# data_memory_copier

Fig. 1: data_memory_copier, metal 1
Drawn at 4 px/um. Cells faint in the background.
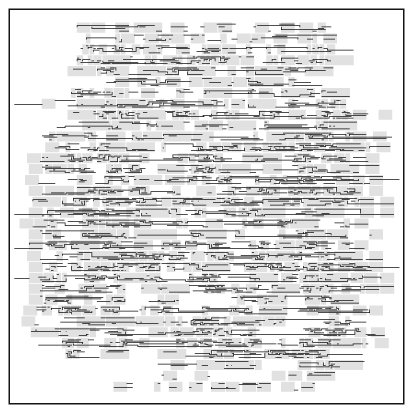
Fig. 2: data_memory_copier, M2 wires
Drawn at 4 px/um.
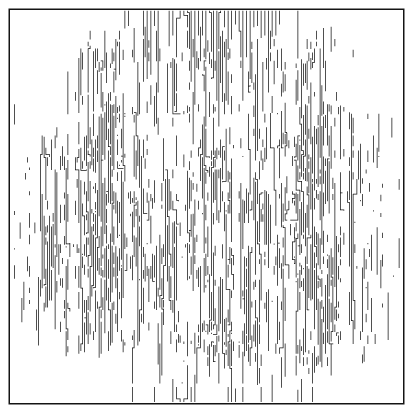
$ cat src/rtl/memcopy_pkg.sv
// Shared types and defaults for the DataMemory block copier.
package memcopy_pkg;

  localparam int unsigned DEFAULT_DATA_WIDTH = 16;
  localparam int unsigned DEFAULT_ADDR_WIDTH = 16;
  localparam int unsigned LENGTH_WIDTH       = 16;

  typedef enum logic [1:0] {
    IDLE  = 2'd0,
    READ  = 2'd1,
    WRITE = 2'd2,
    DONE  = 2'd3
  } state_t;

endpackage

$ cat src/rtl/memcopy_ptr_unit.sv
// Source/destination pointers and remaining-word counter for the block copier.
module memcopy_ptr_unit
  import memcopy_pkg::*;
#(
  parameter int unsigned ADDR_WIDTH = DEFAULT_ADDR_WIDTH,
  parameter int unsigned LEN_WIDTH  = LENGTH_WIDTH
) (
  input  logic                  clk,
  input  logic                  reset,
  input  logic                  load,
  input  logic                  src_inc,
  input  logic                  dst_inc,
  input  logic [ADDR_WIDTH-1:0] src_addr,
  input  logic [ADDR_WIDTH-1:0] dst_addr,
  input  logic [LEN_WIDTH-1:0]  length,
  output logic [ADDR_WIDTH-1:0] src_ptr,
  output logic [ADDR_WIDTH-1:0] dst_ptr,
  output logic                  last
);

  logic [LEN_WIDTH-1:0] remaining;

  // Pointers wrap naturally at 2^ADDR_WIDTH.
  always_ff @(posedge clk) begin
    if (reset) begin
      src_ptr   <= '0;
      dst_ptr   <= '0;
      remaining <= '0;
    end else if (load) begin
      src_ptr   <= src_addr;
      dst_ptr   <= dst_addr;
      remaining <= length;
    end else begin
      if (src_inc)
        src_ptr <= src_ptr + ADDR_WIDTH'(1);
      if (dst_inc) begin
        dst_ptr   <= dst_ptr + ADDR_WIDTH'(1);
        remaining <= remaining - LEN_WIDTH'(1);
      end
    end
  end

  assign last = (remaining == LEN_WIDTH'(1));

endmodule

$ cat src/rtl/data_memory_copier.sv
// DataMemory-port master copying a block of words from src_addr to dst_addr.
// Optional running sum of read words when MEMCOPY_CHECKSUM_EN is defined.
module data_memory_copier
  import memcopy_pkg::*;
#(
  parameter int unsigned DATA_WIDTH = DEFAULT_DATA_WIDTH,
  parameter int unsigned ADDR_WIDTH = DEFAULT_ADDR_WIDTH
) (
  input  logic                    clk,
  input  logic                    reset,
  input  logic                    start,
  input  logic [ADDR_WIDTH-1:0]   src_addr,
  input  logic [ADDR_WIDTH-1:0]   dst_addr,
  input  logic [LENGTH_WIDTH-1:0] length,
  output logic                    busy,
  output logic                    done,
  output logic [ADDR_WIDTH-1:0]   address,
  output logic [DATA_WIDTH-1:0]   data_write,
  output logic                    memo_read,
  output logic                    memo_write,
  input  logic [DATA_WIDTH-1:0]   data_read
`ifdef MEMCOPY_CHECKSUM_EN
  ,
  output logic [DATA_WIDTH-1:0]   checksum
`endif
);

  state_t                state;
  logic [DATA_WIDTH-1:0] hold;
  logic [ADDR_WIDTH-1:0] src_ptr;
  logic [ADDR_WIDTH-1:0] dst_ptr;
  logic                  last;
  logic                  load;

  assign load = (state == IDLE) && start;

  memcopy_ptr_unit #(
    .ADDR_WIDTH (ADDR_WIDTH),
    .LEN_WIDTH  (LENGTH_WIDTH)
  ) u_ptr (
    .clk      (clk),
    .reset    (reset),
    .load     (load),
    .src_inc  (state == READ),
    .dst_inc  (state == WRITE),
    .src_addr (src_addr),
    .dst_addr (dst_addr),
    .length   (length),
    .src_ptr  (src_ptr),
    .dst_ptr  (dst_ptr),
    .last     (last)
  );

  always_ff @(posedge clk) begin
    if (reset) begin
      state <= IDLE;
      hold  <= '0;
`ifdef MEMCOPY_CHECKSUM_EN
      checksum <= '0;
`endif
    end else begin
      case (state)
        IDLE: begin
          if (start) begin
            state <= (length == '0) ? DONE : READ;
`ifdef MEMCOPY_CHECKSUM_EN
            checksum <= '0;
`endif
          end
        end
        READ: begin
          hold  <= data_read;
          state <= WRITE;
`ifdef MEMCOPY_CHECKSUM_EN
          checksum <= checksum + data_read;
`endif
        end
        WRITE:   state <= last ? DONE : READ;
        DONE:    state <= IDLE;
        default: state <= IDLE;
      endcase
    end
  end

  // Bus decodes straight from state; a WRITE in flight when reset is sampled still commits.
  always_comb begin
    busy       = (state != IDLE);
    done       = (state == DONE);
    memo_read  = (state == READ);
    memo_write = (state == WRITE);
    address    = '0;
    data_write = '0;
    if (state == READ)
      address = src_ptr;
    if (state == WRITE) begin
      address    = dst_ptr;
      data_write = hold;
    end
  end

endmodule

$ cat config.mk
export PLATFORM = sky130hd
export DESIGN_NAME = data_memory_copier
export DESIGN_NICKNAME = d
export VERILOG_FILES = /design/src/rtl/memcopy_pkg.sv /design/src/rtl/memcopy_ptr_unit.sv /design/src/rtl/data_memory_copier.sv
export SDC_FILE = /design/constraint.sdc
export NUM_CORES = 1
export LEC_CHECK = 0
export CAP_MARGIN = 25
export CORE_MARGIN = 2
export CORE_UTILIZATION = 44
export DETAILED_ROUTE_END_ITERATION = 8
export HOLD_SLACK_MARGIN = 0.12
export PLACE_DENSITY = 0.73
export SLEW_MARGIN = 10
export SYNTH_ARGS = -nofsm -noshare
export SYNTH_HDL_FRONTEND = slang
export SYNTH_SLANG_ARGS = --single-unit
export TNS_END_PERCENT = 10
$ cat constraint.sdc
create_clock -name clk -period 4.6 [get_ports clk]
set_input_delay 1.38 -clock clk [delete_from_list [all_inputs] [get_ports clk]]
set_output_delay 1.38 -clock clk [all_outputs]
set_load 0.01 [all_outputs]
==> out/qor.yml <==
outcome:
  run_status: "finished, final reports clean"
critical_path:
  worst_setup_path_end_kind: "output port"
  setup.worst_path.start: "state[0]"
final_timing:
  worst_slew_pin_slew_ps: 982.1
  final_min_period_over_clock_period: 0.8396
routing:
  highest_layer: "met4"
  drc: 0
  met2WireLength_um: 5832
yosys:
  synth-cells-yosys: 486
  ys_seq_share: 0.3380
  fp_nets: 557
  ys.warnings.count: 0
clock_network:
  post_cts.repair.setup_buffers: 0
  htree_levels: 3
final_layout:
  filler_cell_count: 804
  largestClassByArea: "combinational gates"
hold_path:
  hold_path_end: "hold[14]"
About Fig. 1:
main direction	horizontal
share of all routed wire	42%
longest straight run	32.2 um
wire length on this layer	4970 um

About Fig. 2:
share of all routed wire	49%
longest straight run	51.7 um
nets with wire on the layer	542


# apb_master

Fig. 3: apb_master, metal 1
Drawn at 3 px/um. Cells faint in the background.
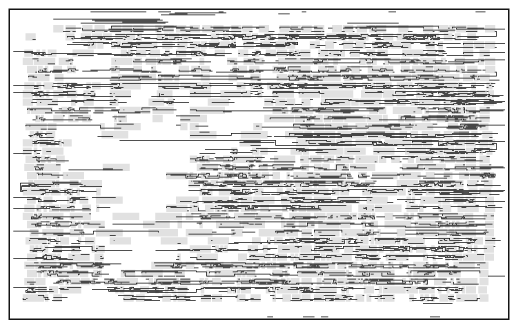
===== config.mk =====
export PLATFORM = sky130hd
export DESIGN_NAME = apb_master
export DESIGN_NICKNAME = d
export VERILOG_FILES = /design/src/rtl/apb_pkg.sv /design/src/rtl/apb_addr_decoder.sv /design/src/rtl/apb_master.sv
export SDC_FILE = /design/constraint.sdc
export NUM_CORES = 1
export LEC_CHECK = 0
export CORE_ASPECT_RATIO = 0.6
export CORE_MARGIN = 4
export CORE_UTILIZATION = 34
export CTS_BUF_LIST = sky130_fd_sc_hd__clkbuf_16
export DETAILED_ROUTE_END_ITERATION = 6
export PLACE_DENSITY = 0.8
export SETUP_SLACK_MARGIN = 0.5
export SYNTH_ARGS = -nofsm -noshare
export SYNTH_HDL_FRONTEND = slang
export SYNTH_HIERARCHICAL = 1
export SYNTH_SLANG_ARGS = --single-unit

===== constraint.sdc =====
create_clock -name PCLK -period 2.06 [get_ports PCLK]
set_clock_uncertainty 0.05 [all_clocks]
set_input_delay 0.309 -clock PCLK [delete_from_list [all_inputs] [get_ports PCLK]]
set_output_delay 0.309 -clock PCLK [all_outputs]
set_load 0.005 [all_outputs]

===== src/rtl/apb_pkg.sv =====
// Shared types and constants for the APB master slice.
package apb_pkg;

  typedef enum logic [1:0] {
    IDLE   = 2'd0,
    SETUP  = 2'd1,
    ACCESS = 2'd2
  } apb_state_t;

  // Upper address half that maps onto the completer window.
  localparam logic [15:0] APB_BASE = 16'h1000;

  localparam int unsigned DEF_NUM_SLV = 4;
  localparam int unsigned DEF_TIMEOUT = 256;

endpackage


===== src/rtl/apb_addr_decoder.sv =====
// Combinational completer decode: 4 KiB slots inside the APB_BASE window.
module apb_addr_decoder
  import apb_pkg::*;
#(
  parameter int unsigned NUM_SLV = DEF_NUM_SLV
) (
  input  logic [31:0]        addr,
  output logic [NUM_SLV-1:0] sel,
  output logic               miss
);

  logic        base_hit;
  logic [11:0] unused_offset;

  assign base_hit      = (addr[31:16] == APB_BASE);
  assign unused_offset = addr[11:0];

  // One-hot slot select from addr[15:12]; anything unmapped is a miss.
  always_comb begin
    sel  = '0;
    miss = 1'b1;
    for (int unsigned k = 0; k < NUM_SLV; k++) begin
      if (base_hit && (32'(addr[15:12]) == k)) begin
        sel[k] = 1'b1;
        miss   = 1'b0;
      end
    end
  end

endmodule


===== src/rtl/apb_master.sv =====
// Single-outstanding APB requester with address decode, wait-state
// timeout and one-cycle host completion pulse.
module apb_master
  import apb_pkg::*;
#(
  parameter int unsigned NUM_SLV = DEF_NUM_SLV,
  parameter int unsigned TIMEOUT = DEF_TIMEOUT
) (
  input  logic                    PCLK,
  input  logic                    PRESET,
  input  logic                    transfer,
  input  logic                    write,
  input  logic [31:0]             addr,
  input  logic [31:0]             wdata,
  output logic [31:0]             rdata,
  output logic                    ready,
  output logic                    err,
  output logic                    busy,
  output logic [31:0]             PADDR,
  output logic [31:0]             PWDATA,
  output logic                    PWRITE,
  output logic                    PENABLE,
  output logic [NUM_SLV-1:0]      PSEL,
  input  logic [NUM_SLV-1:0][31:0] PRDATA,
  input  logic [NUM_SLV-1:0]      PREADY
);

  localparam int unsigned CW = (TIMEOUT > 1) ? $clog2(TIMEOUT) : 1;

  apb_state_t          state;
  logic [CW-1:0]       wait_cnt;
  logic [NUM_SLV-1:0]  dec_sel;
  logic                dec_miss;
  logic                slot_ready;
  logic [31:0]         slot_rdata;

  apb_addr_decoder #(
    .NUM_SLV (NUM_SLV)
  ) u_dec (
    .addr (addr),
    .sel  (dec_sel),
    .miss (dec_miss)
  );

  // Only the selected completer's PREADY counts.
  assign slot_ready = |(PREADY & PSEL);
  assign busy       = (state != IDLE);

  // Read-data mux steered by the registered select.
  always_comb begin
    slot_rdata = '0;
    for (int unsigned k = 0; k < NUM_SLV; k++) begin
      if (PSEL[k]) begin
        slot_rdata = PRDATA[k];
      end
    end
  end

  // Transfer sequencer: IDLE -> SETUP -> ACCESS -> IDLE, outputs registered.
  always_ff @(posedge PCLK) begin
    if (PRESET) begin
      state    <= IDLE;
      PSEL     <= '0;
      PENABLE  <= 1'b0;
      PWRITE   <= 1'b0;
      PADDR    <= '0;
      PWDATA   <= '0;
      rdata    <= '0;
      ready    <= 1'b0;
      err      <= 1'b0;
      wait_cnt <= '0;
    end else begin
      ready <= 1'b0;
      err   <= 1'b0;
      case (state)
        IDLE: begin
          if (transfer) begin
            PADDR  <= addr;
            PWDATA <= wdata;
            PWRITE <= write;
            if (dec_miss) begin
              // Unmapped: complete immediately without touching the bus.
              ready <= 1'b1;
              err   <= 1'b1;
              rdata <= '0;
            end else begin
              PSEL  <= dec_sel;
              state <= SETUP;
            end
          end
        end
        SETUP: begin
          PENABLE  <= 1'b1;
          wait_cnt <= '0;
          state    <= ACCESS;
        end
        ACCESS: begin
          if (slot_ready) begin
            if (!PWRITE) begin
              rdata <= slot_rdata;
            end
            PSEL    <= '0;
            PENABLE <= 1'b0;
            ready   <= 1'b1;
            state   <= IDLE;
          end else if (wait_cnt == CW'(TIMEOUT - 1)) begin
            PSEL    <= '0;
            PENABLE <= 1'b0;
            ready   <= 1'b1;
            err     <= 1'b1;
            state   <= IDLE;
          end else begin
            wait_cnt <= wait_cnt + CW'(1);
          end
        end
        default: begin
          state <= IDLE;
        end
      endcase
    end
  end

endmodule


==> out/qor.yml <==
clock_network:
  clockRootBuffer: "sky130_fd_sc_hd__clkbuf_16"
power:
  total_switching_power_w: 0.001322
  p_seq_w: 0.00231
  power.total_w: 0.005852
routing:
  met3_wirelength_um: 1845
  wl_met1_um: 9498
  drc: 0
critical_path:
  timing.critical_path.to: "rdata[26]"
  crit_path_max_incr_delay_ps: 340
  worst_setup_path_end_kind: "flop"
final_layout:
  fin_nets: 1155
  filler_cell_count: 1189
  seq_cell_count: 114
  post_route_cells_drive_above_1_share: 0.1848
  inverters: 9
grt:
  grt_max_degree: 66
  grt_pass1_vias: 5796
  grt_util_all_layers: 0.2320
  grt_remaining_overflow: 0
  grt_util_met1: 0.3025
hold_path:
  hold_path_end: "PADDR[22]"
outcome:
  run_status: "finished, final reports clean"
yosys:
  most_numerous_cell_types_in_the_synthesized_netlist: "147 x sky130_fd_sc_hd__nand2_1, 114 x sky130_fd_sc_hd__dfxtp_1, 95 x sky130_fd_sc_hd__a21oi_1, 35 x sky130_fd_sc_hd__clkbuf_1, 35 x sky130_fd_sc_hd__nor3_1"
  yosys.area.top_type: "sky130_fd_sc_hd__dfxtp_1"
die:
  die.size.y_um: 102.8
placement:
  place_congestion: 0.8945
About Fig. 3:
wire length on this layer	9500 um
share of all routed wire	44%
main direction	horizontal


# shot_selector_flat

Fig. 4: shot_selector_flat, metal 1
Drawn at 6 px/um. Cells faint in the background.
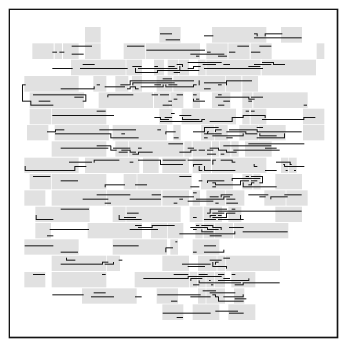
Fig. 5: shot_selector_flat, M2 wires
Drawn at 8 px/um.
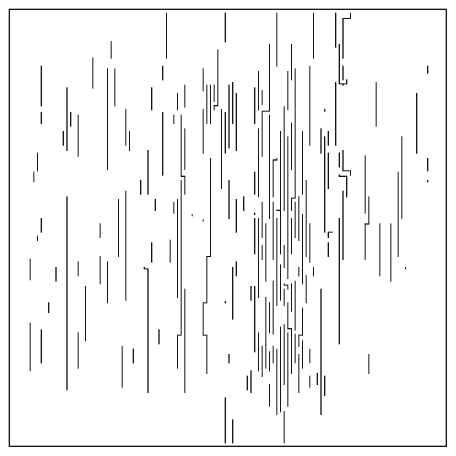
--- src/rtl/shot_selector_if.sv ---
// Handshake bundle between the shot selector and its environment.
// master: the side that drives buttons, turn_active and valid.
// slave:  the shot selector itself.
interface shot_selector_if;
    logic       turn_active;
    logic       btn_up;
    logic       btn_down;
    logic       btn_left;
    logic       btn_right;
    logic       btn_fire;
    logic       valid;
    logic [2:0] fila;
    logic [2:0] columna;
    logic       enable;
    logic       shot_ok;
    logic       shot_rej;
    logic       busy;
    logic       timeout;

    modport master (
        output turn_active, btn_up, btn_down, btn_left, btn_right, btn_fire, valid,
        input  fila, columna, enable, shot_ok, shot_rej, busy, timeout
    );

    modport slave (
        input  turn_active, btn_up, btn_down, btn_left, btn_right, btn_fire, valid,
        output fila, columna, enable, shot_ok, shot_rej, busy, timeout
    );
endinterface

--- src/rtl/shot_selector.sv ---
// shot_selector: turns push-buttons into a cursor on the battleship board,
// issues a one-cycle fire strobe to the fired-cell register and reports
// whether the shot landed on a new cell (shot_ok) or a used one (shot_rej).
// Optional feature macro: TURN_TIMEOUT_EN (idle turn timeout pulse).
module shot_selector #(
    parameter int ROWS           = 5,
    parameter int COLS           = 5,
    parameter int SYNC_STAGES    = 2,
    parameter int TIMEOUT_CYCLES = 50000000
) (
    input  logic           clk,
    input  logic           reset,
    shot_selector_if.slave bus
);

    localparam logic [2:0] ROW_LAST = 3'(ROWS - 1);
    localparam logic [2:0] COL_LAST = 3'(COLS - 1);

    // bit positions inside the button vectors
    localparam int B_UP    = 0;
    localparam int B_DOWN  = 1;
    localparam int B_LEFT  = 2;
    localparam int B_RIGHT = 3;
    localparam int B_FIRE  = 4;

    typedef enum logic [2:0] {
        S_IDLE = 3'd0,
        S_FIRE = 3'd1,
        S_WAIT = 3'd2,
        S_OK   = 3'd3,
        S_REJ  = 3'd4
    } state_t;

    logic [4:0]                  btn_raw_s;
    logic [SYNC_STAGES-1:0][4:0] sync_r;
    logic [4:0]                  prev_r;
    logic [4:0]                  edge_r;
    logic                        move_s;
    logic                        expire_s;

    state_t     state_r;
    state_t     state_nxt_s;
    logic [2:0] fila_r;
    logic [2:0] fila_nxt_s;
    logic [2:0] columna_r;
    logic [2:0] columna_nxt_s;
    logic       enable_r;
    logic       shot_ok_r;
    logic       shot_rej_r;
    logic       busy_r;
    logic       timeout_r;

    assign btn_raw_s = {bus.btn_fire, bus.btn_right, bus.btn_left, bus.btn_down, bus.btn_up};
    assign move_s    = |edge_r[B_RIGHT:B_UP];

    // Synchronise the raw buttons and register one event per rising edge
    always_ff @(posedge clk or posedge reset) begin
        if (reset) begin
            sync_r <= '0;
            prev_r <= 5'b0;
            edge_r <= 5'b0;
        end else begin
            sync_r <= {sync_r[SYNC_STAGES-2:0], btn_raw_s};
            prev_r <= sync_r[SYNC_STAGES-1];
            edge_r <= sync_r[SYNC_STAGES-1] & ~prev_r;
        end
    end

`ifdef TURN_TIMEOUT_EN
    localparam int             CNT_W    = $clog2(TIMEOUT_CYCLES);
    localparam logic [CNT_W-1:0] CNT_LAST = CNT_W'(TIMEOUT_CYCLES - 1);

    logic [CNT_W-1:0] tcount_r;

    // a fire edge takes precedence: the shot starts instead of timing out
    assign expire_s = (state_r == S_IDLE) && bus.turn_active && !move_s &&
                      !edge_r[B_FIRE] && (tcount_r == CNT_LAST);

    // Count idle cycles of an active turn, restarting on entry to IDLE and on movement
    always_ff @(posedge clk or posedge reset) begin
        if (reset) begin
            tcount_r <= '0;
        end else if ((state_r != S_IDLE) || move_s) begin
            tcount_r <= '0;
        end else if (bus.turn_active) begin
            if (tcount_r == CNT_LAST) begin
                tcount_r <= '0;
            end else begin
                tcount_r <= tcount_r + CNT_W'(1);
            end
        end else begin
            tcount_r <= tcount_r;
        end
    end
`else
    assign expire_s = 1'b0;
`endif

    // Next state and next cursor; the cursor only moves in IDLE during an active turn
    always_comb begin
        state_nxt_s   = state_r;
        fila_nxt_s    = fila_r;
        columna_nxt_s = columna_r;
        case (state_r)
            S_IDLE: begin
                if (bus.turn_active && edge_r[B_FIRE]) begin
                    state_nxt_s = S_FIRE;
                end else if (bus.turn_active) begin
                    if (edge_r[B_UP] && !edge_r[B_DOWN]) begin
                        fila_nxt_s = (fila_r == 3'd0) ? ROW_LAST : fila_r - 3'd1;
                    end else if (edge_r[B_DOWN] && !edge_r[B_UP]) begin
                        fila_nxt_s = (fila_r == ROW_LAST) ? 3'd0 : fila_r + 3'd1;
                    end else begin
                        fila_nxt_s = fila_r;
                    end
                    if (edge_r[B_LEFT] && !edge_r[B_RIGHT]) begin
                        columna_nxt_s = (columna_r == 3'd0) ? COL_LAST : columna_r - 3'd1;
                    end else if (edge_r[B_RIGHT] && !edge_r[B_LEFT]) begin
                        columna_nxt_s = (columna_r == COL_LAST) ? 3'd0 : columna_r + 3'd1;
                    end else begin
                        columna_nxt_s = columna_r;
                    end
                end else begin
                    state_nxt_s = S_IDLE;
                end
            end
            S_FIRE: state_nxt_s = S_WAIT;
            S_WAIT: begin
                // the register updated valid on the FIRE edge
                if (bus.valid) begin
                    state_nxt_s = S_OK;
                end else begin
                    state_nxt_s = S_REJ;
                end
            end
            S_OK:    state_nxt_s = S_IDLE;
            S_REJ:   state_nxt_s = S_IDLE;
            default: state_nxt_s = S_IDLE;
        endcase
    end

    // State, cursor and output registers; reset aborts any shot without a pulse
    always_ff @(posedge clk or posedge reset) begin
        if (reset) begin
            state_r    <= S_IDLE;
            fila_r     <= 3'd0;
            columna_r  <= 3'd0;
            enable_r   <= 1'b0;
            shot_ok_r  <= 1'b0;
            shot_rej_r <= 1'b0;
            busy_r     <= 1'b0;
            timeout_r  <= 1'b0;
        end else begin
            state_r    <= state_nxt_s;
            fila_r     <= fila_nxt_s;
            columna_r  <= columna_nxt_s;
            enable_r   <= (state_nxt_s == S_FIRE);
            shot_ok_r  <= (state_nxt_s == S_OK);
            shot_rej_r <= (state_nxt_s == S_REJ);
            busy_r     <= (state_nxt_s != S_IDLE);
            timeout_r  <= expire_s;
        end
    end

    assign bus.fila     = fila_r;
    assign bus.columna  = columna_r;
    assign bus.enable   = enable_r;
    assign bus.shot_ok  = shot_ok_r;
    assign bus.shot_rej = shot_rej_r;
    assign bus.busy     = busy_r;
    assign bus.timeout  = timeout_r;

endmodule

--- src/flat_wrapper.sv ---
// flat-port wrapper written by rule: the top's interface ports become plain ports
module shot_selector_flat 
#(
    parameter int ROWS           = 5,
    parameter int COLS           = 5,
    parameter int SYNC_STAGES    = 2,
    parameter int TIMEOUT_CYCLES = 50000000
)
  (clk, reset, bus_turn_active, bus_btn_up, bus_btn_down, bus_btn_left, bus_btn_right, bus_btn_fire, bus_valid, bus_fila, bus_columna, bus_enable, bus_shot_ok, bus_shot_rej, bus_busy, bus_timeout);
  shot_selector_if bus_i ();
  input  logic clk;
  input  logic reset;
  input wire logic [$bits(bus_i.turn_active)-1:0] bus_turn_active;
  input wire logic [$bits(bus_i.btn_up)-1:0] bus_btn_up;
  input wire logic [$bits(bus_i.btn_down)-1:0] bus_btn_down;
  input wire logic [$bits(bus_i.btn_left)-1:0] bus_btn_left;
  input wire logic [$bits(bus_i.btn_right)-1:0] bus_btn_right;
  input wire logic [$bits(bus_i.btn_fire)-1:0] bus_btn_fire;
  input wire logic [$bits(bus_i.valid)-1:0] bus_valid;
  output wire logic [$bits(bus_i.fila)-1:0] bus_fila;
  output wire logic [$bits(bus_i.columna)-1:0] bus_columna;
  output wire logic [$bits(bus_i.enable)-1:0] bus_enable;
  output wire logic [$bits(bus_i.shot_ok)-1:0] bus_shot_ok;
  output wire logic [$bits(bus_i.shot_rej)-1:0] bus_shot_rej;
  output wire logic [$bits(bus_i.busy)-1:0] bus_busy;
  output wire logic [$bits(bus_i.timeout)-1:0] bus_timeout;
  assign bus_i.turn_active = bus_turn_active;
  assign bus_i.btn_up = bus_btn_up;
  assign bus_i.btn_down = bus_btn_down;
  assign bus_i.btn_left = bus_btn_left;
  assign bus_i.btn_right = bus_btn_right;
  assign bus_i.btn_fire = bus_btn_fire;
  assign bus_i.valid = bus_valid;
  assign bus_fila = bus_i.fila;
  assign bus_columna = bus_i.columna;
  assign bus_enable = bus_i.enable;
  assign bus_shot_ok = bus_i.shot_ok;
  assign bus_shot_rej = bus_i.shot_rej;
  assign bus_busy = bus_i.busy;
  assign bus_timeout = bus_i.timeout;
  shot_selector #(.ROWS(ROWS), .COLS(COLS), .SYNC_STAGES(SYNC_STAGES), .TIMEOUT_CYCLES(TIMEOUT_CYCLES)) u_core (.clk(clk), .reset(reset), .bus(bus_i));
endmodule
--- config.mk ---
export PLATFORM = sky130hd
export DESIGN_NAME = shot_selector_flat
export DESIGN_NICKNAME = d
export VERILOG_FILES = /design/src/rtl/shot_selector_if.sv /design/src/rtl/shot_selector.sv /design/src/flat_wrapper.sv
export SDC_FILE = /design/constraint.sdc
export NUM_CORES = 1
export LEC_CHECK = 0
export CORE_MARGIN = 2
export CORE_UTILIZATION = 52
export DETAILED_ROUTE_END_ITERATION = 10
export PLACE_DENSITY = 0.76
export SYNTH_ARGS = -nofsm -noshare
export SYNTH_HDL_FRONTEND = slang
export SYNTH_SLANG_ARGS = --single-unit
--- constraint.sdc ---
create_clock -name clk -period 2 [get_ports clk]
set_input_delay 0.3 -clock clk [delete_from_list [all_inputs] [get_ports clk]]
set_output_delay 0.3 -clock clk [all_outputs]
set_load 0.05 [all_outputs]
==> out/qor.yml <==
outcome:
  run_status: "finished, final reports clean"
final_layout:
  comb-cell-share: 0.2847
  filler_cell_count: 191
  layout.cells.non_filler: 159
  mi_logic_area_um2: 456.7
  non_clock_buffer_count: 19
yosys:
  synth.top_cells.by_area: "sky130_fd_sc_hd__dfrtp_1 62%, sky130_fd_sc_hd__ha_1 7.6%, sky130_fd_sc_hd__inv_1 2.6%"
  synth.cellmix.xorXnorShare: 0.01323
final_timing:
  final.setup.tns_ps: 0
clock_network:
  cts.clk_slew.worst_paths_ps: 110
  postCtsHoldBufs: 0
power:
  total_switching_power_w: 0.0008420
die:
  taps: 30
  chipWidth_um: 54.46
  die.size.y_um: 54.46
grt:
  grt_remaining_overflow: 0
critical_path:
  worstReg2RegStart: "u_core.bus.fila[0]"
  timing.critical_path.to: "bus_fila[0]"
## Picture notes: Fig. 4
longest straight run	13.8 um
main direction	horizontal
share of all routed wire	42%
nets with wire on the layer	122
wire length on this layer	800 um

## Picture notes: Fig. 5
share of all routed wire	50%
longest straight run	24.1 um
main direction	vertical


# decrypt_scheduler

Fig. 6: decrypt_scheduler, metal 1
Drawn at 4 px/um. Cells faint in the background.
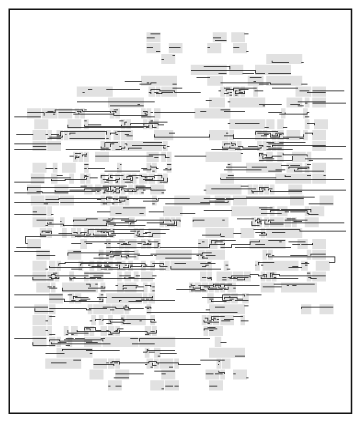
Fig. 7: decrypt_scheduler, M2 wires
Drawn at 4 px/um.
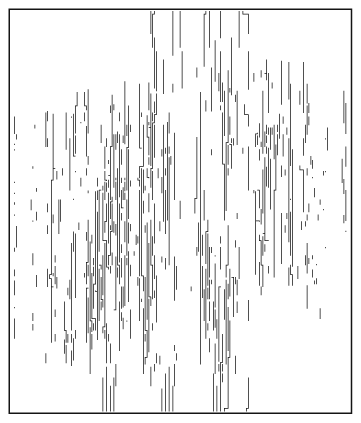
`src/rtl/decrypt_scheduler.sv`:
```
// In-place decryption sequencer for the frame BRAM: walks every pixel with read/modify/write
// and shares the single BRAM port with the VGA reader, which always wins the port.
module decrypt_scheduler #(
    parameter int ADDR_W = 15,
    parameter int PIXELS = 30625
) (
    input  logic              clk,
    input  logic              reset_n,
    input  logic              start,
    input  logic              abort,
    input  logic [7:0]        key,
    input  logic              vga_req,
    input  logic [ADDR_W-1:0] vga_addr,
    output logic              vga_rvalid,
    output logic [ADDR_W-1:0] mem_addr,
    output logic              mem_we,
    output logic [7:0]        mem_wdata,
    input  logic [7:0]        mem_rdata,
    output logic              busy,
    output logic              done,
    output logic [ADDR_W-1:0] pixel_idx
);
    typedef enum logic [2:0] {
        S_IDLE,
        S_READ,
        S_WAIT,
        S_WRITE,
        S_DONE
    } state_t;

    localparam logic [ADDR_W-1:0] LAST_IDX = ADDR_W'(PIXELS - 1);

    state_t            state_q, state_d;
    logic [ADDR_W-1:0] idx_q, idx_d;
    logic [7:0]        key_q, key_d;
    logic [7:0]        data_q, data_d;
    logic              rvalid_q;

    // Pixels whose bits [6:3] are all ones, or equal 0x1C, are replaced by the key.
    function automatic logic [7:0] subst(input logic [7:0] d, input logic [7:0] k);
        return ((d[6:3] == 4'b1111) || (d == 8'h1C)) ? k : d;
    endfunction

    always_ff @(posedge clk or negedge reset_n) begin
        if (!reset_n) begin
            state_q  <= S_IDLE;
            idx_q    <= '0;
            key_q    <= '0;
            data_q   <= '0;
            rvalid_q <= 1'b0;
        end else begin
            state_q  <= state_d;
            idx_q    <= idx_d;
            key_q    <= key_d;
            data_q   <= data_d;
            rvalid_q <= vga_req;
        end
    end

    // The VGA address is the default port owner; the engine takes the port only
    // in READ/WRITE when VGA is not requesting and no abort is pending.
    always_comb begin
        state_d  = state_q;
        idx_d    = idx_q;
        key_d    = key_q;
        data_d   = data_q;
        mem_addr = vga_addr;
        mem_we   = 1'b0;
        case (state_q)
            S_IDLE: begin
                if (start) begin
                    key_d   = key;
                    idx_d   = '0;
                    state_d = S_READ;
                end
            end
            S_READ: begin
                if (abort) begin
                    state_d = S_IDLE;
                end else if (!vga_req) begin
                    mem_addr = idx_q;
                    state_d  = S_WAIT;
                end
            end
            S_WAIT: begin
                data_d  = mem_rdata;
                state_d = abort ? S_IDLE : S_WRITE;
            end
            S_WRITE: begin
                if (abort) begin
                    state_d = S_IDLE;
                end else if (!vga_req) begin
                    mem_addr = idx_q;
                    mem_we   = 1'b1;
                    if (idx_q == LAST_IDX) begin
                        state_d = S_DONE;
                    end else begin
                        idx_d   = idx_q + 1'b1;
                        state_d = S_READ;
                    end
                end
            end
            S_DONE: begin
                state_d = S_IDLE;
            end
            default: begin
                state_d = S_IDLE;
            end
        endcase
    end

    assign mem_wdata  = subst(data_q, key_q);
    assign busy       = (state_q != S_IDLE);
    assign done       = (state_q == S_DONE);
    assign pixel_idx  = idx_q;
    assign vga_rvalid = rvalid_q;

endmodule

```
`config.mk`:
```
export PLATFORM = sky130hd
export DESIGN_NAME = decrypt_scheduler
export DESIGN_NICKNAME = d
export VERILOG_FILES = /design/src/rtl/decrypt_scheduler.sv
export SDC_FILE = /design/constraint.sdc
export NUM_CORES = 1
export LEC_CHECK = 0
export ABC_AREA = 1
export CORE_ASPECT_RATIO = 1.2
export CORE_MARGIN = 4
export CORE_UTILIZATION = 30
export DETAILED_ROUTE_END_ITERATION = 7
export GPL_TIMING_DRIVEN = 1
export REMOVE_ABC_BUFFERS = 1
export SLEW_MARGIN = 20
export SYNTH_ARGS = -nofsm -noshare
export SYNTH_HDL_FRONTEND = slang
export SYNTH_SLANG_ARGS = --single-unit
```
`constraint.sdc`:
```
create_clock -name clk -period 2.8 [get_ports clk]
set_input_delay 0.28 -clock clk [delete_from_list [all_inputs] [get_ports clk]]
set_output_delay 0.28 -clock clk [all_outputs]
set_load 0.03 [all_outputs]
```
==> out/qor.yml <==
routing:
  via_per_inst: 4.596
  final_antenna_net_count: 0
  drt_wl_total_um: 5995
  wl_per_cell_um: 12.89
  wl_met1_um: 2613
  met2WireLength_um: 2884
yosys:
  synth.top_cells.by_area: "sky130_fd_sc_hd__dfrtp_1 41%, sky130_fd_sc_hd__nand2_1 20%, sky130_fd_sc_hd__nor2_1 5.9%"
  synth.cellmix.xorXnorShare: 0.02857
  synth-cells-yosys: 300
  yosys.area.top_type: "sky130_fd_sc_hd__dfrtp_1"
final_timing:
  unrepaired_setup_endpoints_after_global_routing: "false"
  report.final.slew_viol_count: 0
final_layout:
  fin_nets: 415
flow_run:
  max_cap_violations: 0
critical_path:
  timing.critical_path.mode_cell: "sky130_fd_sc_hd__nand2_1"
  crit_fanout: 11
  cp_slowest_cell: "sky130_fd_sc_hd__clkdlybuf4s50_1"
clock_network:
  post_cts.repair.setup_buffers: 0
  cts_sinks: 35
die:
  floorplan.io_pins: 78
  floorplanUtilization: 0.3112
power:
  comb_power_w: 0.00103
placement:
  dpl-instance-area_um2: 2975
outcome:
  run_status: "finished, final reports clean"
Notes on Fig. 6 above:
longest straight run	30.8 um
share of all routed wire	44%
main direction	horizontal
nets with wire on the layer	363

Notes on Fig. 7 above:
longest straight run	68.0 um
share of all routed wire	48%
nets with wire on the layer	316


# multi_dataflow_tcdm_load_arbiter

`src/rtl/multi_dataflow_tcdm_load_arbiter.sv`:
```
// Round-robin load arbiter sharing one TCDM master port between NB_CH source channels,
// with address lock under stall and in-order response routing through a channel-ID FIFO.
module multi_dataflow_tcdm_load_arbiter #(
    parameter int unsigned NB_CH       = 3,
    parameter int unsigned DATA_WIDTH  = 32,
    parameter int unsigned ADDR_WIDTH  = 32,
    parameter int unsigned OUTSTANDING = 4
) (
    input  logic                                   clk_i,
    input  logic                                   rst_ni,
    input  logic                                   clear_i,
    input  logic [NB_CH-1:0]                       ch_en_i,
    input  logic [NB_CH-1:0]                       ch_req_i,
    input  logic [NB_CH*ADDR_WIDTH-1:0]            ch_add_i,
    output logic [NB_CH-1:0]                       ch_gnt_o,
    output logic [NB_CH*DATA_WIDTH-1:0]            ch_r_data_o,
    output logic [NB_CH-1:0]                       ch_r_valid_o,
    output logic                                   tcdm_req_o,
    output logic [ADDR_WIDTH-1:0]                  tcdm_add_o,
    output logic                                   tcdm_wen_o,
    output logic [DATA_WIDTH/8-1:0]                tcdm_be_o,
    input  logic                                   tcdm_gnt_i,
    input  logic [DATA_WIDTH-1:0]                  tcdm_r_data_i,
    input  logic                                   tcdm_r_valid_i,
    output logic [$clog2(OUTSTANDING+1)-1:0]       inflight_o,
    output logic                                   busy_o,
    output logic                                   err_o
);

    localparam int unsigned CNT_W = $clog2(OUTSTANDING + 1);
    localparam int unsigned ID_W  = $clog2(NB_CH);
    localparam int unsigned PTR_W = (OUTSTANDING > 1) ? $clog2(OUTSTANDING) : 1;

    logic [ID_W-1:0]  rr_ptr_q, rr_ptr_d;
    logic             lock_q, lock_d;
    logic [ID_W-1:0]  lock_id_q, lock_id_d;
    logic [PTR_W-1:0] wr_ptr_q, wr_ptr_d;
    logic [PTR_W-1:0] rd_ptr_q, rd_ptr_d;
    logic [CNT_W-1:0] inflight_q, inflight_d;
    logic             err_q, err_d;
    logic [ID_W-1:0]  id_fifo_q [OUTSTANDING];
    logic [ID_W-1:0]  id_fifo_d [OUTSTANDING];

    logic [NB_CH-1:0] elig;
    logic [ID_W-1:0]  scan_sel;
    logic [ID_W-1:0]  sel;
    logic [ID_W-1:0]  head;
    logic             can_issue;
    logic             fifo_empty;
    logic             req_c;
    logic             hs_c;
    logic             pop_c;
    int               idx;

    // Round-robin scan; walking backwards lets the first channel in scan order win.
    always_comb begin
        elig     = ch_req_i & ch_en_i;
        scan_sel = '0;
        idx      = 0;
        for (int i = int'(NB_CH) - 1; i >= 0; i--) begin
            idx = int'(rr_ptr_q) + i;
            if (idx >= int'(NB_CH)) idx = idx - int'(NB_CH);
            if (elig[idx]) scan_sel = ID_W'(idx);
        end
        sel = lock_q ? lock_id_q : scan_sel;
    end

    assign can_issue  = inflight_q < CNT_W'(OUTSTANDING);
    assign fifo_empty = (inflight_q == '0);
    assign head       = id_fifo_q[rd_ptr_q];
    assign req_c      = rst_ni & can_issue & (lock_q | (|elig));
    assign hs_c       = req_c & tcdm_gnt_i;
    assign pop_c      = rst_ni & tcdm_r_valid_i & ~fifo_empty;

    assign tcdm_req_o   = req_c;
    assign tcdm_add_o   = req_c ? ch_add_i[int'(sel)*ADDR_WIDTH +: ADDR_WIDTH] : '0;
    assign tcdm_wen_o   = 1'b1;
    assign tcdm_be_o    = '1;
    assign ch_gnt_o     = hs_c ? (NB_CH'(1) << sel) : '0;
    assign ch_r_valid_o = pop_c ? (NB_CH'(1) << head) : '0;
    assign ch_r_data_o  = rst_ni ? {NB_CH{tcdm_r_data_i}} : '0;
    assign inflight_o   = rst_ni ? inflight_q : '0;
    assign busy_o       = rst_ni & ((inflight_q != '0) | lock_q);
    assign err_o        = rst_ni & err_q;

    // Next-state: handshake/stall, FIFO push/pop, occupancy and clear.
    always_comb begin
        rr_ptr_d   = rr_ptr_q;
        lock_d     = lock_q;
        lock_id_d  = lock_id_q;
        wr_ptr_d   = wr_ptr_q;
        rd_ptr_d   = rd_ptr_q;
        inflight_d = inflight_q;
        err_d      = err_q;
        id_fifo_d  = id_fifo_q;

        if (hs_c) begin
            id_fifo_d[wr_ptr_q] = sel;
            wr_ptr_d = (wr_ptr_q == PTR_W'(OUTSTANDING - 1)) ? '0 : wr_ptr_q + 1'b1;
            rr_ptr_d = (sel == ID_W'(NB_CH - 1)) ? '0 : sel + 1'b1;
            lock_d   = 1'b0;
        end else if (req_c) begin
            lock_d    = 1'b1;
            lock_id_d = sel;
        end

        if (pop_c) begin
            rd_ptr_d = (rd_ptr_q == PTR_W'(OUTSTANDING - 1)) ? '0 : rd_ptr_q + 1'b1;
        end
        if (tcdm_r_valid_i && fifo_empty) err_d = 1'b1;

        if (hs_c && !pop_c) inflight_d = inflight_q + 1'b1;
        else if (!hs_c && pop_c) inflight_d = inflight_q - 1'b1;

        if (clear_i) begin
            rr_ptr_d   = '0;
            lock_d     = 1'b0;
            lock_id_d  = '0;
            wr_ptr_d   = '0;
            rd_ptr_d   = '0;
            inflight_d = '0;
            err_d      = 1'b0;
        end
    end

    always_ff @(posedge clk_i) begin
        if (!rst_ni) begin
            rr_ptr_q   <= '0;
            lock_q     <= 1'b0;
            lock_id_q  <= '0;
            wr_ptr_q   <= '0;
            rd_ptr_q   <= '0;
            inflight_q <= '0;
            err_q      <= 1'b0;
        end else begin
            rr_ptr_q   <= rr_ptr_d;
            lock_q     <= lock_d;
            lock_id_q  <= lock_id_d;
            wr_ptr_q   <= wr_ptr_d;
            rd_ptr_q   <= rd_ptr_d;
            inflight_q <= inflight_d;
            err_q      <= err_d;
        end
    end

    // ID storage needs no reset: entries are only read when occupancy is non-zero.
    always_ff @(posedge clk_i) begin
        id_fifo_q <= id_fifo_d;
    end

endmodule

```
`config.mk`:
```
export PLATFORM = sky130hd
export DESIGN_NAME = multi_dataflow_tcdm_load_arbiter
export DESIGN_NICKNAME = d
export VERILOG_FILES = /design/src/rtl/multi_dataflow_tcdm_load_arbiter.sv
export SDC_FILE = /design/constraint.sdc
export NUM_CORES = 1
export LEC_CHECK = 0
export ABC_AREA = 1
export CAP_MARGIN = 20
export CORE_AREA = 2 2 110 112
export DETAILED_ROUTE_END_ITERATION = 8
export DIE_AREA = 0 0 112 114
export GPL_ROUTABILITY_DRIVEN = 0
export PLACE_DENSITY = 0.75
export SLEW_MARGIN = 0
export SYNTH_ARGS = -nofsm -noshare
export SYNTH_HDL_FRONTEND = slang
export SYNTH_SLANG_ARGS = --single-unit
```
`constraint.sdc`:
```
create_clock -name clk_i -period 4.9 [get_ports clk_i]
set_clock_uncertainty 0.15 [all_clocks]
set_input_delay 0.98 -clock clk_i [delete_from_list [all_inputs] [get_ports clk_i]]
set_output_delay 0.98 -clock clk_i [all_outputs]
set_load 0.03 [all_outputs]
```
Fig. 8: multi_dataflow_tcdm_load_arbiter, metal 1
Drawn at 3 px/um. Cells faint in the background.
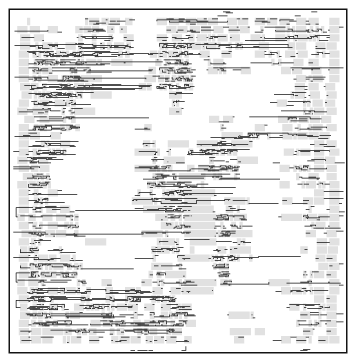
main direction	horizontal
longest straight run	30.8 um
wire length on this layer	4040 um
share of all routed wire	34%
nets with wire on the layer	685

Fig. 9: multi_dataflow_tcdm_load_arbiter, M2 wires
Drawn at 4 px/um.
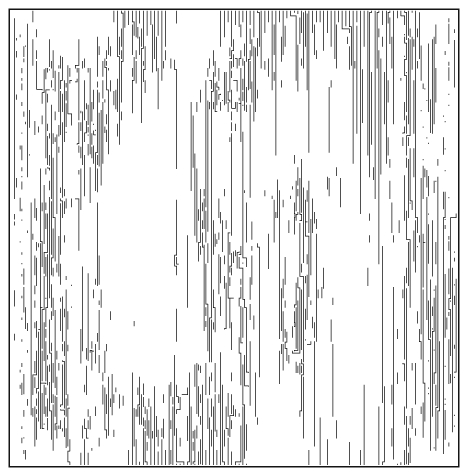
wire length on this layer	6530 um
share of all routed wire	56%
nets with wire on the layer	694

Fig. 10: multi_dataflow_tcdm_load_arbiter, met3 routing
Drawn at 2 px/um. Cells faint in the background.
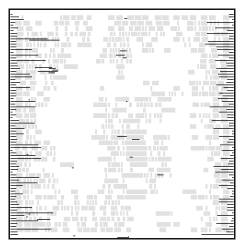
longest straight run	20.9 um
share of all routed wire	8.0%
main direction	horizontal

==> out/qor.yml <==
outcome:
  run_status: "finished, final reports clean"
die:
  std_cell_rows: 40
  floorplanUtilization: 0.2527
  taps: 147
routing:
  met3_wirelength_um: 940
  drtIter0Drc: 136
placement:
  place_worst_setup_slack_ps: 594.2
final_layout:
  number_of_clock_buffers_in_the_layout: 3
  area_growth_pct: 85.75
  layout.cells.non_filler: 861
yosys:
  yosysMostFrequentCell: "sky130_fd_sc_hd__nand2_1"
  ys_sh_simple: 0.3717
  synthesis.instances: 514
flow_run:
  warning_count: 30
final_timing:
  report.final.slew_viol_count: 0
  post-route-worst-setup-slack_ps: 603.3
clock_network:
  postCtsHoldBufs: 0
  cts_sinks: 21
  tritoncts.num_buffers: 3
critical_path:
  crit_path_max_incr_delay_ps: 480
power:
  vdd_ir_drop_max_v: 0.0001043
grt:
  grt_first_pass_wirelength_um: 17710

# alarm_tone_gen

**config.mk**
```make
export PLATFORM = sky130hd
export DESIGN_NAME = alarm_tone_gen
export DESIGN_NICKNAME = d
export VERILOG_FILES = /design/src/rtl/alarm_tone_gen.sv
export SDC_FILE = /design/constraint.sdc
export NUM_CORES = 1
export LEC_CHECK = 0
export ABC_AREA = 0
export ABC_CLOCK_PERIOD_IN_PS = 2370
export CORE_MARGIN = 5
export CORE_UTILIZATION = 55
export DETAILED_ROUTE_END_ITERATION = 8
export PLACE_DENSITY_LB_ADDON = 0.05
export SYNTH_ARGS = -nofsm -noshare
export SYNTH_HDL_FRONTEND = slang
export SYNTH_SLANG_ARGS = --single-unit
```
**constraint.sdc**
```tcl
create_clock -name clk -period 2.37 [get_ports clk]
set_clock_uncertainty 0.2 [all_clocks]
set_input_delay 0.474 -clock clk [delete_from_list [all_inputs] [get_ports clk]]
set_output_delay 0.474 -clock clk [all_outputs]
set_load 0.005 [all_outputs]
```
**src/rtl/alarm_tone_gen.sv**
```systemverilog
// Alarm beeper: gated square-wave tone in a BEEP/GAP cadence with stop and auto-silence.
// Optional macro ALARM_TIMEOUT_EN enables the auto-silence timeout counter.
module alarm_tone_gen #(
  parameter int CLK_HZ    = 50000000,
  parameter int TONE_HZ   = 2000,
  parameter int BEEP_MS   = 250,
  parameter int GAP_MS    = 250,
  parameter int TIMEOUT_S = 60
) (
  input  logic clk,
  input  logic rst,
  input  logic aud_en,
  input  logic stop,
  output logic aud_out,
  output logic beeping,
  output logic timed_out
);

  localparam int HALF     = CLK_HZ / (2 * TONE_HZ);
  localparam int BEEP_CYC = (CLK_HZ / 1000) * BEEP_MS;
  localparam int GAP_CYC  = (CLK_HZ / 1000) * GAP_MS;
  localparam int SEG_MAX  = (BEEP_CYC > GAP_CYC) ? BEEP_CYC : GAP_CYC;
  localparam int SEG_W    = (SEG_MAX > 1) ? $clog2(SEG_MAX) : 1;
  localparam int HALF_W   = (HALF > 1) ? $clog2(HALF) : 1;

  if (HALF < 1) begin : g_bad_half
    $fatal(1, "alarm_tone_gen: HALF must be >= 1");
  end
  if (BEEP_CYC < 1) begin : g_bad_beep
    $fatal(1, "alarm_tone_gen: BEEP_CYC must be >= 1");
  end
  if (GAP_CYC < 1) begin : g_bad_gap
    $fatal(1, "alarm_tone_gen: GAP_CYC must be >= 1");
  end
  if (TIMEOUT_S < 0) begin : g_bad_to
    $fatal(1, "alarm_tone_gen: TIMEOUT_S must be >= 0");
  end

  typedef enum logic [1:0] {IDLE, BEEP, GAP, DONE} state_t;

  state_t            state, state_d;
  logic [SEG_W-1:0]  seg_cnt, seg_d;
  logic [HALF_W-1:0] tone_cnt, tone_d;
  logic              aud_d, beep_d, tflag_d;
  logic              to_hit;

  always_ff @(posedge clk) begin
    if (rst) begin
      state     <= IDLE;
      seg_cnt   <= '0;
      tone_cnt  <= '0;
      aud_out   <= 1'b0;
      beeping   <= 1'b0;
      timed_out <= 1'b0;
    end else begin
      state     <= state_d;
      seg_cnt   <= seg_d;
      tone_cnt  <= tone_d;
      aud_out   <= aud_d;
      beeping   <= beep_d;
      timed_out <= tflag_d;
    end
  end

  // Outputs are computed for the next state so they register in step with it.
  always_comb begin
    state_d = state;
    seg_d   = '0;
    tone_d  = '0;
    aud_d   = 1'b0;
    beep_d  = 1'b0;
    tflag_d = timed_out;
    if (!aud_en) begin
      state_d = IDLE;
      tflag_d = 1'b0;
    end else begin
      case (state)
        IDLE: begin
          if (stop) begin
            state_d = DONE;
            tflag_d = 1'b0;
          end else begin
            state_d = BEEP;
            aud_d   = 1'b1;
            beep_d  = 1'b1;
          end
        end
        BEEP: begin
          if (stop) begin
            state_d = DONE;
            tflag_d = 1'b0;
          end else if (to_hit) begin
            state_d = DONE;
            tflag_d = 1'b1;
          end else if (seg_cnt == SEG_W'(BEEP_CYC - 1)) begin
            state_d = GAP;
            beep_d  = 1'b1;
          end else begin
            seg_d  = seg_cnt + 1'b1;
            beep_d = 1'b1;
            if (tone_cnt == HALF_W'(HALF - 1)) begin
              aud_d = ~aud_out;
            end else begin
              tone_d = tone_cnt + 1'b1;
              aud_d  = aud_out;
            end
          end
        end
        GAP: begin
          if (stop) begin
            state_d = DONE;
            tflag_d = 1'b0;
          end else if (to_hit) begin
            state_d = DONE;
            tflag_d = 1'b1;
          end else if (seg_cnt == SEG_W'(GAP_CYC - 1)) begin
            state_d = BEEP;
            aud_d   = 1'b1;
            beep_d  = 1'b1;
          end else begin
            seg_d  = seg_cnt + 1'b1;
            beep_d = 1'b1;
          end
        end
        default: state_d = DONE;
      endcase
    end
  end

`ifdef ALARM_TIMEOUT_EN
  localparam longint TO_CYC = longint'(CLK_HZ) * longint'(TIMEOUT_S);
  localparam int     TO_W   = (TO_CYC > 1) ? $clog2(TO_CYC) : 1;

  logic [TO_W-1:0] to_cnt, to_cnt_d;
  logic            in_pat, in_pat_d;

  assign in_pat   = (state == BEEP) || (state == GAP);
  assign in_pat_d = (state_d == BEEP) || (state_d == GAP);
  assign to_hit   = in_pat && (to_cnt == TO_W'(TO_CYC - 1));

  // Only counts while staying inside the pattern; any exit clears it.
  always_comb begin
    to_cnt_d = '0;
    if (in_pat && in_pat_d) to_cnt_d = to_cnt + 1'b1;
  end

  always_ff @(posedge clk) begin
    if (rst) to_cnt <= '0;
    else     to_cnt <= to_cnt_d;
  end
`else
  assign to_hit = 1'b0;
`endif

endmodule

```
Fig. 11: alarm_tone_gen, met3 routing
Drawn at 4 px/um. Cells faint in the background.
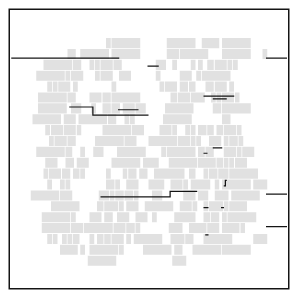
longest straight run	26.7 um
share of all routed wire	3.1%
nets with wire on the layer	11

Fig. 12: alarm_tone_gen, metal 1
Drawn at 6 px/um. Cells faint in the background.
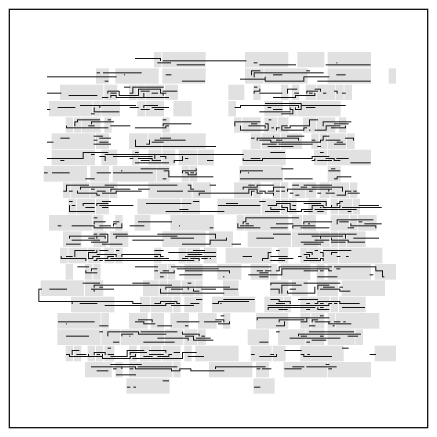
share of all routed wire	45%
main direction	horizontal
nets with wire on the layer	221
wire length on this layer	1610 um
longest straight run	23.0 um

==> out/qor.yml <==
die:
  die.size.y_um: 69.48
yosys:
  ys.warnings.count: 0
  postSynthRegisterBits: 42
  ys_seq_share: 0.4322
  yosys.stat.chipArea_um2: 1946
  synth-cells-yosys: 217
  yosysMostFrequentCell: "sky130_fd_sc_hd__nor2_1"
grt:
  antenna_found_initial: 0
  grt_util_met1: 0.1744
power:
  p_leak_nw: 0.7209
  cellPowerDensity_nw_per_um2: 533.5
  power_leader: "sequential cells"
hold_path:
  hold_path_end: "seg_cnt[0]"
placement:
  place.detailed.hpwl_um: 2599
outcome:
  run_status: "finished, final reports clean"
clock_network:
  postCtsHoldBufs: 0
  cts.clk_slew.worst_paths_ps: 120
final_layout:
  inverters: 4

# seven_seg_scan_flat

Fig. 13: seven_seg_scan_flat, metal 1
Drawn at 6 px/um. Cells faint in the background.
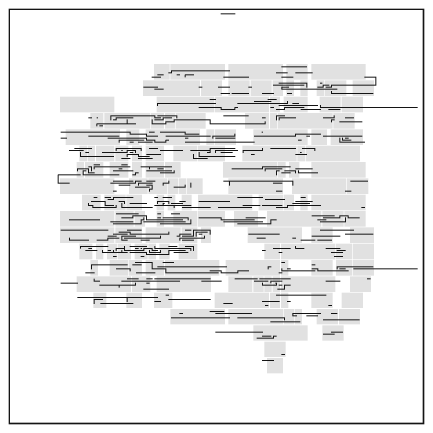
$ cat src/rtl/seven_seg_scan_if.sv
// Bus bundle between the scan controller and whatever drives its display value.
// The master side supplies the value and controls; the slave side returns the scan outputs.
interface seven_seg_scan_if #(
  parameter int NUM_DIGITS = 2
) ();
  logic [4*NUM_DIGITS-1:0] value;
  logic                    load;
  logic                    lz_en;
  logic [3:0]              nibble_out;
  logic [NUM_DIGITS-1:0]   digit_en_n;
  logic                    frame_tick;

  modport master (
    output value, load, lz_en,
    input  nibble_out, digit_en_n, frame_tick
  );

  modport slave (
    input  value, load, lz_en,
    output nibble_out, digit_en_n, frame_tick
  );
endinterface

$ cat src/rtl/seven_seg_scan.sv
// Time-multiplexed hex display scanner: one nibble and one active-low digit enable per slot,
// with frame-aligned value updates, inter-digit blanking and optional leading-zero suppression.
module seven_seg_scan #(
  parameter int NUM_DIGITS   = 2,
  parameter int REFRESH_DIV  = 1000,
  parameter int BLANK_CYCLES = 16
) (
  input  logic             clk,
  input  logic             rst_n,
  seven_seg_scan_if.slave  bus
);

  localparam int PW = $clog2(REFRESH_DIV);
  localparam int IW = (NUM_DIGITS > 1) ? $clog2(NUM_DIGITS) : 1;
  localparam int VW = 4 * NUM_DIGITS;
  localparam logic [PW-1:0] PRSC_MAX = PW'(REFRESH_DIV - 1);
  localparam logic [IW-1:0] IDX_MAX  = IW'(NUM_DIGITS - 1);

  logic [PW-1:0]         prsc_q, prsc_d;
  logic [IW-1:0]         idx_q, idx_d;
  logic [VW-1:0]         pending_q, pending_d;
  logic [VW-1:0]         active_q, active_d;
  logic [3:0]            nibble_q, nibble_d;
  logic [NUM_DIGITS-1:0] digit_en_q, digit_en_d;
  logic                  frame_tick_q, frame_tick_d;

  logic                  wrap;
  logic                  frame;
  logic                  blank;
  logic [NUM_DIGITS-1:0] supp;

  always_comb begin
    wrap  = (prsc_q == PRSC_MAX);
    frame = wrap && (idx_q == IDX_MAX);

    prsc_d = wrap ? '0 : prsc_q + PW'(1);
    idx_d  = idx_q;
    if (wrap) begin
      idx_d = (idx_q == IDX_MAX) ? '0 : idx_q + IW'(1);
    end

    // A load on the frame edge bypasses straight into the frame being started.
    pending_d    = bus.load ? bus.value : pending_q;
    active_d     = frame ? pending_d : active_q;
    frame_tick_d = frame;
  end

  // Outputs describe the post-edge state, so everything below keys off the _d values.
  always_comb begin
    logic hi_zero;
    hi_zero = 1'b1;
    supp    = '0;
    for (int i = NUM_DIGITS - 1; i >= 1; i--) begin
      hi_zero = hi_zero && (active_d[4*i +: 4] == 4'h0);
      supp[i] = bus.lz_en && hi_zero;
    end
  end

  always_comb begin
    blank      = (int'(prsc_d) < BLANK_CYCLES);
    nibble_d   = '0;
    digit_en_d = '1;
    for (int i = 0; i < NUM_DIGITS; i++) begin
      if (idx_d == IW'(i)) begin
        nibble_d = active_d[4*i +: 4];
        if (!blank && !supp[i]) begin
          digit_en_d[i] = 1'b0;
        end
      end
    end
  end

  always_ff @(posedge clk or negedge rst_n) begin
    if (!rst_n) begin
      prsc_q       <= '0;
      idx_q        <= '0;
      pending_q    <= '0;
      active_q     <= '0;
      nibble_q     <= '0;
      digit_en_q   <= '1;
      frame_tick_q <= 1'b0;
    end else begin
      prsc_q       <= prsc_d;
      idx_q        <= idx_d;
      pending_q    <= pending_d;
      active_q     <= active_d;
      nibble_q     <= nibble_d;
      digit_en_q   <= digit_en_d;
      frame_tick_q <= frame_tick_d;
    end
  end

  assign bus.nibble_out = nibble_q;
  assign bus.digit_en_n = digit_en_q;
  assign bus.frame_tick = frame_tick_q;

endmodule

$ cat src/flat_wrapper.sv
// flat-port wrapper written by rule: the top's interface ports become plain ports
module seven_seg_scan_flat 
#(
  parameter int NUM_DIGITS   = 2,
  parameter int REFRESH_DIV  = 1000,
  parameter int BLANK_CYCLES = 16
)
  (clk, rst_n, bus_value, bus_load, bus_lz_en, bus_nibble_out, bus_digit_en_n, bus_frame_tick);
  seven_seg_scan_if #(.NUM_DIGITS(NUM_DIGITS)) bus_i ();
  input  logic clk;
  input  logic rst_n;
  input wire logic [$bits(bus_i.value)-1:0] bus_value;
  input wire logic [$bits(bus_i.load)-1:0] bus_load;
  input wire logic [$bits(bus_i.lz_en)-1:0] bus_lz_en;
  output wire logic [$bits(bus_i.nibble_out)-1:0] bus_nibble_out;
  output wire logic [$bits(bus_i.digit_en_n)-1:0] bus_digit_en_n;
  output wire logic [$bits(bus_i.frame_tick)-1:0] bus_frame_tick;
  assign bus_i.value = bus_value;
  assign bus_i.load = bus_load;
  assign bus_i.lz_en = bus_lz_en;
  assign bus_nibble_out = bus_i.nibble_out;
  assign bus_digit_en_n = bus_i.digit_en_n;
  assign bus_frame_tick = bus_i.frame_tick;
  seven_seg_scan #(.NUM_DIGITS(NUM_DIGITS), .REFRESH_DIV(REFRESH_DIV), .BLANK_CYCLES(BLANK_CYCLES)) u_core (.clk(clk), .rst_n(rst_n), .bus(bus_i));
endmodule
$ cat config.mk
export PLATFORM = sky130hd
export DESIGN_NAME = seven_seg_scan_flat
export DESIGN_NICKNAME = d
export VERILOG_FILES = /design/src/rtl/seven_seg_scan_if.sv /design/src/rtl/seven_seg_scan.sv /design/src/flat_wrapper.sv
export SDC_FILE = /design/constraint.sdc
export NUM_CORES = 1
export LEC_CHECK = 0
export ABC_CLOCK_PERIOD_IN_PS = 2830
export CAP_MARGIN = 0
export CORE_MARGIN = 8
export CORE_UTILIZATION = 53
export CTS_CLUSTER_DIAMETER = 50
export DETAILED_ROUTE_END_ITERATION = 16
export GPL_TIMING_DRIVEN = 1
export PLACE_DENSITY = 0.89
export SKIP_CTS_REPAIR_TIMING = 1
export SYNTH_ARGS = -nofsm -noshare
export SYNTH_HDL_FRONTEND = slang
export SYNTH_SLANG_ARGS = --single-unit
$ cat constraint.sdc
create_clock -name clk -period 2.83 [get_ports clk]
set_input_delay 0.4245 -clock clk [delete_from_list [all_inputs] [get_ports clk]]
set_output_delay 0.4245 -clock clk [all_outputs]
set_load 0.005 [all_outputs]
==> out/qor.yml <==
die:
  floorplanUtilization: 0.5452
  die.size.y_um: 68.80
  chipWidth_um: 68.80
power:
  power_leader: "sequential cells"
  total_switching_power_w: 0.0001872
final_layout:
  n_antenna_cell: 0
  area_growth_pct: 19.39
  non_clock_buffer_count: 21
clock_network:
  clk_path_buf_depth: 2
  tritoncts_clock_tree: "yes"
  tritoncts.num_buffers: 5
outcome:
  run_status: "finished, final reports clean"
critical_path:
  setup.worst_path.start: "u_core.prsc_q[0]"
  critPathLaunchType: "flop"
  critical_path_arrival_ps: 2680
yosys:
  synth.cellmix.xorXnorShare: 0.05334
  synth.cell_area_um2: 1478
Notes on Fig. 13 above:
longest straight run	16.1 um
main direction	horizontal
wire length on this layer	1090 um
nets with wire on the layer	143


# dp23_write_arbiter

===== src/rtl/dp23_arb_pkg.sv =====
// Shared types and framing constants for the DP23 FIFO write-port arbiter.
// Header and trailer layouts are fixed at 32 bits.
package dp23_arb_pkg;

    typedef enum logic [1:0] {
        ST_IDLE,
        ST_HEADER,
        ST_DATA,
        ST_TRAILER
    } state_e;

    localparam logic [7:0] HDR_MARKER = 8'hAB;
    localparam logic [7:0] TRL_MARKER = 8'hCD;
    localparam int         SEQ_WIDTH  = 16;
    localparam int         CNT_WIDTH  = 17;

    localparam logic [CNT_WIDTH-1:0] CNT_SAT = 17'h10000;

    // An overlength packet reports 0xFFFF with the overflow flag set.
    function automatic logic [31:0] trailer_word(input logic [CNT_WIDTH-1:0] cnt);
        logic ovl;
        ovl = cnt[CNT_WIDTH-1];
        return {TRL_MARKER, 7'b0, ovl, (ovl ? 16'hFFFF : cnt[15:0])};
    endfunction

endpackage


===== src/rtl/rr_arbiter.sv =====
// Round-robin requester search starting one past the last granted port.
// The pointer advances only when the owner's packet is finished.
module rr_arbiter #(
    parameter int N = 4
) (
    input  logic                         clk_i,
    input  logic                         rst_i,
    input  logic [N-1:0]                 req_i,
    input  logic                         update_i,
    input  logic [$clog2(N)-1:0]         update_idx_i,
    output logic [N-1:0]                 grant_o,
    output logic [$clog2(N)-1:0]         grant_idx_o,
    output logic                         any_o
);
    localparam int IW = $clog2(N);

    logic [IW-1:0] ptr_q;

    // NOTE: sequential state uses non-blocking assignments so every register
    // samples pre-edge values regardless of process evaluation order.
    always_ff @(posedge clk_i) begin
        if (rst_i) begin
            ptr_q <= IW'(N - 1);
        end else if (update_i) begin
            ptr_q <= update_idx_i;
        end
    end

    // NOTE: every output gets a default before the search so no path leaves
    // a value held, which would infer a latch.
    always_comb begin
        logic [IW-1:0] idx;
        idx         = '0;
        grant_o     = '0;
        grant_idx_o = '0;
        any_o       = 1'b0;
        for (int k = 1; k <= N; k++) begin
            idx = IW'((int'(ptr_q) + k) % N);
            if (!any_o && req_i[idx]) begin
                any_o        = 1'b1;
                grant_o[idx] = 1'b1;
                grant_idx_o  = idx;
            end
        end
    end

endmodule


===== src/rtl/dp23_write_arbiter.sv =====
// Shares the DP23 FIFO write port between packet sources, one framed packet
// (header, data, trailer) at a time in round-robin order.
module dp23_write_arbiter
    import dp23_arb_pkg::*;
#(
    parameter int NumPorts  = 4,
    parameter int GpifWidth = 32
) (
    input  logic                          clk_dp_wr_i,
    input  logic                          dpo_rst_wrclk_i,
    input  logic                          en_i,
    input  logic [NumPorts-1:0]           s_valid_i,
    input  logic [NumPorts-1:0]           s_last_i,
    input  logic [NumPorts*GpifWidth-1:0] s_data_i,
    output logic [NumPorts-1:0]           s_ready_o,
    input  logic                          dpo_full_i,
    input  logic                          dpo_almost_full_i,
    output logic                          dpo_wr_o,
    output logic [GpifWidth-1:0]          dpo_dti_o,
    output logic [NumPorts-1:0]           grant_o,
    output logic                          busy_o,
    output logic [31:0]                   pkt_count_o
);
    localparam int IW = $clog2(NumPorts);

    state_e                state_q, state_d;
    logic [NumPorts-1:0]   grant_q;
    logic [IW-1:0]         port_q;
    logic [CNT_WIDTH-1:0]  cnt_q;
    logic [SEQ_WIDTH-1:0]  seq_q [NumPorts];
    logic [31:0]           pkt_q;
    logic                  busy_q;

    logic [NumPorts-1:0]   arb_grant;
    logic [IW-1:0]         arb_idx;
    logic                  arb_any;
    logic                  start, cur_valid, cur_last, beat, trl_wr;
    logic [GpifWidth-1:0]  cur_data;

    // Almost-full gates only the start of a packet; an active one runs on.
    assign start     = en_i && !dpo_almost_full_i && arb_any;
    assign cur_valid = s_valid_i[port_q];
    assign cur_last  = s_last_i[port_q];
    assign cur_data  = s_data_i[port_q*GpifWidth +: GpifWidth];
    assign beat      = (state_q == ST_DATA) && cur_valid && !dpo_full_i;
    assign trl_wr    = (state_q == ST_TRAILER) && !dpo_full_i;

    rr_arbiter #(.N(NumPorts)) u_rr (
        .clk_i        (clk_dp_wr_i),
        .rst_i        (dpo_rst_wrclk_i),
        .req_i        (s_valid_i),
        .update_i     (trl_wr),
        .update_idx_i (port_q),
        .grant_o      (arb_grant),
        .grant_idx_o  (arb_idx),
        .any_o        (arb_any)
    );

    always_ff @(posedge clk_dp_wr_i) begin
        if (dpo_rst_wrclk_i) state_q <= ST_IDLE;
        else                 state_q <= state_d;
    end

    always_comb begin
        state_d = state_q;
        unique case (state_q)
            ST_IDLE:    if (start)           state_d = ST_HEADER;
            ST_HEADER:  if (!dpo_full_i)     state_d = ST_DATA;
            ST_DATA:    if (beat && cur_last) state_d = ST_TRAILER;
            ST_TRAILER: if (!dpo_full_i)     state_d = ST_IDLE;
            default:                         state_d = ST_IDLE;
        endcase
    end

    // Write strobe, data and ready all depend on the current full flag.
    always_comb begin
        s_ready_o = '0;
        dpo_wr_o  = 1'b0;
        dpo_dti_o = '0;
        unique case (state_q)
            ST_HEADER: if (!dpo_full_i) begin
                dpo_wr_o  = 1'b1;
                dpo_dti_o = {HDR_MARKER, 8'(port_q), seq_q[port_q]};
            end
            ST_DATA: begin
                s_ready_o[port_q] = !dpo_full_i;
                if (beat) begin
                    dpo_wr_o  = 1'b1;
                    dpo_dti_o = cur_data;
                end
            end
            ST_TRAILER: if (!dpo_full_i) begin
                dpo_wr_o  = 1'b1;
                dpo_dti_o = trailer_word(cnt_q);
            end
            default: ;
        endcase
    end

    // NOTE: the sequence-number array is reset explicitly; sequence numbers
    // restart at zero after any reset, so it cannot be left to power-up state.
    always_ff @(posedge clk_dp_wr_i) begin
        if (dpo_rst_wrclk_i) begin
            grant_q <= '0;
            port_q  <= '0;
            cnt_q   <= '0;
            pkt_q   <= '0;
            busy_q  <= 1'b0;
            for (int i = 0; i < NumPorts; i++) seq_q[i] <= '0;
        end else begin
            busy_q <= (state_d != ST_IDLE);
            unique case (state_q)
                ST_IDLE: if (start) begin
                    grant_q <= arb_grant;
                    port_q  <= arb_idx;
                    cnt_q   <= '0;
                end
                ST_DATA: if (beat && cnt_q != CNT_SAT) cnt_q <= cnt_q + 1'b1;
                ST_TRAILER: if (trl_wr) begin
                    seq_q[port_q] <= seq_q[port_q] + 1'b1;
                    pkt_q         <= pkt_q + 1'b1;
                    grant_q       <= '0;
                end
                default: ;
            endcase
        end
    end

    assign grant_o     = grant_q;
    assign busy_o      = busy_q;
    assign pkt_count_o = pkt_q;

endmodule


===== config.mk =====
export PLATFORM = sky130hd
export DESIGN_NAME = dp23_write_arbiter
export DESIGN_NICKNAME = d
export VERILOG_FILES = /design/src/rtl/dp23_arb_pkg.sv /design/src/rtl/rr_arbiter.sv /design/src/rtl/dp23_write_arbiter.sv
export SDC_FILE = /design/constraint.sdc
export NUM_CORES = 1
export LEC_CHECK = 0
export CAP_MARGIN = 20
export CORE_AREA = 4 4 170 172
export DETAILED_ROUTE_END_ITERATION = 12
export DIE_AREA = 0 0 174 176
export HOLD_SLACK_MARGIN = 0.12
export PLACE_DENSITY_LB_ADDON = 0.1
export SLEW_MARGIN = 20
export SYNTH_ARGS = -nofsm -noshare
export SYNTH_HDL_FRONTEND = slang
export SYNTH_SLANG_ARGS = --single-unit

===== constraint.sdc =====
create_clock -name clk_dp_wr_i -period 2.7 [get_ports clk_dp_wr_i]
set_input_delay 0.54 -clock clk_dp_wr_i [delete_from_list [all_inputs] [get_ports clk_dp_wr_i]]
set_output_delay 0.54 -clock clk_dp_wr_i [all_outputs]
set_load 0.005 [all_outputs]

Fig. 14: dp23_write_arbiter, metal 1
Drawn at 2 px/um. Cells faint in the background.
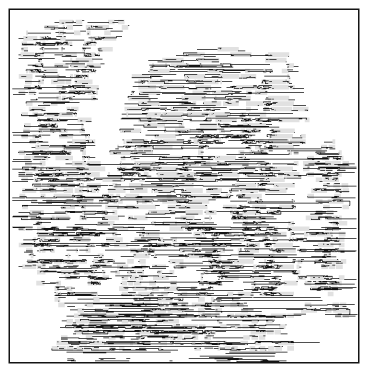
share of all routed wire	48%
longest straight run	69.5 um
main direction	horizontal
wire length on this layer	13100 um
nets with wire on the layer	1071

==> out/qor.yml <==
clock_network:
  cts_sinks: 126
final_layout:
  non_clock_buffer_count: 303
  comb_cells: 545
placement:
  place_congestion: 0.8220
grt:
  grt_pass1_vias: 7055
outcome:
  run_status: "finished, final reports clean"
critical_path:
  path_delay_family: "multiplexers"
yosys:
  fp_nets: 900
  top_logic_kind: "simple AND/OR/NAND/NOR gates"
  synthesis.instances: 747
  most_numerous_cell_types_in_the_synthesized_netlist: "116 x sky130_fd_sc_hd__nor2_1, 64 x sky130_fd_sc_hd__edfxtp_1, 62 x sky130_fd_sc_hd__dfxtp_1, 57 x sky130_fd_sc_hd__nand2_1, 46 x sky130_fd_sc_hd__mux4_2"
final_timing:
  clock.fmax_mhz: 378.2
power:
  total_switching_power_w: 0.001176
  cellPowerDensity_nw_per_um2: 457.4
routing:
  wl_met1_um: 13080
Fig. 15: dp23_write_arbiter, M2 wires
Drawn at 3 px/um.
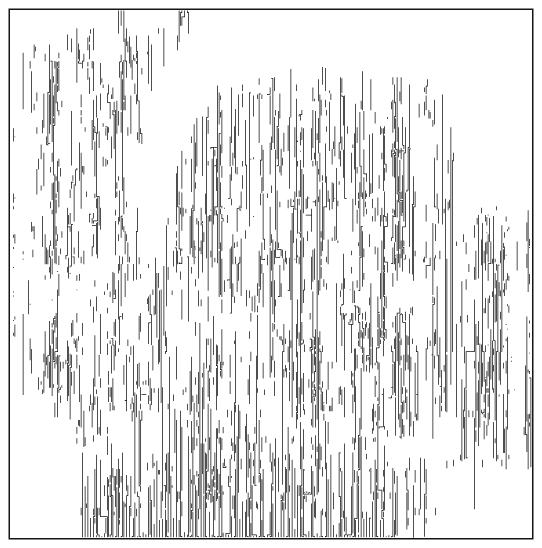
longest straight run	86.0 um
wire length on this layer	12800 um
share of all routed wire	47%


# prefix_adder_pipe_flat

Fig. 16: prefix_adder_pipe_flat, metal 1
Drawn at 3 px/um. Cells faint in the background.
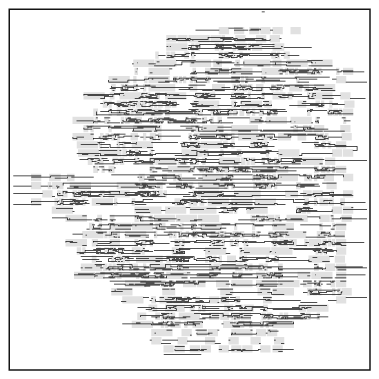
## src/rtl/prefix_adder_pipe_if.sv

```systemverilog
// Stream interface for prefix_adder_pipe: operation request channel, result channel
// and the accumulator readback.
interface prefix_adder_pipe_if #(
    parameter int WIDTH = 16
);
    logic             in_valid;
    logic             in_ready;
    logic [WIDTH-1:0] a_in;
    logic [WIDTH-1:0] b_in;
    logic             cin;
    logic             op_sub;
    logic             op_acc;
    logic             acc_clr;
    logic             out_valid;
    logic             out_ready;
    logic [WIDTH-1:0] sum;
    logic             cout;
    logic             ovf;
    logic [WIDTH-1:0] acc_q;

    modport master (
        output in_valid, a_in, b_in, cin, op_sub, op_acc, acc_clr, out_ready,
        input  in_ready, out_valid, sum, cout, ovf, acc_q
    );

    modport slave (
        input  in_valid, a_in, b_in, cin, op_sub, op_acc, acc_clr, out_ready,
        output in_ready, out_valid, sum, cout, ovf, acc_q
    );
endinterface

```

## src/rtl/prefix_adder_pipe.sv

```systemverilog
// Pipelined Kogge-Stone prefix adder with add/sub/accumulate modes and a
// valid/ready stream on both sides; tree levels are spread over STAGES registers.
module prefix_adder_pipe #(
    parameter int WIDTH  = 16,
    parameter int STAGES = 2,
    parameter int ACC_EN = 1
) (
    input logic               wb_clk_i,
    input logic               wb_rst_i,
    prefix_adder_pipe_if.slave bus
);
    localparam int LEVELS = $clog2(WIDTH);

    typedef struct packed {
        logic             valid;
        logic             isAcc;
        logic             c;
        logic             xMsb;
        logic             yMsb;
        logic [WIDTH-1:0] pBit;
        logic [WIDTH-1:0] grpG;
        logic [WIDTH-1:0] grpP;
    } stageT;

    // Applies prefix levels [lo, hi) of the (G,P) combine tree.
    function automatic stageT combineLevels(input stageT s, input int lo, input int hi);
        stageT            r;
        logic [WIDTH-1:0] gPrev;
        logic [WIDTH-1:0] pPrev;
        r = s;
        for (int l = 0; l < LEVELS; l++) begin
            if (l >= lo && l < hi) begin
                gPrev = r.grpG;
                pPrev = r.grpP;
                for (int i = 0; i < WIDTH; i++) begin
                    if (i >= (1 << l)) begin
                        r.grpG[i] = gPrev[i] | (pPrev[i] & gPrev[i - (1 << l)]);
                        r.grpP[i] = pPrev[i] & pPrev[i - (1 << l)];
                    end
                end
            end
        end
        return r;
    endfunction

    logic             en;
    logic             accHazard;
    stageT            front;
    stageT            src  [STAGES];
    stageT            post [STAGES];
    logic [WIDTH-1:0] resultSum;
    logic             resultCout;
    logic             resultOvf;
    logic [WIDTH-1:0] sum_q, sum_d;
    logic             cout_q, cout_d;
    logic             ovf_q, ovf_d;
    logic             outValid_q, outValid_d;
    logic             outAcc_q, outAcc_d;
    logic [WIDTH-1:0] accum_q, accum_d;

    assign en           = !outValid_q | bus.out_ready;
    assign bus.in_ready = en & !accHazard;

    // Carry-in is folded into bit-0 generate so the tree output is the carry vector.
    always_comb begin : opForm
        logic             useAcc;
        logic [WIDTH-1:0] x;
        logic [WIDTH-1:0] yRaw;
        logic [WIDTH-1:0] y;
        logic             c;
        useAcc     = (ACC_EN != 0) && bus.op_acc;
        x          = useAcc ? accum_q : bus.a_in;
        yRaw       = useAcc ? bus.a_in : bus.b_in;
        y          = bus.op_sub ? ~yRaw : yRaw;
        c          = bus.op_sub | bus.cin;
        front       = '0;
        front.valid = bus.in_valid & bus.in_ready;
        front.isAcc = useAcc;
        front.c     = c;
        front.xMsb  = x[WIDTH-1];
        front.yMsb  = y[WIDTH-1];
        front.pBit  = x ^ y;
        front.grpG  = x & y;
        front.grpG[0] = (x[0] & y[0]) | ((x[0] ^ y[0]) & c);
        front.grpP  = x ^ y;
    end

    assign src[0] = front;

    for (genvar s = 0; s < STAGES; s++) begin : g_stage
        localparam int LO = (s * LEVELS) / STAGES;
        localparam int HI = ((s + 1) * LEVELS) / STAGES;

        assign post[s] = combineLevels(src[s], LO, HI);

        if (s > 0) begin : g_reg
            stageT stage_q;
            stageT stage_d;

            assign stage_d = en ? post[s-1] : stage_q;

            always_ff @(posedge wb_clk_i) begin
                if (wb_rst_i) stage_q <= '0;
                else          stage_q <= stage_d;
            end

            assign src[s] = stage_q;
        end
    end

    // Accumulates are serialised: nothing new enters while one is anywhere in the pipe.
    always_comb begin
        accHazard = outValid_q & outAcc_q;
        for (int s = 1; s < STAGES; s++) begin
            accHazard = accHazard | (src[s].valid & src[s].isAcc);
        end
        if (ACC_EN == 0) accHazard = 1'b0;
    end

    always_comb begin
        resultSum  = post[STAGES-1].pBit ^ {post[STAGES-1].grpG[WIDTH-2:0], post[STAGES-1].c};
        resultCout = post[STAGES-1].grpG[WIDTH-1];
        resultOvf  = (post[STAGES-1].xMsb == post[STAGES-1].yMsb) &&
                     (resultSum[WIDTH-1] != post[STAGES-1].xMsb);
        sum_d      = sum_q;
        cout_d     = cout_q;
        ovf_d      = ovf_q;
        outValid_d = outValid_q;
        outAcc_d   = outAcc_q;
        if (en) begin
            outValid_d = post[STAGES-1].valid;
            outAcc_d   = post[STAGES-1].isAcc;
            if (post[STAGES-1].valid) begin
                sum_d  = resultSum;
                cout_d = resultCout;
                ovf_d  = resultOvf;
            end
        end
        // A clear in the same cycle as an accumulate write-back takes priority.
        accum_d = accum_q;
        if (ACC_EN == 0)                                   accum_d = '0;
        else if (bus.acc_clr)                              accum_d = '0;
        else if (outValid_q & bus.out_ready & outAcc_q)    accum_d = sum_q;
    end

    always_ff @(posedge wb_clk_i) begin
        if (wb_rst_i) begin
            sum_q      <= '0;
            cout_q     <= 1'b0;
            ovf_q      <= 1'b0;
            outValid_q <= 1'b0;
            outAcc_q   <= 1'b0;
            accum_q    <= '0;
        end else begin
            sum_q      <= sum_d;
            cout_q     <= cout_d;
            ovf_q      <= ovf_d;
            outValid_q <= outValid_d;
            outAcc_q   <= outAcc_d;
            accum_q    <= accum_d;
        end
    end

    assign bus.out_valid = outValid_q;
    assign bus.sum       = sum_q;
    assign bus.cout      = cout_q;
    assign bus.ovf       = ovf_q;
    assign bus.acc_q     = accum_q;
endmodule
```

## src/flat_wrapper.sv

```systemverilog
// flat-port wrapper written by rule: the top's interface ports become plain ports
module prefix_adder_pipe_flat 
#(
    parameter int WIDTH  = 16,
    parameter int STAGES = 2,
    parameter int ACC_EN = 1
)
  (wb_clk_i, wb_rst_i, bus_in_valid, bus_a_in, bus_b_in, bus_cin, bus_op_sub, bus_op_acc, bus_acc_clr, bus_out_ready, bus_in_ready, bus_out_valid, bus_sum, bus_cout, bus_ovf, bus_acc_q);
  prefix_adder_pipe_if #(.WIDTH(WIDTH)) bus_i ();
  input logic wb_clk_i;
  input logic wb_rst_i;
  input wire logic [$bits(bus_i.in_valid)-1:0] bus_in_valid;
  input wire logic [$bits(bus_i.a_in)-1:0] bus_a_in;
  input wire logic [$bits(bus_i.b_in)-1:0] bus_b_in;
  input wire logic [$bits(bus_i.cin)-1:0] bus_cin;
  input wire logic [$bits(bus_i.op_sub)-1:0] bus_op_sub;
  input wire logic [$bits(bus_i.op_acc)-1:0] bus_op_acc;
  input wire logic [$bits(bus_i.acc_clr)-1:0] bus_acc_clr;
  input wire logic [$bits(bus_i.out_ready)-1:0] bus_out_ready;
  output wire logic [$bits(bus_i.in_ready)-1:0] bus_in_ready;
  output wire logic [$bits(bus_i.out_valid)-1:0] bus_out_valid;
  output wire logic [$bits(bus_i.sum)-1:0] bus_sum;
  output wire logic [$bits(bus_i.cout)-1:0] bus_cout;
  output wire logic [$bits(bus_i.ovf)-1:0] bus_ovf;
  output wire logic [$bits(bus_i.acc_q)-1:0] bus_acc_q;
  assign bus_i.in_valid = bus_in_valid;
  assign bus_i.a_in = bus_a_in;
  assign bus_i.b_in = bus_b_in;
  assign bus_i.cin = bus_cin;
  assign bus_i.op_sub = bus_op_sub;
  assign bus_i.op_acc = bus_op_acc;
  assign bus_i.acc_clr = bus_acc_clr;
  assign bus_i.out_ready = bus_out_ready;
  assign bus_in_ready = bus_i.in_ready;
  assign bus_out_valid = bus_i.out_valid;
  assign bus_sum = bus_i.sum;
  assign bus_cout = bus_i.cout;
  assign bus_ovf = bus_i.ovf;
  assign bus_acc_q = bus_i.acc_q;
  prefix_adder_pipe #(.WIDTH(WIDTH), .STAGES(STAGES), .ACC_EN(ACC_EN)) u_core (.wb_clk_i(wb_clk_i), .wb_rst_i(wb_rst_i), .bus(bus_i));
endmodule
```

## config.mk

```make
export PLATFORM = sky130hd
export DESIGN_NAME = prefix_adder_pipe_flat
export DESIGN_NICKNAME = d
export VERILOG_FILES = /design/src/rtl/prefix_adder_pipe_if.sv /design/src/rtl/prefix_adder_pipe.sv /design/src/flat_wrapper.sv
export SDC_FILE = /design/constraint.sdc
export NUM_CORES = 1
export LEC_CHECK = 0
export ABC_AREA = 1
export CAP_MARGIN = 20
export CORE_MARGIN = 4
export CORE_UTILIZATION = 35
export CTS_BUF_LIST = sky130_fd_sc_hd__clkbuf_16
export DETAILED_ROUTE_END_ITERATION = 10
export SLEW_MARGIN = 20
export SYNTH_ARGS = -nofsm -noshare
export SYNTH_HDL_FRONTEND = slang
export SYNTH_SLANG_ARGS = --single-unit
export TNS_END_PERCENT = 30
```

## constraint.sdc

```tcl
create_clock -name wb_clk_i -period 5 [get_ports wb_clk_i]
set_clock_uncertainty 0.15 [all_clocks]
set_input_delay 1 -clock wb_clk_i [delete_from_list [all_inputs] [get_ports wb_clk_i]]
set_output_delay 1 -clock wb_clk_i [all_outputs]
set_load 0.01 [all_outputs]
```

==> out/qor.yml <==
grt:
  grt_pass1_vias: 3909
  global_routing_usage_on_met3: 0.02780
  grt_remaining_overflow: 0
final_layout:
  post_route_cells_drive_above_1_share: 0.05335
  seq_cell_count: 85
  n_antenna_cell: 0
final_timing:
  clock.fmax_mhz: 286.9
  setup-violations-final: 0
yosys:
  yosys.cell_types.count: 33
clock_network:
  cts_sinks: 85
  htree_levels: 3
routing:
  drc: 0
  wl_per_cell_um: 14.46
critical_path:
  critPathLaunchType: "input pin"
placement:
  dpl-instance-area_um2: 5149
power:
  p_leak_nw: 2.284
  power.total_w: 0.001706
outcome:
  run_status: "finished, final reports clean"
die:
  chipArea_um2: 14340
## Picture notes: Fig. 16
nets with wire on the layer	669
main direction	horizontal
wire length on this layer	5960 um
longest straight run	70.4 um
share of all routed wire	50%


# byte_unstriping_flat

**config.mk**
```make
export PLATFORM = sky130hd
export DESIGN_NAME = byte_unstriping_flat
export DESIGN_NICKNAME = d
export VERILOG_FILES = /design/src/rtl/byte_unstriping_if.sv /design/src/rtl/byte_unstriping.sv /design/src/flat_wrapper.sv
export SDC_FILE = /design/constraint.sdc
export NUM_CORES = 1
export LEC_CHECK = 0
export CORE_MARGIN = 8
export CORE_UTILIZATION = 44
export CTS_BUF_LIST = sky130_fd_sc_hd__clkbuf_16
export DETAILED_ROUTE_END_ITERATION = 16
export GPL_ROUTABILITY_DRIVEN = 0
export MAX_ROUTING_LAYER = met4
export PLACE_DENSITY = 0.7
export SLEW_MARGIN = 40
export SYNTH_ARGS = -nofsm -noshare
export SYNTH_HDL_FRONTEND = slang
export SYNTH_SLANG_ARGS = --single-unit
```
**constraint.sdc**
```tcl
create_clock -name clk -period 3.63 [get_ports clk]
set_clock_uncertainty 0.15 [all_clocks]
set_input_delay 0.5445 -clock clk [delete_from_list [all_inputs] [get_ports clk]]
set_output_delay 0.5445 -clock clk [all_outputs]
set_load 0.01 [all_outputs]
```
**src/rtl/byte_unstriping_if.sv**
```systemverilog
// ---------------------------------------------------------------------------
// byte_unstriping_if
// Bundles the four-lane receive word, its valid strobe and the reassembled
// serial byte stream of byte_unstriping.
//   rx_lane0..3 : lane bytes, lane0 is the first byte in stream order
//   rx_ValidL   : the four lane bytes form one word this cycle
//   rx_DataS    : reassembled serial byte (registered in the design)
//   rx_ValidS   : rx_DataS carries a stream byte
//   overflow    : sticky, a lane word was dropped
// master = lane source / stream sink, slave = the unstriping block.
// ---------------------------------------------------------------------------
interface byte_unstriping_if;
  logic [7:0] rx_lane0;
  logic [7:0] rx_lane1;
  logic [7:0] rx_lane2;
  logic [7:0] rx_lane3;
  logic       rx_ValidL;
  logic [7:0] rx_DataS;
  logic       rx_ValidS;
  logic       overflow;

  modport master (
    output rx_lane0, rx_lane1, rx_lane2, rx_lane3, rx_ValidL,
    input  rx_DataS, rx_ValidS, overflow
  );

  modport slave (
    input  rx_lane0, rx_lane1, rx_lane2, rx_lane3, rx_ValidL,
    output rx_DataS, rx_ValidS, overflow
  );
endinterface

```
**src/rtl/byte_unstriping.sv**
```systemverilog
// ---------------------------------------------------------------------------
// byte_unstriping
// Captures 4-byte lane words into a 2-entry word FIFO and re-serialises them
// one byte per enabled cycle, lane0 first, with no bubbles between words.
//   clk   : single clock, rising edge
//   rst   : asynchronous, active-low reset
//   enb   : block enable; 0 freezes all internal state and idles the output
//   bus   : byte_unstriping_if.slave (lane words in, serial stream out)
// Parameter INACTIVE is driven on rx_DataS whenever rx_ValidS is 0.
// ---------------------------------------------------------------------------
module byte_unstriping #(
  parameter logic [7:0] INACTIVE = 8'h00
) (
  input  logic             clk,
  input  logic             rst,
  input  logic             enb,
  byte_unstriping_if.slave bus
);

  typedef enum logic {
    S_IDLE = 1'b0,
    S_SER  = 1'b1
  } state_t;

  // Word FIFO
  logic [31:0] r_mem [2];
  logic        r_wr_ptr;
  logic        r_rd_ptr;
  logic [1:0]  r_count;

  // Serializer
  state_t      r_state;
  logic [1:0]  r_cnt;
  logic [7:0]  r_data;
  logic        r_valid;
  logic        r_overflow;

  logic [31:0] w_in_word;
  logic [31:0] w_head_word;
  logic [1:0]  w_idx;
  logic [7:0]  w_emit_byte;
  logic        w_emit;
  logic        w_pop;
  logic        w_push_req;
  logic        w_push;
  logic [1:0]  w_count_next;

  always_comb begin
    // NOTE: every signal here is assigned on every path through the block,
    // so no latch can be inferred.
    w_in_word    = {bus.rx_lane3, bus.rx_lane2, bus.rx_lane1, bus.rx_lane0};
    w_head_word  = r_mem[r_rd_ptr];
    // IDLE always starts a word at lane0; SER continues at the held index.
    w_idx        = (r_state == S_SER) ? r_cnt : 2'd0;
    w_emit_byte  = w_head_word[{w_idx, 3'b000} +: 8];
    // A word stays in the FIFO until its lane3 byte goes out, so a non-empty
    // FIFO is exactly the condition for having a byte to emit.
    w_emit       = enb && (r_count != 2'd0);
    w_pop        = w_emit && (w_idx == 2'd3);
    w_push_req   = enb && bus.rx_ValidL;
    // A full FIFO still accepts a word on the edge that frees the head slot.
    w_push       = w_push_req && ((r_count != 2'd2) || w_pop);
    w_count_next = r_count + {1'b0, w_push} - {1'b0, w_pop};
  end

  // NOTE: the FIFO storage has no reset; the count and pointers define which
  // entries are meaningful, so stale contents are never observed.
  always_ff @(posedge clk) begin
    if (w_push) begin
      r_mem[r_wr_ptr] <= w_in_word;
    end
  end

  // NOTE: sequential state uses non-blocking assignments so every register
  // samples the pre-edge values computed in the combinational block.
  always_ff @(posedge clk or negedge rst) begin
    if (!rst) begin
      r_wr_ptr   <= 1'b0;
      r_rd_ptr   <= 1'b0;
      r_count    <= 2'd0;
      r_state    <= S_IDLE;
      r_cnt      <= 2'd0;
      r_data     <= INACTIVE;
      r_valid    <= 1'b0;
      r_overflow <= 1'b0;
    end else begin
      if (w_push) begin
        r_wr_ptr <= ~r_wr_ptr;
      end
      if (w_pop) begin
        r_rd_ptr <= ~r_rd_ptr;
      end
      r_count <= w_count_next;

      if (w_push_req && !w_push) begin
        r_overflow <= 1'b1;
      end

      if (w_emit) begin
        r_data  <= w_emit_byte;
        r_valid <= 1'b1;
        if (w_pop) begin
          // Stay in SER when another word is queued so its lane0 follows
          // immediately; otherwise go back to IDLE.
          r_cnt   <= 2'd0;
          r_state <= (w_count_next != 2'd0) ? S_SER : S_IDLE;
        end else begin
          r_cnt   <= w_idx + 2'd1;
          r_state <= S_SER;
        end
      end else begin
        r_data  <= INACTIVE;
        r_valid <= 1'b0;
      end
    end
  end

  assign bus.rx_DataS  = r_data;
  assign bus.rx_ValidS = r_valid;
  assign bus.overflow  = r_overflow;

endmodule

```
**src/flat_wrapper.sv**
```systemverilog
// flat-port wrapper written by rule: the top's interface ports become plain ports
module byte_unstriping_flat 
#(
  parameter logic [7:0] INACTIVE = 8'h00
)
  (clk, rst, enb, bus_rx_lane0, bus_rx_lane1, bus_rx_lane2, bus_rx_lane3, bus_rx_ValidL, bus_rx_DataS, bus_rx_ValidS, bus_overflow);
  byte_unstriping_if bus_i ();
  input  logic clk;
  input  logic rst;
  input  logic enb;
  input wire logic [$bits(bus_i.rx_lane0)-1:0] bus_rx_lane0;
  input wire logic [$bits(bus_i.rx_lane1)-1:0] bus_rx_lane1;
  input wire logic [$bits(bus_i.rx_lane2)-1:0] bus_rx_lane2;
  input wire logic [$bits(bus_i.rx_lane3)-1:0] bus_rx_lane3;
  input wire logic [$bits(bus_i.rx_ValidL)-1:0] bus_rx_ValidL;
  output wire logic [$bits(bus_i.rx_DataS)-1:0] bus_rx_DataS;
  output wire logic [$bits(bus_i.rx_ValidS)-1:0] bus_rx_ValidS;
  output wire logic [$bits(bus_i.overflow)-1:0] bus_overflow;
  assign bus_i.rx_lane0 = bus_rx_lane0;
  assign bus_i.rx_lane1 = bus_rx_lane1;
  assign bus_i.rx_lane2 = bus_rx_lane2;
  assign bus_i.rx_lane3 = bus_rx_lane3;
  assign bus_i.rx_ValidL = bus_rx_ValidL;
  assign bus_rx_DataS = bus_i.rx_DataS;
  assign bus_rx_ValidS = bus_i.rx_ValidS;
  assign bus_overflow = bus_i.overflow;
  byte_unstriping #(.INACTIVE(INACTIVE)) u_core (.clk(clk), .rst(rst), .enb(enb), .bus(bus_i));
endmodule
```
Fig. 17: byte_unstriping_flat, metal 1
Drawn at 4 px/um. Cells faint in the background.
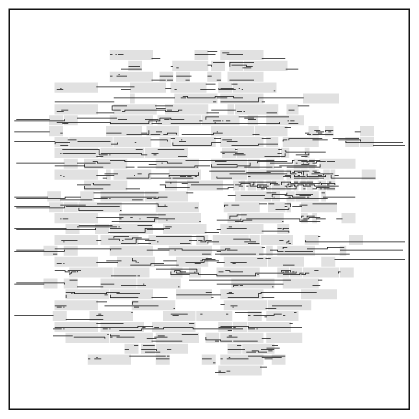
main direction	horizontal
wire length on this layer	2330 um

==> out/qor.yml <==
final_timing:
  timing.final.hold_violations: 17
  hold_slack_ps: -6.725
  post-route-min-period_ps: 2788
clock_network:
  post_cts.repair.setup_buffers: 0
yosys:
  ys_sh_simple: 0.02927
  count_of_library_flops_with_an_enable_pin: 64
  asyncSetResetFlopFracSynth: 0.2099
  yosysMostFrequentCell: "sky130_fd_sc_hd__edfxtp_1"
critical_path:
  timing.critical_path.to: "u_core.r_mem[1][2]"
  critPathLaunchType: "flop"
outcome:
  violations: "negative hold slack"
  run_status: "finished with violations"
routing:
  met3_wirelength_um: 215
flow_run:
  max_cap_violations: 0
hold_path:
  timing.hold.worst.class: "in2async"

# reg_wb_scheduler

File: src/rtl/reg_wb_scheduler_pkg.sv
// Shared types for the register writeback scheduler: source select and register index width.
// No logic; imported by the top and the scoreboard.
package reg_wb_scheduler_pkg;

  localparam int REG_IDX_W = 5;

  typedef logic [REG_IDX_W-1:0] reg_idx_t;

  typedef enum logic {
    SRC_ALU = 1'b0,
    SRC_MEM = 1'b1
  } src_e;

  // Pointer holds the most recent winner; starting at ALU hands MEM the first contention.
  localparam src_e PTR_RST = SRC_ALU;

endpackage

File: src/rtl/reg_wb_scheduler_scoreboard.sv
// Pending-destination scoreboard: set on issue, clear on register-file write, set wins a tie.
// busy_mask is registered; hazard is a combinational lookup with no backpressure.
module reg_scoreboard
  import reg_wb_scheduler_pkg::*;
#(
  parameter int NREG = 32
) (
  input  logic            clk,
  input  logic            rst,
  input  logic            set_en,
  input  reg_idx_t        set_rd,
  input  logic            clr_en,
  input  reg_idx_t        clr_rd,
  input  reg_idx_t        rs1,
  input  reg_idx_t        rs2,
  output logic            hazard,
  output logic [NREG-1:0] busy_mask
);

  logic [NREG-1:0] busy_q;
  logic [NREG-1:0] busy_d;

  // Clear first so a same-register issue at the same edge overrides it.
  always_comb begin
    busy_d = busy_q;
    if (clr_en) begin
      busy_d[clr_rd] = 1'b0;
    end
    if (set_en && (set_rd != '0)) begin
      busy_d[set_rd] = 1'b1;
    end
    busy_d[0] = 1'b0;
  end

  always_ff @(posedge clk or posedge rst) begin
    if (rst) begin
      busy_q <= '0;
    end else begin
      busy_q <= busy_d;
    end
  end

  assign busy_mask = busy_q;
  assign hazard    = busy_q[rs1] | busy_q[rs2];

endmodule

File: src/rtl/reg_wb_scheduler.sv
// Round-robin arbiter of ALU and load writebacks onto one register-file write port, plus scoreboard.
// Latency 1 cycle to rf_we; the losing requester sees ready=0 and holds its request.
module reg_wb_scheduler
  import reg_wb_scheduler_pkg::*;
#(
  parameter int XLEN = 32,
  parameter int NREG = 32
) (
  input  logic            clk,
  input  logic            rst,
  input  logic            alu_valid,
  input  logic [4:0]      alu_rd,
  input  logic [XLEN-1:0] alu_data,
  output logic            alu_ready,
  input  logic            mem_valid,
  input  logic [4:0]      mem_rd,
  input  logic [XLEN-1:0] mem_data,
  output logic            mem_ready,
  output logic            rf_we,
  output logic [4:0]      rf_rd,
  output logic [XLEN-1:0] rf_wdata,
  input  logic            iss_valid,
  input  logic [4:0]      iss_rd,
  input  logic [4:0]      chk_rs1,
  input  logic [4:0]      chk_rs2,
  output logic            hazard,
  output logic [NREG-1:0] busy_mask
);

  src_e            ptr_q;
  src_e            ptr_d;
  logic            rf_we_q;
  logic            rf_we_d;
  reg_idx_t        rf_rd_q;
  reg_idx_t        rf_rd_d;
  logic [XLEN-1:0] rf_wdata_q;
  logic [XLEN-1:0] rf_wdata_d;
  logic            alu_acc;
  logic            mem_acc;

  always_comb begin
    alu_ready = 1'b0;
    mem_ready = 1'b0;
    if (!rst) begin
      if (alu_valid && mem_valid) begin
        alu_ready = (ptr_q == SRC_MEM);
        mem_ready = (ptr_q == SRC_ALU);
      end else begin
        alu_ready = alu_valid;
        mem_ready = mem_valid;
      end
    end
  end

  assign alu_acc = alu_valid & alu_ready;
  assign mem_acc = mem_valid & mem_ready;

  // x0 writes still handshake but never reach the register file.
  always_comb begin
    ptr_d      = ptr_q;
    rf_we_d    = 1'b0;
    rf_rd_d    = '0;
    rf_wdata_d = '0;
    if (alu_acc) begin
      ptr_d      = SRC_ALU;
      rf_we_d    = (alu_rd != '0);
      rf_rd_d    = alu_rd;
      rf_wdata_d = alu_data;
    end else if (mem_acc) begin
      ptr_d      = SRC_MEM;
      rf_we_d    = (mem_rd != '0);
      rf_rd_d    = mem_rd;
      rf_wdata_d = mem_data;
    end
  end

  always_ff @(posedge clk or posedge rst) begin
    if (rst) begin
      ptr_q      <= PTR_RST;
      rf_we_q    <= 1'b0;
      rf_rd_q    <= '0;
      rf_wdata_q <= '0;
    end else begin
      ptr_q      <= ptr_d;
      rf_we_q    <= rf_we_d;
      rf_rd_q    <= rf_rd_d;
      rf_wdata_q <= rf_wdata_d;
    end
  end

  assign rf_we    = rf_we_q;
  assign rf_rd    = rf_rd_q;
  assign rf_wdata = rf_wdata_q;

  reg_scoreboard #(
    .NREG(NREG)
  ) u_scoreboard (
    .clk      (clk),
    .rst      (rst),
    .set_en   (iss_valid),
    .set_rd   (iss_rd),
    .clr_en   (rf_we_q),
    .clr_rd   (rf_rd_q),
    .rs1      (chk_rs1),
    .rs2      (chk_rs2),
    .hazard   (hazard),
    .busy_mask(busy_mask)
  );

endmodule

File: config.mk
export PLATFORM = sky130hd
export DESIGN_NAME = reg_wb_scheduler
export DESIGN_NICKNAME = d
export VERILOG_FILES = /design/src/rtl/reg_wb_scheduler_pkg.sv /design/src/rtl/reg_wb_scheduler_scoreboard.sv /design/src/rtl/reg_wb_scheduler.sv
export SDC_FILE = /design/constraint.sdc
export NUM_CORES = 1
export LEC_CHECK = 0
export ABC_AREA = 1
export CAP_MARGIN = 20
export CORE_UTILIZATION = 30
export CTS_BUF_LIST = sky130_fd_sc_hd__clkbuf_8
export CTS_CLUSTER_SIZE = 12
export DETAILED_ROUTE_END_ITERATION = 8
export MAX_ROUTING_LAYER = met4
export PLACE_DENSITY_LB_ADDON = 0.08
export SLEW_MARGIN = 20
export SYNTH_ARGS = -nofsm -noshare
export SYNTH_HDL_FRONTEND = slang
export SYNTH_SLANG_ARGS = --single-unit
export TNS_END_PERCENT = 1
File: constraint.sdc
create_clock -name clk -period 2.9 [get_ports clk]
set_clock_uncertainty 0.1 [all_clocks]
set_input_delay 0.58 -clock clk [delete_from_list [all_inputs] [get_ports clk]]
set_output_delay 0.58 -clock clk [all_outputs]
set_load 0.05 [all_outputs]
Fig. 18: reg_wb_scheduler, metal 1
Drawn at 3 px/um. Cells faint in the background.
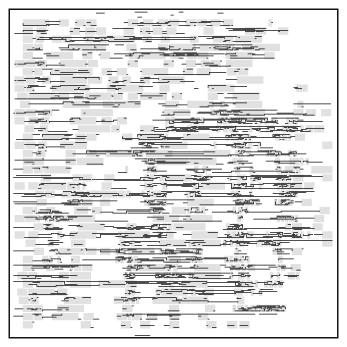
longest straight run	40.5 um
share of all routed wire	43%
nets with wire on the layer	577
wire length on this layer	4930 um

==> out/qor.yml <==
final_timing:
  hold_slack_ps: 453.9
  worst_slew_pin_slew_ps: 878.7
yosys:
  yosys.area.top_type_share: 0.5100
final_layout:
  comb_cells: 267
  area_occupied_by_registers_um2: 1752
  largestClassByArea: "buffers"
critical_path:
  crit_type: "in2out"
  critPathLaunchType: "input pin"
  crit_buf_inv: 3
  endpoint_of_the_worst_slack_reg_to_reg_timing_path: "rf_we"
grt:
  grt_first_pass_wirelength_um: 17860
placement:
  dp_cells: 699
  place_worst_setup_slack_ps: 129.8
power:
  power_frac_clock: 0.302
  comb_power_w: 0.00123
routing:
  met2WireLength_um: 5526
  via_per_inst: 4.954
outcome:
  run_status: "finished, final reports clean"
clock_network:
  htree_levels: 3
Fig. 19: reg_wb_scheduler, M2 wires
Drawn at 4 px/um.
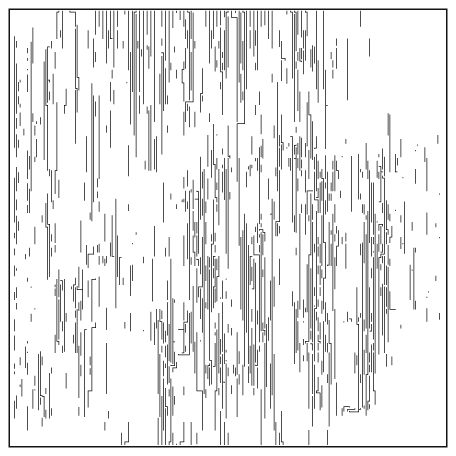
nets with wire on the layer	542
main direction	vertical


# fwuart_tx_fifo

Fig. 20: fwuart_tx_fifo, metal 1
Drawn at 3 px/um. Cells faint in the background.
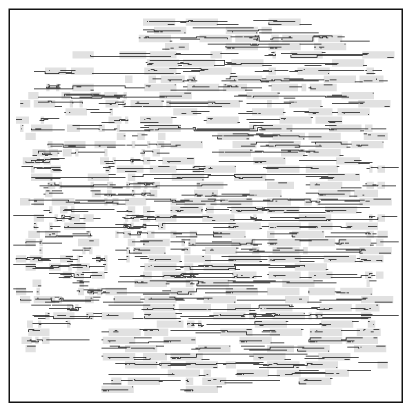
Fig. 21: fwuart_tx_fifo, M2 wires
Drawn at 4 px/um.
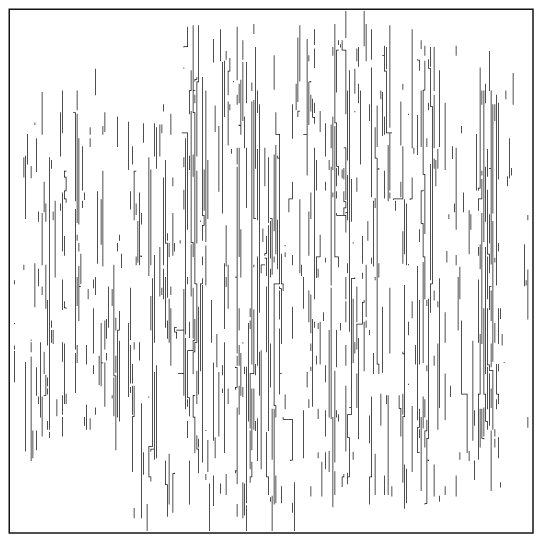
Fig. 22: fwuart_tx_fifo, met3 routing
Drawn at 2 px/um. Cells faint in the background.
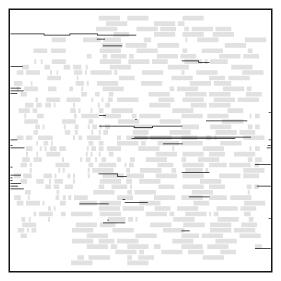
$ cat src/rtl/fwuart_tx_fifo.sv
// Byte FIFO upstream of fwuart_tx: decouples bursty producers from the serial line.
// Latency: a byte pushed at edge N is visible on i_dat/i_valid right after edge N (show-ahead).
// Backpressure: t_ready drops when full (a same-cycle pop does not free a slot); i_ready stalls the head.
//
// Ports:
//   clock, reset       - system clock; synchronous active-high reset
//   t_dat/t_valid/t_ready - producer-side write interface
//   i_dat/i_valid/i_ready - consumer-side read interface to fwuart_tx
//   level, hi_wat, empty  - occupancy and watermark status from registered state
//   flush              - synchronous clear of contents; wins over push and pop
module fwuart_tx_fifo #(
  parameter int DATA_WIDTH = 8,
  parameter int DEPTH_LOG2 = 4,
  parameter int HIWAT      = 12
) (
  input  logic                  clock,
  input  logic                  reset,
  input  logic [DATA_WIDTH-1:0] t_dat,
  input  logic                  t_valid,
  output logic                  t_ready,
  output logic [DATA_WIDTH-1:0] i_dat,
  output logic                  i_valid,
  input  logic                  i_ready,
  output logic [DEPTH_LOG2:0]   level,
  output logic                  hi_wat,
  output logic                  empty,
  input  logic                  flush
);

  localparam int DEPTH = 1 << DEPTH_LOG2;
  localparam logic [DEPTH_LOG2:0] DEPTH_LVL = (DEPTH_LOG2+1)'(DEPTH);
  localparam logic [DEPTH_LOG2:0] HIWAT_LVL = (DEPTH_LOG2+1)'(HIWAT);

  logic [DATA_WIDTH-1:0] mem [DEPTH];
  logic [DEPTH_LOG2-1:0] wp;
  logic [DEPTH_LOG2-1:0] rp;
  logic                  push;
  logic                  pop;

  // Both readies come purely from the registered level, so a pop cannot
  // open a slot for a push in the same cycle when full.
  assign t_ready = (level != DEPTH_LVL);
  assign i_valid = (level != '0);
  assign i_dat   = mem[rp];
  assign empty   = (level == '0);
  assign hi_wat  = (level >= HIWAT_LVL);

  assign push = t_valid & t_ready;
  assign pop  = i_valid & i_ready;

  // Storage is deliberately not reset; the write never touches mem[rp]
  // while the FIFO is non-empty because wp != rp unless empty or full,
  // and no push is accepted when full.
  always_ff @(posedge clock) begin
    if (!reset && !flush && push) begin
      mem[wp] <= t_dat;
    end
  end

  always_ff @(posedge clock) begin
    if (reset || flush) begin
      wp    <= '0;
      rp    <= '0;
      level <= '0;
    end else begin
      if (push) wp <= wp + 1'b1;
      if (pop)  rp <= rp + 1'b1;
      case ({push, pop})
        2'b10:   level <= level + 1'b1;
        2'b01:   level <= level - 1'b1;
        default: level <= level;
      endcase
    end
  end

endmodule

$ cat config.mk
export PLATFORM = sky130hd
export DESIGN_NAME = fwuart_tx_fifo
export DESIGN_NICKNAME = d
export VERILOG_FILES = /design/src/rtl/fwuart_tx_fifo.sv
export SDC_FILE = /design/constraint.sdc
export NUM_CORES = 1
export LEC_CHECK = 0
export ABC_CLOCK_PERIOD_IN_PS = 3000
export CAP_MARGIN = 10
export CELL_PAD_IN_SITES_DETAIL_PLACEMENT = 1
export CELL_PAD_IN_SITES_GLOBAL_PLACEMENT = 2
export CORE_UTILIZATION = 35
export CTS_CLUSTER_DIAMETER = 60
export CTS_CLUSTER_SIZE = 40
export DETAILED_ROUTE_END_ITERATION = 10
export HOLD_SLACK_MARGIN = 0.05
export PLACE_DENSITY_LB_ADDON = 0.1
export SETUP_SLACK_MARGIN = 0.2
export SKIP_CTS_REPAIR_TIMING = 1
export SYNTH_ARGS = -nofsm -noshare
export SYNTH_HDL_FRONTEND = slang
export SYNTH_SLANG_ARGS = --single-unit
$ cat constraint.sdc
create_clock -name clock -period 3 [get_ports clock]
set_clock_uncertainty 0.05 [all_clocks]
set_input_delay 0.3 -clock clock [delete_from_list [all_inputs] [get_ports clock]]
set_output_delay 0.3 -clock clock [all_outputs]
set_load 0.05 [all_outputs]
==> out/qor.yml <==
clock_network:
  cts.clk_slew.worst_paths_ps: 60
  clk_path_buf_depth: 2
  clockRootBuffer: "sky130_fd_sc_hd__clkbuf_16"
final_timing:
  post-route-min-period_ps: 2674
  post-route-worst-setup-slack_ps: 326.1
hold_path:
  min_from: "rp[3]"
  timing.hold.worst_path_depth: 2
  timing.hold.worst.class: "reg2reg"
final_layout:
  area_occupied_by_registers_um2: 4185
  largest_registers: "mem: 128 flops, level: 5 flops"
  finish.utilization: 0.4421
  lay_top_cells: "128 x sky130_fd_sc_hd__edfxtp_1, 36 x sky130_fd_sc_hd__nor2_1, 32 x sky130_fd_sc_hd__mux4_2"
  layout.cells.non_filler: 607
  largestClassByArea: "flip-flops and latches"
  regMostFlops: "mem"
routing:
  highest_layer: "met4"
  drt_wl_total_um: 12770
  via_per_inst: 4.880
  final_antenna_net_count: 0
yosys:
  ys_sh_simple: 0.05495
  yosysMostFrequentCell: "sky130_fd_sc_hd__edfxtp_1"
  yosys.area.top_type: "sky130_fd_sc_hd__edfxtp_1"
power:
  p_leak_nw: 2.363
  cellPowerDensity_nw_per_um2: 652.2
outcome:
  run_status: "finished, final reports clean"
die:
  std_cell_rows: 46
  taps: 216
  floorplan.io_pins: 30
critical_path:
  crit_path_max_incr_delay_ps: 700
## Picture notes: Fig. 20
main direction	horizontal
wire length on this layer	5430 um
share of all routed wire	43%

## Picture notes: Fig. 21
wire length on this layer	6680 um
main direction	vertical
nets with wire on the layer	355

## Picture notes: Fig. 22
longest straight run	58.0 um
main direction	horizontal


# xor_checksum_unit

Fig. 23: xor_checksum_unit, metal 1
Drawn at 8 px/um. Cells faint in the background.
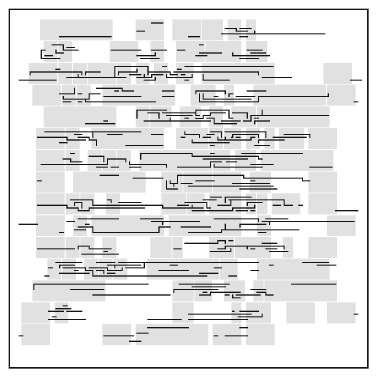
Fig. 24: xor_checksum_unit, M2 wires
Drawn at 12 px/um.
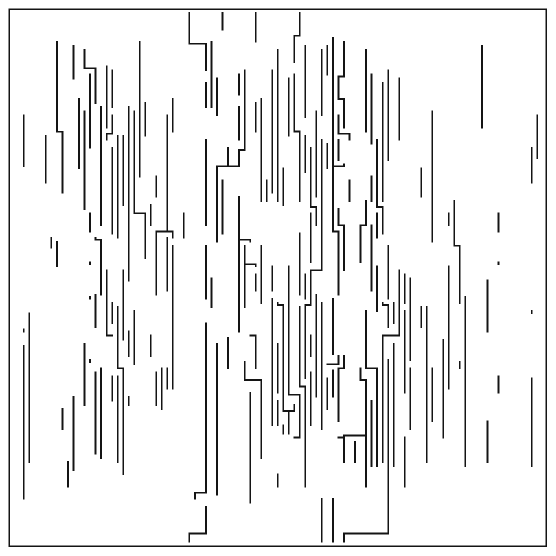
===== config.mk =====
export PLATFORM = sky130hd
export DESIGN_NAME = xor_checksum_unit
export DESIGN_NICKNAME = d
export VERILOG_FILES = /design/src/rtl/xor_checksum_unit.sv
export SDC_FILE = /design/constraint.sdc
export NUM_CORES = 1
export LEC_CHECK = 0
export CAP_MARGIN = 20
export CORE_UTILIZATION = 47
export DETAILED_ROUTE_END_ITERATION = 7
export GPL_ROUTABILITY_DRIVEN = 0
export PLACE_DENSITY = 0.92
export SYNTH_ARGS = -nofsm -noshare
export SYNTH_HDL_FRONTEND = slang
export SYNTH_SLANG_ARGS = --single-unit

===== constraint.sdc =====
create_clock -name clk -period 3.5 [get_ports clk]
set_clock_uncertainty 0.2 [all_clocks]
set_input_delay 0.525 -clock clk [delete_from_list [all_inputs] [get_ports clk]]
set_output_delay 0.525 -clock clk [all_outputs]
set_load 0.005 [all_outputs]

===== src/rtl/xor_checksum_unit.sv =====
// Frame XOR checksum: accumulates beats until in_last or MAX_WORDS, then holds the result.
// Optional XOR_CHECKSUM_COMPARE_EN adds exp_chk/out_err comparison against an expected checksum.
module xor_checksum_unit #(
   parameter int unsigned WIDTH     = 8,
   parameter int unsigned MAX_WORDS = 16,
   localparam int unsigned CW       = $clog2(MAX_WORDS + 1)
) (
   input  logic             clk,
   input  logic             rst_n,
   input  logic [WIDTH-1:0] in_data,
   input  logic             in_valid,
   input  logic             in_last,
   output logic             in_ready,
   output logic [WIDTH-1:0] out_chk,
   output logic [CW-1:0]    out_cnt,
   output logic             out_ovf,
   output logic             out_valid,
   input  logic             out_ready
`ifdef XOR_CHECKSUM_COMPARE_EN
   ,
   input  logic [WIDTH-1:0] exp_chk,
   output logic             out_err
`endif
);

   localparam logic [1:0] S_IDLE  = 2'd0;
   localparam logic [1:0] S_ACCUM = 2'd1;
   localparam logic [1:0] S_DONE  = 2'd2;

   logic [1:0]       state_q, state_d;
   logic [WIDTH-1:0] acc_q, acc_d;
   logic [CW-1:0]    cnt_q, cnt_d;
   logic             ovf_q, ovf_d;
   logic             rdy_q;
   logic             accept;
   logic [WIDTH-1:0] acc_upd;
   logic [CW-1:0]    cnt_upd;

   // in_ready is registered so it stays low through reset and rises on the first edge after release
   assign in_ready  = rdy_q;
   assign accept    = in_valid && rdy_q;
   assign out_valid = (state_q == S_DONE);
   assign out_chk   = acc_q;
   assign out_cnt   = cnt_q;
   assign out_ovf   = ovf_q;

   always_comb begin
      state_d = state_q;
      acc_d   = acc_q;
      cnt_d   = cnt_q;
      ovf_d   = ovf_q;
      acc_upd = (state_q == S_ACCUM) ? (acc_q ^ in_data) : in_data;
      cnt_upd = (state_q == S_ACCUM) ? (cnt_q + CW'(1)) : CW'(1);
      case (state_q)
         S_IDLE, S_ACCUM: begin
            if (accept) begin
               acc_d = acc_upd;
               cnt_d = cnt_upd;
               ovf_d = 1'b0;
               if (in_last) begin
                  state_d = S_DONE;
               end else if (cnt_upd == CW'(MAX_WORDS)) begin
                  state_d = S_DONE;
                  ovf_d   = 1'b1;
               end else begin
                  state_d = S_ACCUM;
               end
            end
         end
         S_DONE: begin
            if (out_ready) state_d = S_IDLE;
         end
         default: state_d = S_IDLE;
      endcase
   end

   always_ff @(posedge clk or negedge rst_n) begin
      if (!rst_n) begin
         state_q <= S_IDLE;
         acc_q   <= '0;
         cnt_q   <= '0;
         ovf_q   <= 1'b0;
         rdy_q   <= 1'b0;
      end else begin
         state_q <= state_d;
         acc_q   <= acc_d;
         cnt_q   <= cnt_d;
         ovf_q   <= ovf_d;
         rdy_q   <= (state_d != S_DONE);
      end
   end

`ifdef XOR_CHECKSUM_COMPARE_EN
   logic err_q, err_d;

   assign out_err = err_q;

   // Overflow frames never saw their expected checksum, so they always flag an error
   always_comb begin
      err_d = err_q;
      if (accept && (state_q != S_DONE)) begin
         if (in_last)                       err_d = (acc_upd != exp_chk);
         else if (cnt_upd == CW'(MAX_WORDS)) err_d = 1'b1;
      end
   end

   always_ff @(posedge clk or negedge rst_n) begin
      if (!rst_n) err_q <= 1'b0;
      else        err_q <= err_d;
   end
`endif

endmodule


==> out/qor.yml <==
yosys:
  yosys.stat.chipArea_um2: 854.6
  synth.top_cells.by_area: "sky130_fd_sc_hd__dfrtp_1 50%, sky130_fd_sc_hd__a21oi_1 8.8%, sky130_fd_sc_hd__nand3_1 5.9%"
  ys_seq_share: 0.4978
  fp_nets: 103
  asyncSetResetFlopFracSynth: 1.000
  yosysMostFrequentCell: "sky130_fd_sc_hd__dfrtp_1"
  synthesis.instances: 89
  synth_top_flop_cell: "sky130_fd_sc_hd__dfrtp_1"
clock_network:
  clockRootBuffer: "sky130_fd_sc_hd__clkbuf_4"
  tritoncts.num_buffers: 3
final_layout:
  n_antenna_cell: 0
  comb-cell-share: 0.3411
  layout.cells.non_filler: 142
  fin_nets: 132
  non_clock_buffer_count: 29
  filler_cell_count: 144
  buffer_area_frac: 0.2436
  area_growth_pct: 38.21
critical_path:
  endpoint_of_the_worst_slack_reg_to_reg_timing_path: "state_q[0]"
  path_delay_family: "flip-flops"
  worst_setup_path_end_kind: "output port"
  cp_slowest_cell: "sky130_fd_sc_hd__dfrtp_1"
hold_path:
  timing.hold.worst_path_depth: 2
power:
  total_switching_power_w: 0.0002398
routing:
  total_vias_in_the_final_route: 793
  highest_layer: "met4"
outcome:
  run_status: "finished, final reports clean"
placement:
  place_worst_setup_slack_ps: 1241
final_timing:
  final.setup.tns_ps: 0
## Picture notes: Fig. 23
main direction	horizontal
wire length on this layer	867 um
nets with wire on the layer	106

## Picture notes: Fig. 24
main direction	vertical
longest straight run	16.1 um


# device_select

Fig. 25: device_select, metal 1
Drawn at 6 px/um. Cells faint in the background.
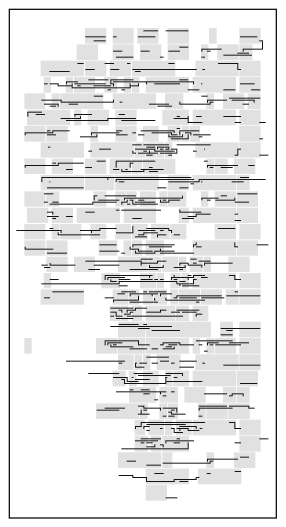
Fig. 26: device_select, M2 wires
Drawn at 8 px/um.
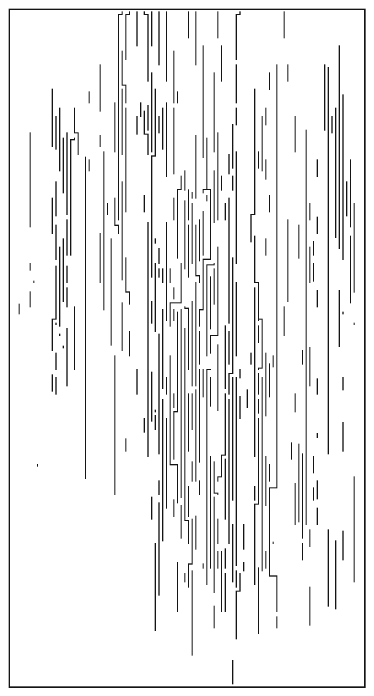
===== config.mk =====
export PLATFORM = sky130hd
export DESIGN_NAME = device_select
export DESIGN_NICKNAME = d
export VERILOG_FILES = /design/src/rtl/device_select.sv
export SDC_FILE = /design/constraint.sdc
export NUM_CORES = 1
export LEC_CHECK = 0
export CORE_ASPECT_RATIO = 2
export CORE_MARGIN = 2
export CORE_UTILIZATION = 40
export DETAILED_ROUTE_END_ITERATION = 6
export PLACE_DENSITY = 0.85
export SYNTH_ARGS = -nofsm -noshare
export SYNTH_HDL_FRONTEND = slang
export SYNTH_SLANG_ARGS = --single-unit

===== constraint.sdc =====
create_clock -name clk -period 2.5 [get_ports clk]
set_clock_uncertainty 0.15 [all_clocks]
set_input_delay 0.5 -clock clk [delete_from_list [all_inputs] [get_ports clk]]
set_output_delay 0.5 -clock clk [all_outputs]
set_load 0.02 [all_outputs]

===== src/rtl/device_select.sv =====
// device_select: device-side control unit for one parallel-channel address.
// Recognises its address, captures or propagates select, and runs the
// initial-selection sequence: address-in, then command-out, then status-in.
// Each tag is sampled on one edge and answered on the next.
// All outputs are registered.
module device_select #(
    parameter logic [7:0] ADDRESS = 8'h00
) (
    input  logic       clk,
    input  logic       reset,
    // channel outbound side
    input  logic [7:0] bus_out,
    input  logic       operational_out,
    input  logic       hold_out,
    input  logic       address_out,
    input  logic       command_out,
    input  logic       service_out,
    input  logic       selection_x,
    // channel inbound side
    output logic [7:0] bus_in,
    output logic       operational_in,
    output logic       address_in,
    output logic       status_in,
    output logic       request_in,
    output logic       service_in,
    output logic       selection_y,
    // local device logic
    input  logic [7:0] status,
    output logic [7:0] cmd,
    output logic       cmd_valid,
    output logic       status_accepted,
    output logic       status_stacked
);

    typedef enum logic [2:0] {
        S_IDLE,
        S_ADDRESSED,
        S_SELECTED,
        S_ADDR_IN,
        S_CMD_DROP,
        S_STATUS_IN,
        S_STATUS_DROP,
        S_DISCONNECT
    } state_t;

    state_t r_state;

    // This block never raises requests or data-service on its own.
    assign request_in = 1'b0;
    assign service_in = 1'b0;

    // Selection state machine with registered tag, bus and pulse outputs.
    always_ff @(posedge clk) begin
        if (reset) begin
            r_state         <= S_IDLE;
            bus_in          <= 8'h00;
            operational_in  <= 1'b0;
            address_in      <= 1'b0;
            status_in       <= 1'b0;
            selection_y     <= 1'b0;
            cmd             <= 8'h00;
            cmd_valid       <= 1'b0;
            status_accepted <= 1'b0;
            status_stacked  <= 1'b0;
        end else if (!operational_out) begin
            // Channel disconnect: drop everything but keep the last command.
            r_state         <= S_IDLE;
            bus_in          <= 8'h00;
            operational_in  <= 1'b0;
            address_in      <= 1'b0;
            status_in       <= 1'b0;
            selection_y     <= 1'b0;
            cmd_valid       <= 1'b0;
            status_accepted <= 1'b0;
            status_stacked  <= 1'b0;
        end else begin
            cmd_valid       <= 1'b0;
            status_accepted <= 1'b0;
            status_stacked  <= 1'b0;
            // Select is only passed on while idle.
            selection_y     <= 1'b0;
            case (r_state)
                S_IDLE: begin
                    selection_y <= selection_x;
                    // A match after select has already passed belongs downstream.
                    if (address_out && bus_out == ADDRESS && !selection_x)
                        r_state <= S_ADDRESSED;
                end
                S_ADDRESSED: begin
                    if (selection_x) begin
                        operational_in <= 1'b1;
                        r_state        <= S_SELECTED;
                    end else if (!address_out) begin
                        r_state <= S_IDLE;
                    end
                end
                S_SELECTED: begin
                    if (!address_out) begin
                        bus_in     <= ADDRESS;
                        address_in <= 1'b1;
                        r_state    <= S_ADDR_IN;
                    end
                end
                S_ADDR_IN: begin
                    if (command_out) begin
                        cmd        <= bus_out;
                        cmd_valid  <= 1'b1;
                        address_in <= 1'b0;
                        bus_in     <= 8'h00;
                        r_state    <= S_CMD_DROP;
                    end
                end
                S_CMD_DROP: begin
                    if (!command_out) begin
                        bus_in    <= status;
                        status_in <= 1'b1;
                        r_state   <= S_STATUS_IN;
                    end
                end
                S_STATUS_IN: begin
                    if (service_out || command_out) begin
                        // Acceptance takes precedence over stacking.
                        status_accepted <= service_out;
                        status_stacked  <= !service_out;
                        status_in       <= 1'b0;
                        bus_in          <= 8'h00;
                        r_state         <= S_STATUS_DROP;
                    end
                end
                S_STATUS_DROP: begin
                    if (!service_out && !command_out)
                        r_state <= S_DISCONNECT;
                end
                S_DISCONNECT: begin
                    if (!selection_x && !hold_out) begin
                        operational_in <= 1'b0;
                        r_state        <= S_IDLE;
                    end
                end
                default: r_state <= S_IDLE;
            endcase
        end
    end

endmodule


==> out/qor.yml <==
final_layout:
  area_occupied_by_registers_um2: 520.5
  seq-cell-share: 0.2703
  finish.utilization: 0.6171
  clock_tree_area_fraction: 0.03704
die:
  std_cell_rows: 29
  floorplan.io_pins: 49
  chipArea_um2: 3743
power:
  cellPowerDensity_nw_per_um2: 436.3
critical_path:
  path_delay_family: "flip-flops"
  worst-endpoint-required_ps: 2520
  setup.worst_path.start: "r_state[0]"
yosys:
  yosys.area.top_type_share: 0.4012
  ys_seq_share: 0.4012
  synthesis.instances: 144
  yosys.area.top_type: "sky130_fd_sc_hd__dfxtp_1"
  synth_top_flop_cell: "sky130_fd_sc_hd__dfxtp_1"
flow_run:
  warning_count: 28
routing:
  final_antenna_net_count: 0
clock_network:
  cts_sinks: 26
outcome:
  run_status: "finished, final reports clean"
## Picture notes: Fig. 25
nets with wire on the layer	192
main direction	horizontal
share of all routed wire	34%

## Picture notes: Fig. 26
longest straight run	52.9 um
wire length on this layer	1910 um
main direction	vertical
nets with wire on the layer	196



==> screenshots <==
Met3 routing.
picture 1
Drawn at 4 px/um. Cells faint in the background.
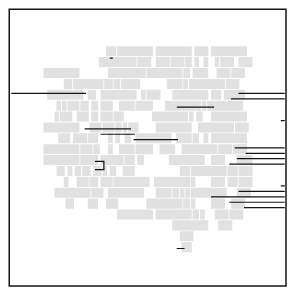
picture 2
Drawn at 2 px/um. Cells faint in the background.
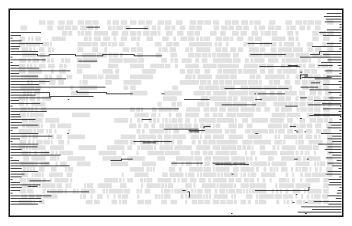
picture 3
Drawn at 3 px/um. Cells faint in the background.
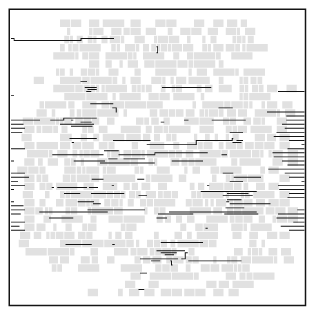
picture 4
Drawn at 2 px/um. Cells faint in the background.
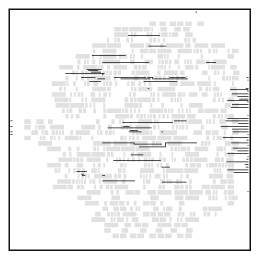
picture 5
Drawn at 3 px/um. Cells faint in the background.
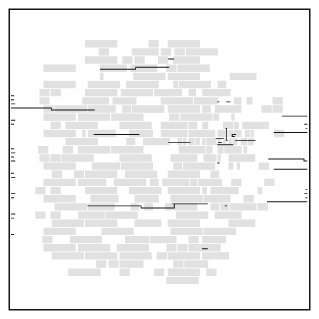
picture 6
Drawn at 2 px/um. Cells faint in the background.
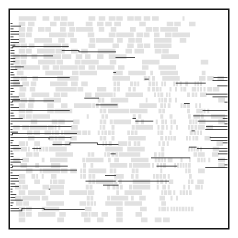
data_memory_copier is picture 3.
prefix_adder_pipe_flat is picture 4.
reg_wb_scheduler is picture 6.
apb_master is picture 2.
seven_seg_scan_flat is picture 1.
byte_unstriping_flat is picture 5.
- largest die: picture 2
- smallest die: picture 1


==> screenshots <==
Metal 4.
(a)
Drawn at 2 px/um. Cells faint in the background.
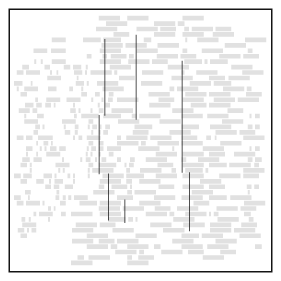
(b)
Drawn at 2 px/um. Cells faint in the background.
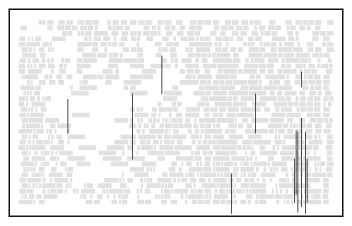
(c)
Drawn at 3 px/um. Cells faint in the background.
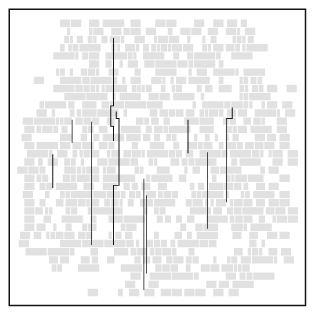
(d)
Drawn at 2 px/um. Cells faint in the background.
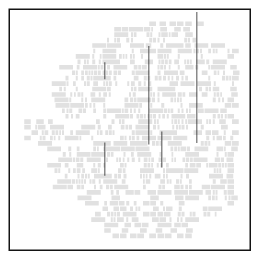
(e)
Drawn at 1.5 px/um. Cells faint in the background.
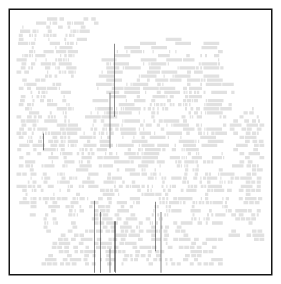
(f)
Drawn at 3 px/um. Cells faint in the background.
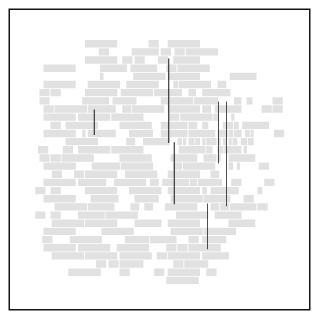
| picture | from |
|---|---|
| (d) | prefix_adder_pipe_flat |
| (a) | fwuart_tx_fifo |
| (b) | apb_master |
| (c) | data_memory_copier |
| (e) | dp23_write_arbiter |
| (f) | byte_unstriping_flat |

Key to (c):
share of all routed wire	2.3%
longest straight run	40.8 um
nets with wire on the layer	8
main direction	vertical

Power and IR drop assume default switching activity.
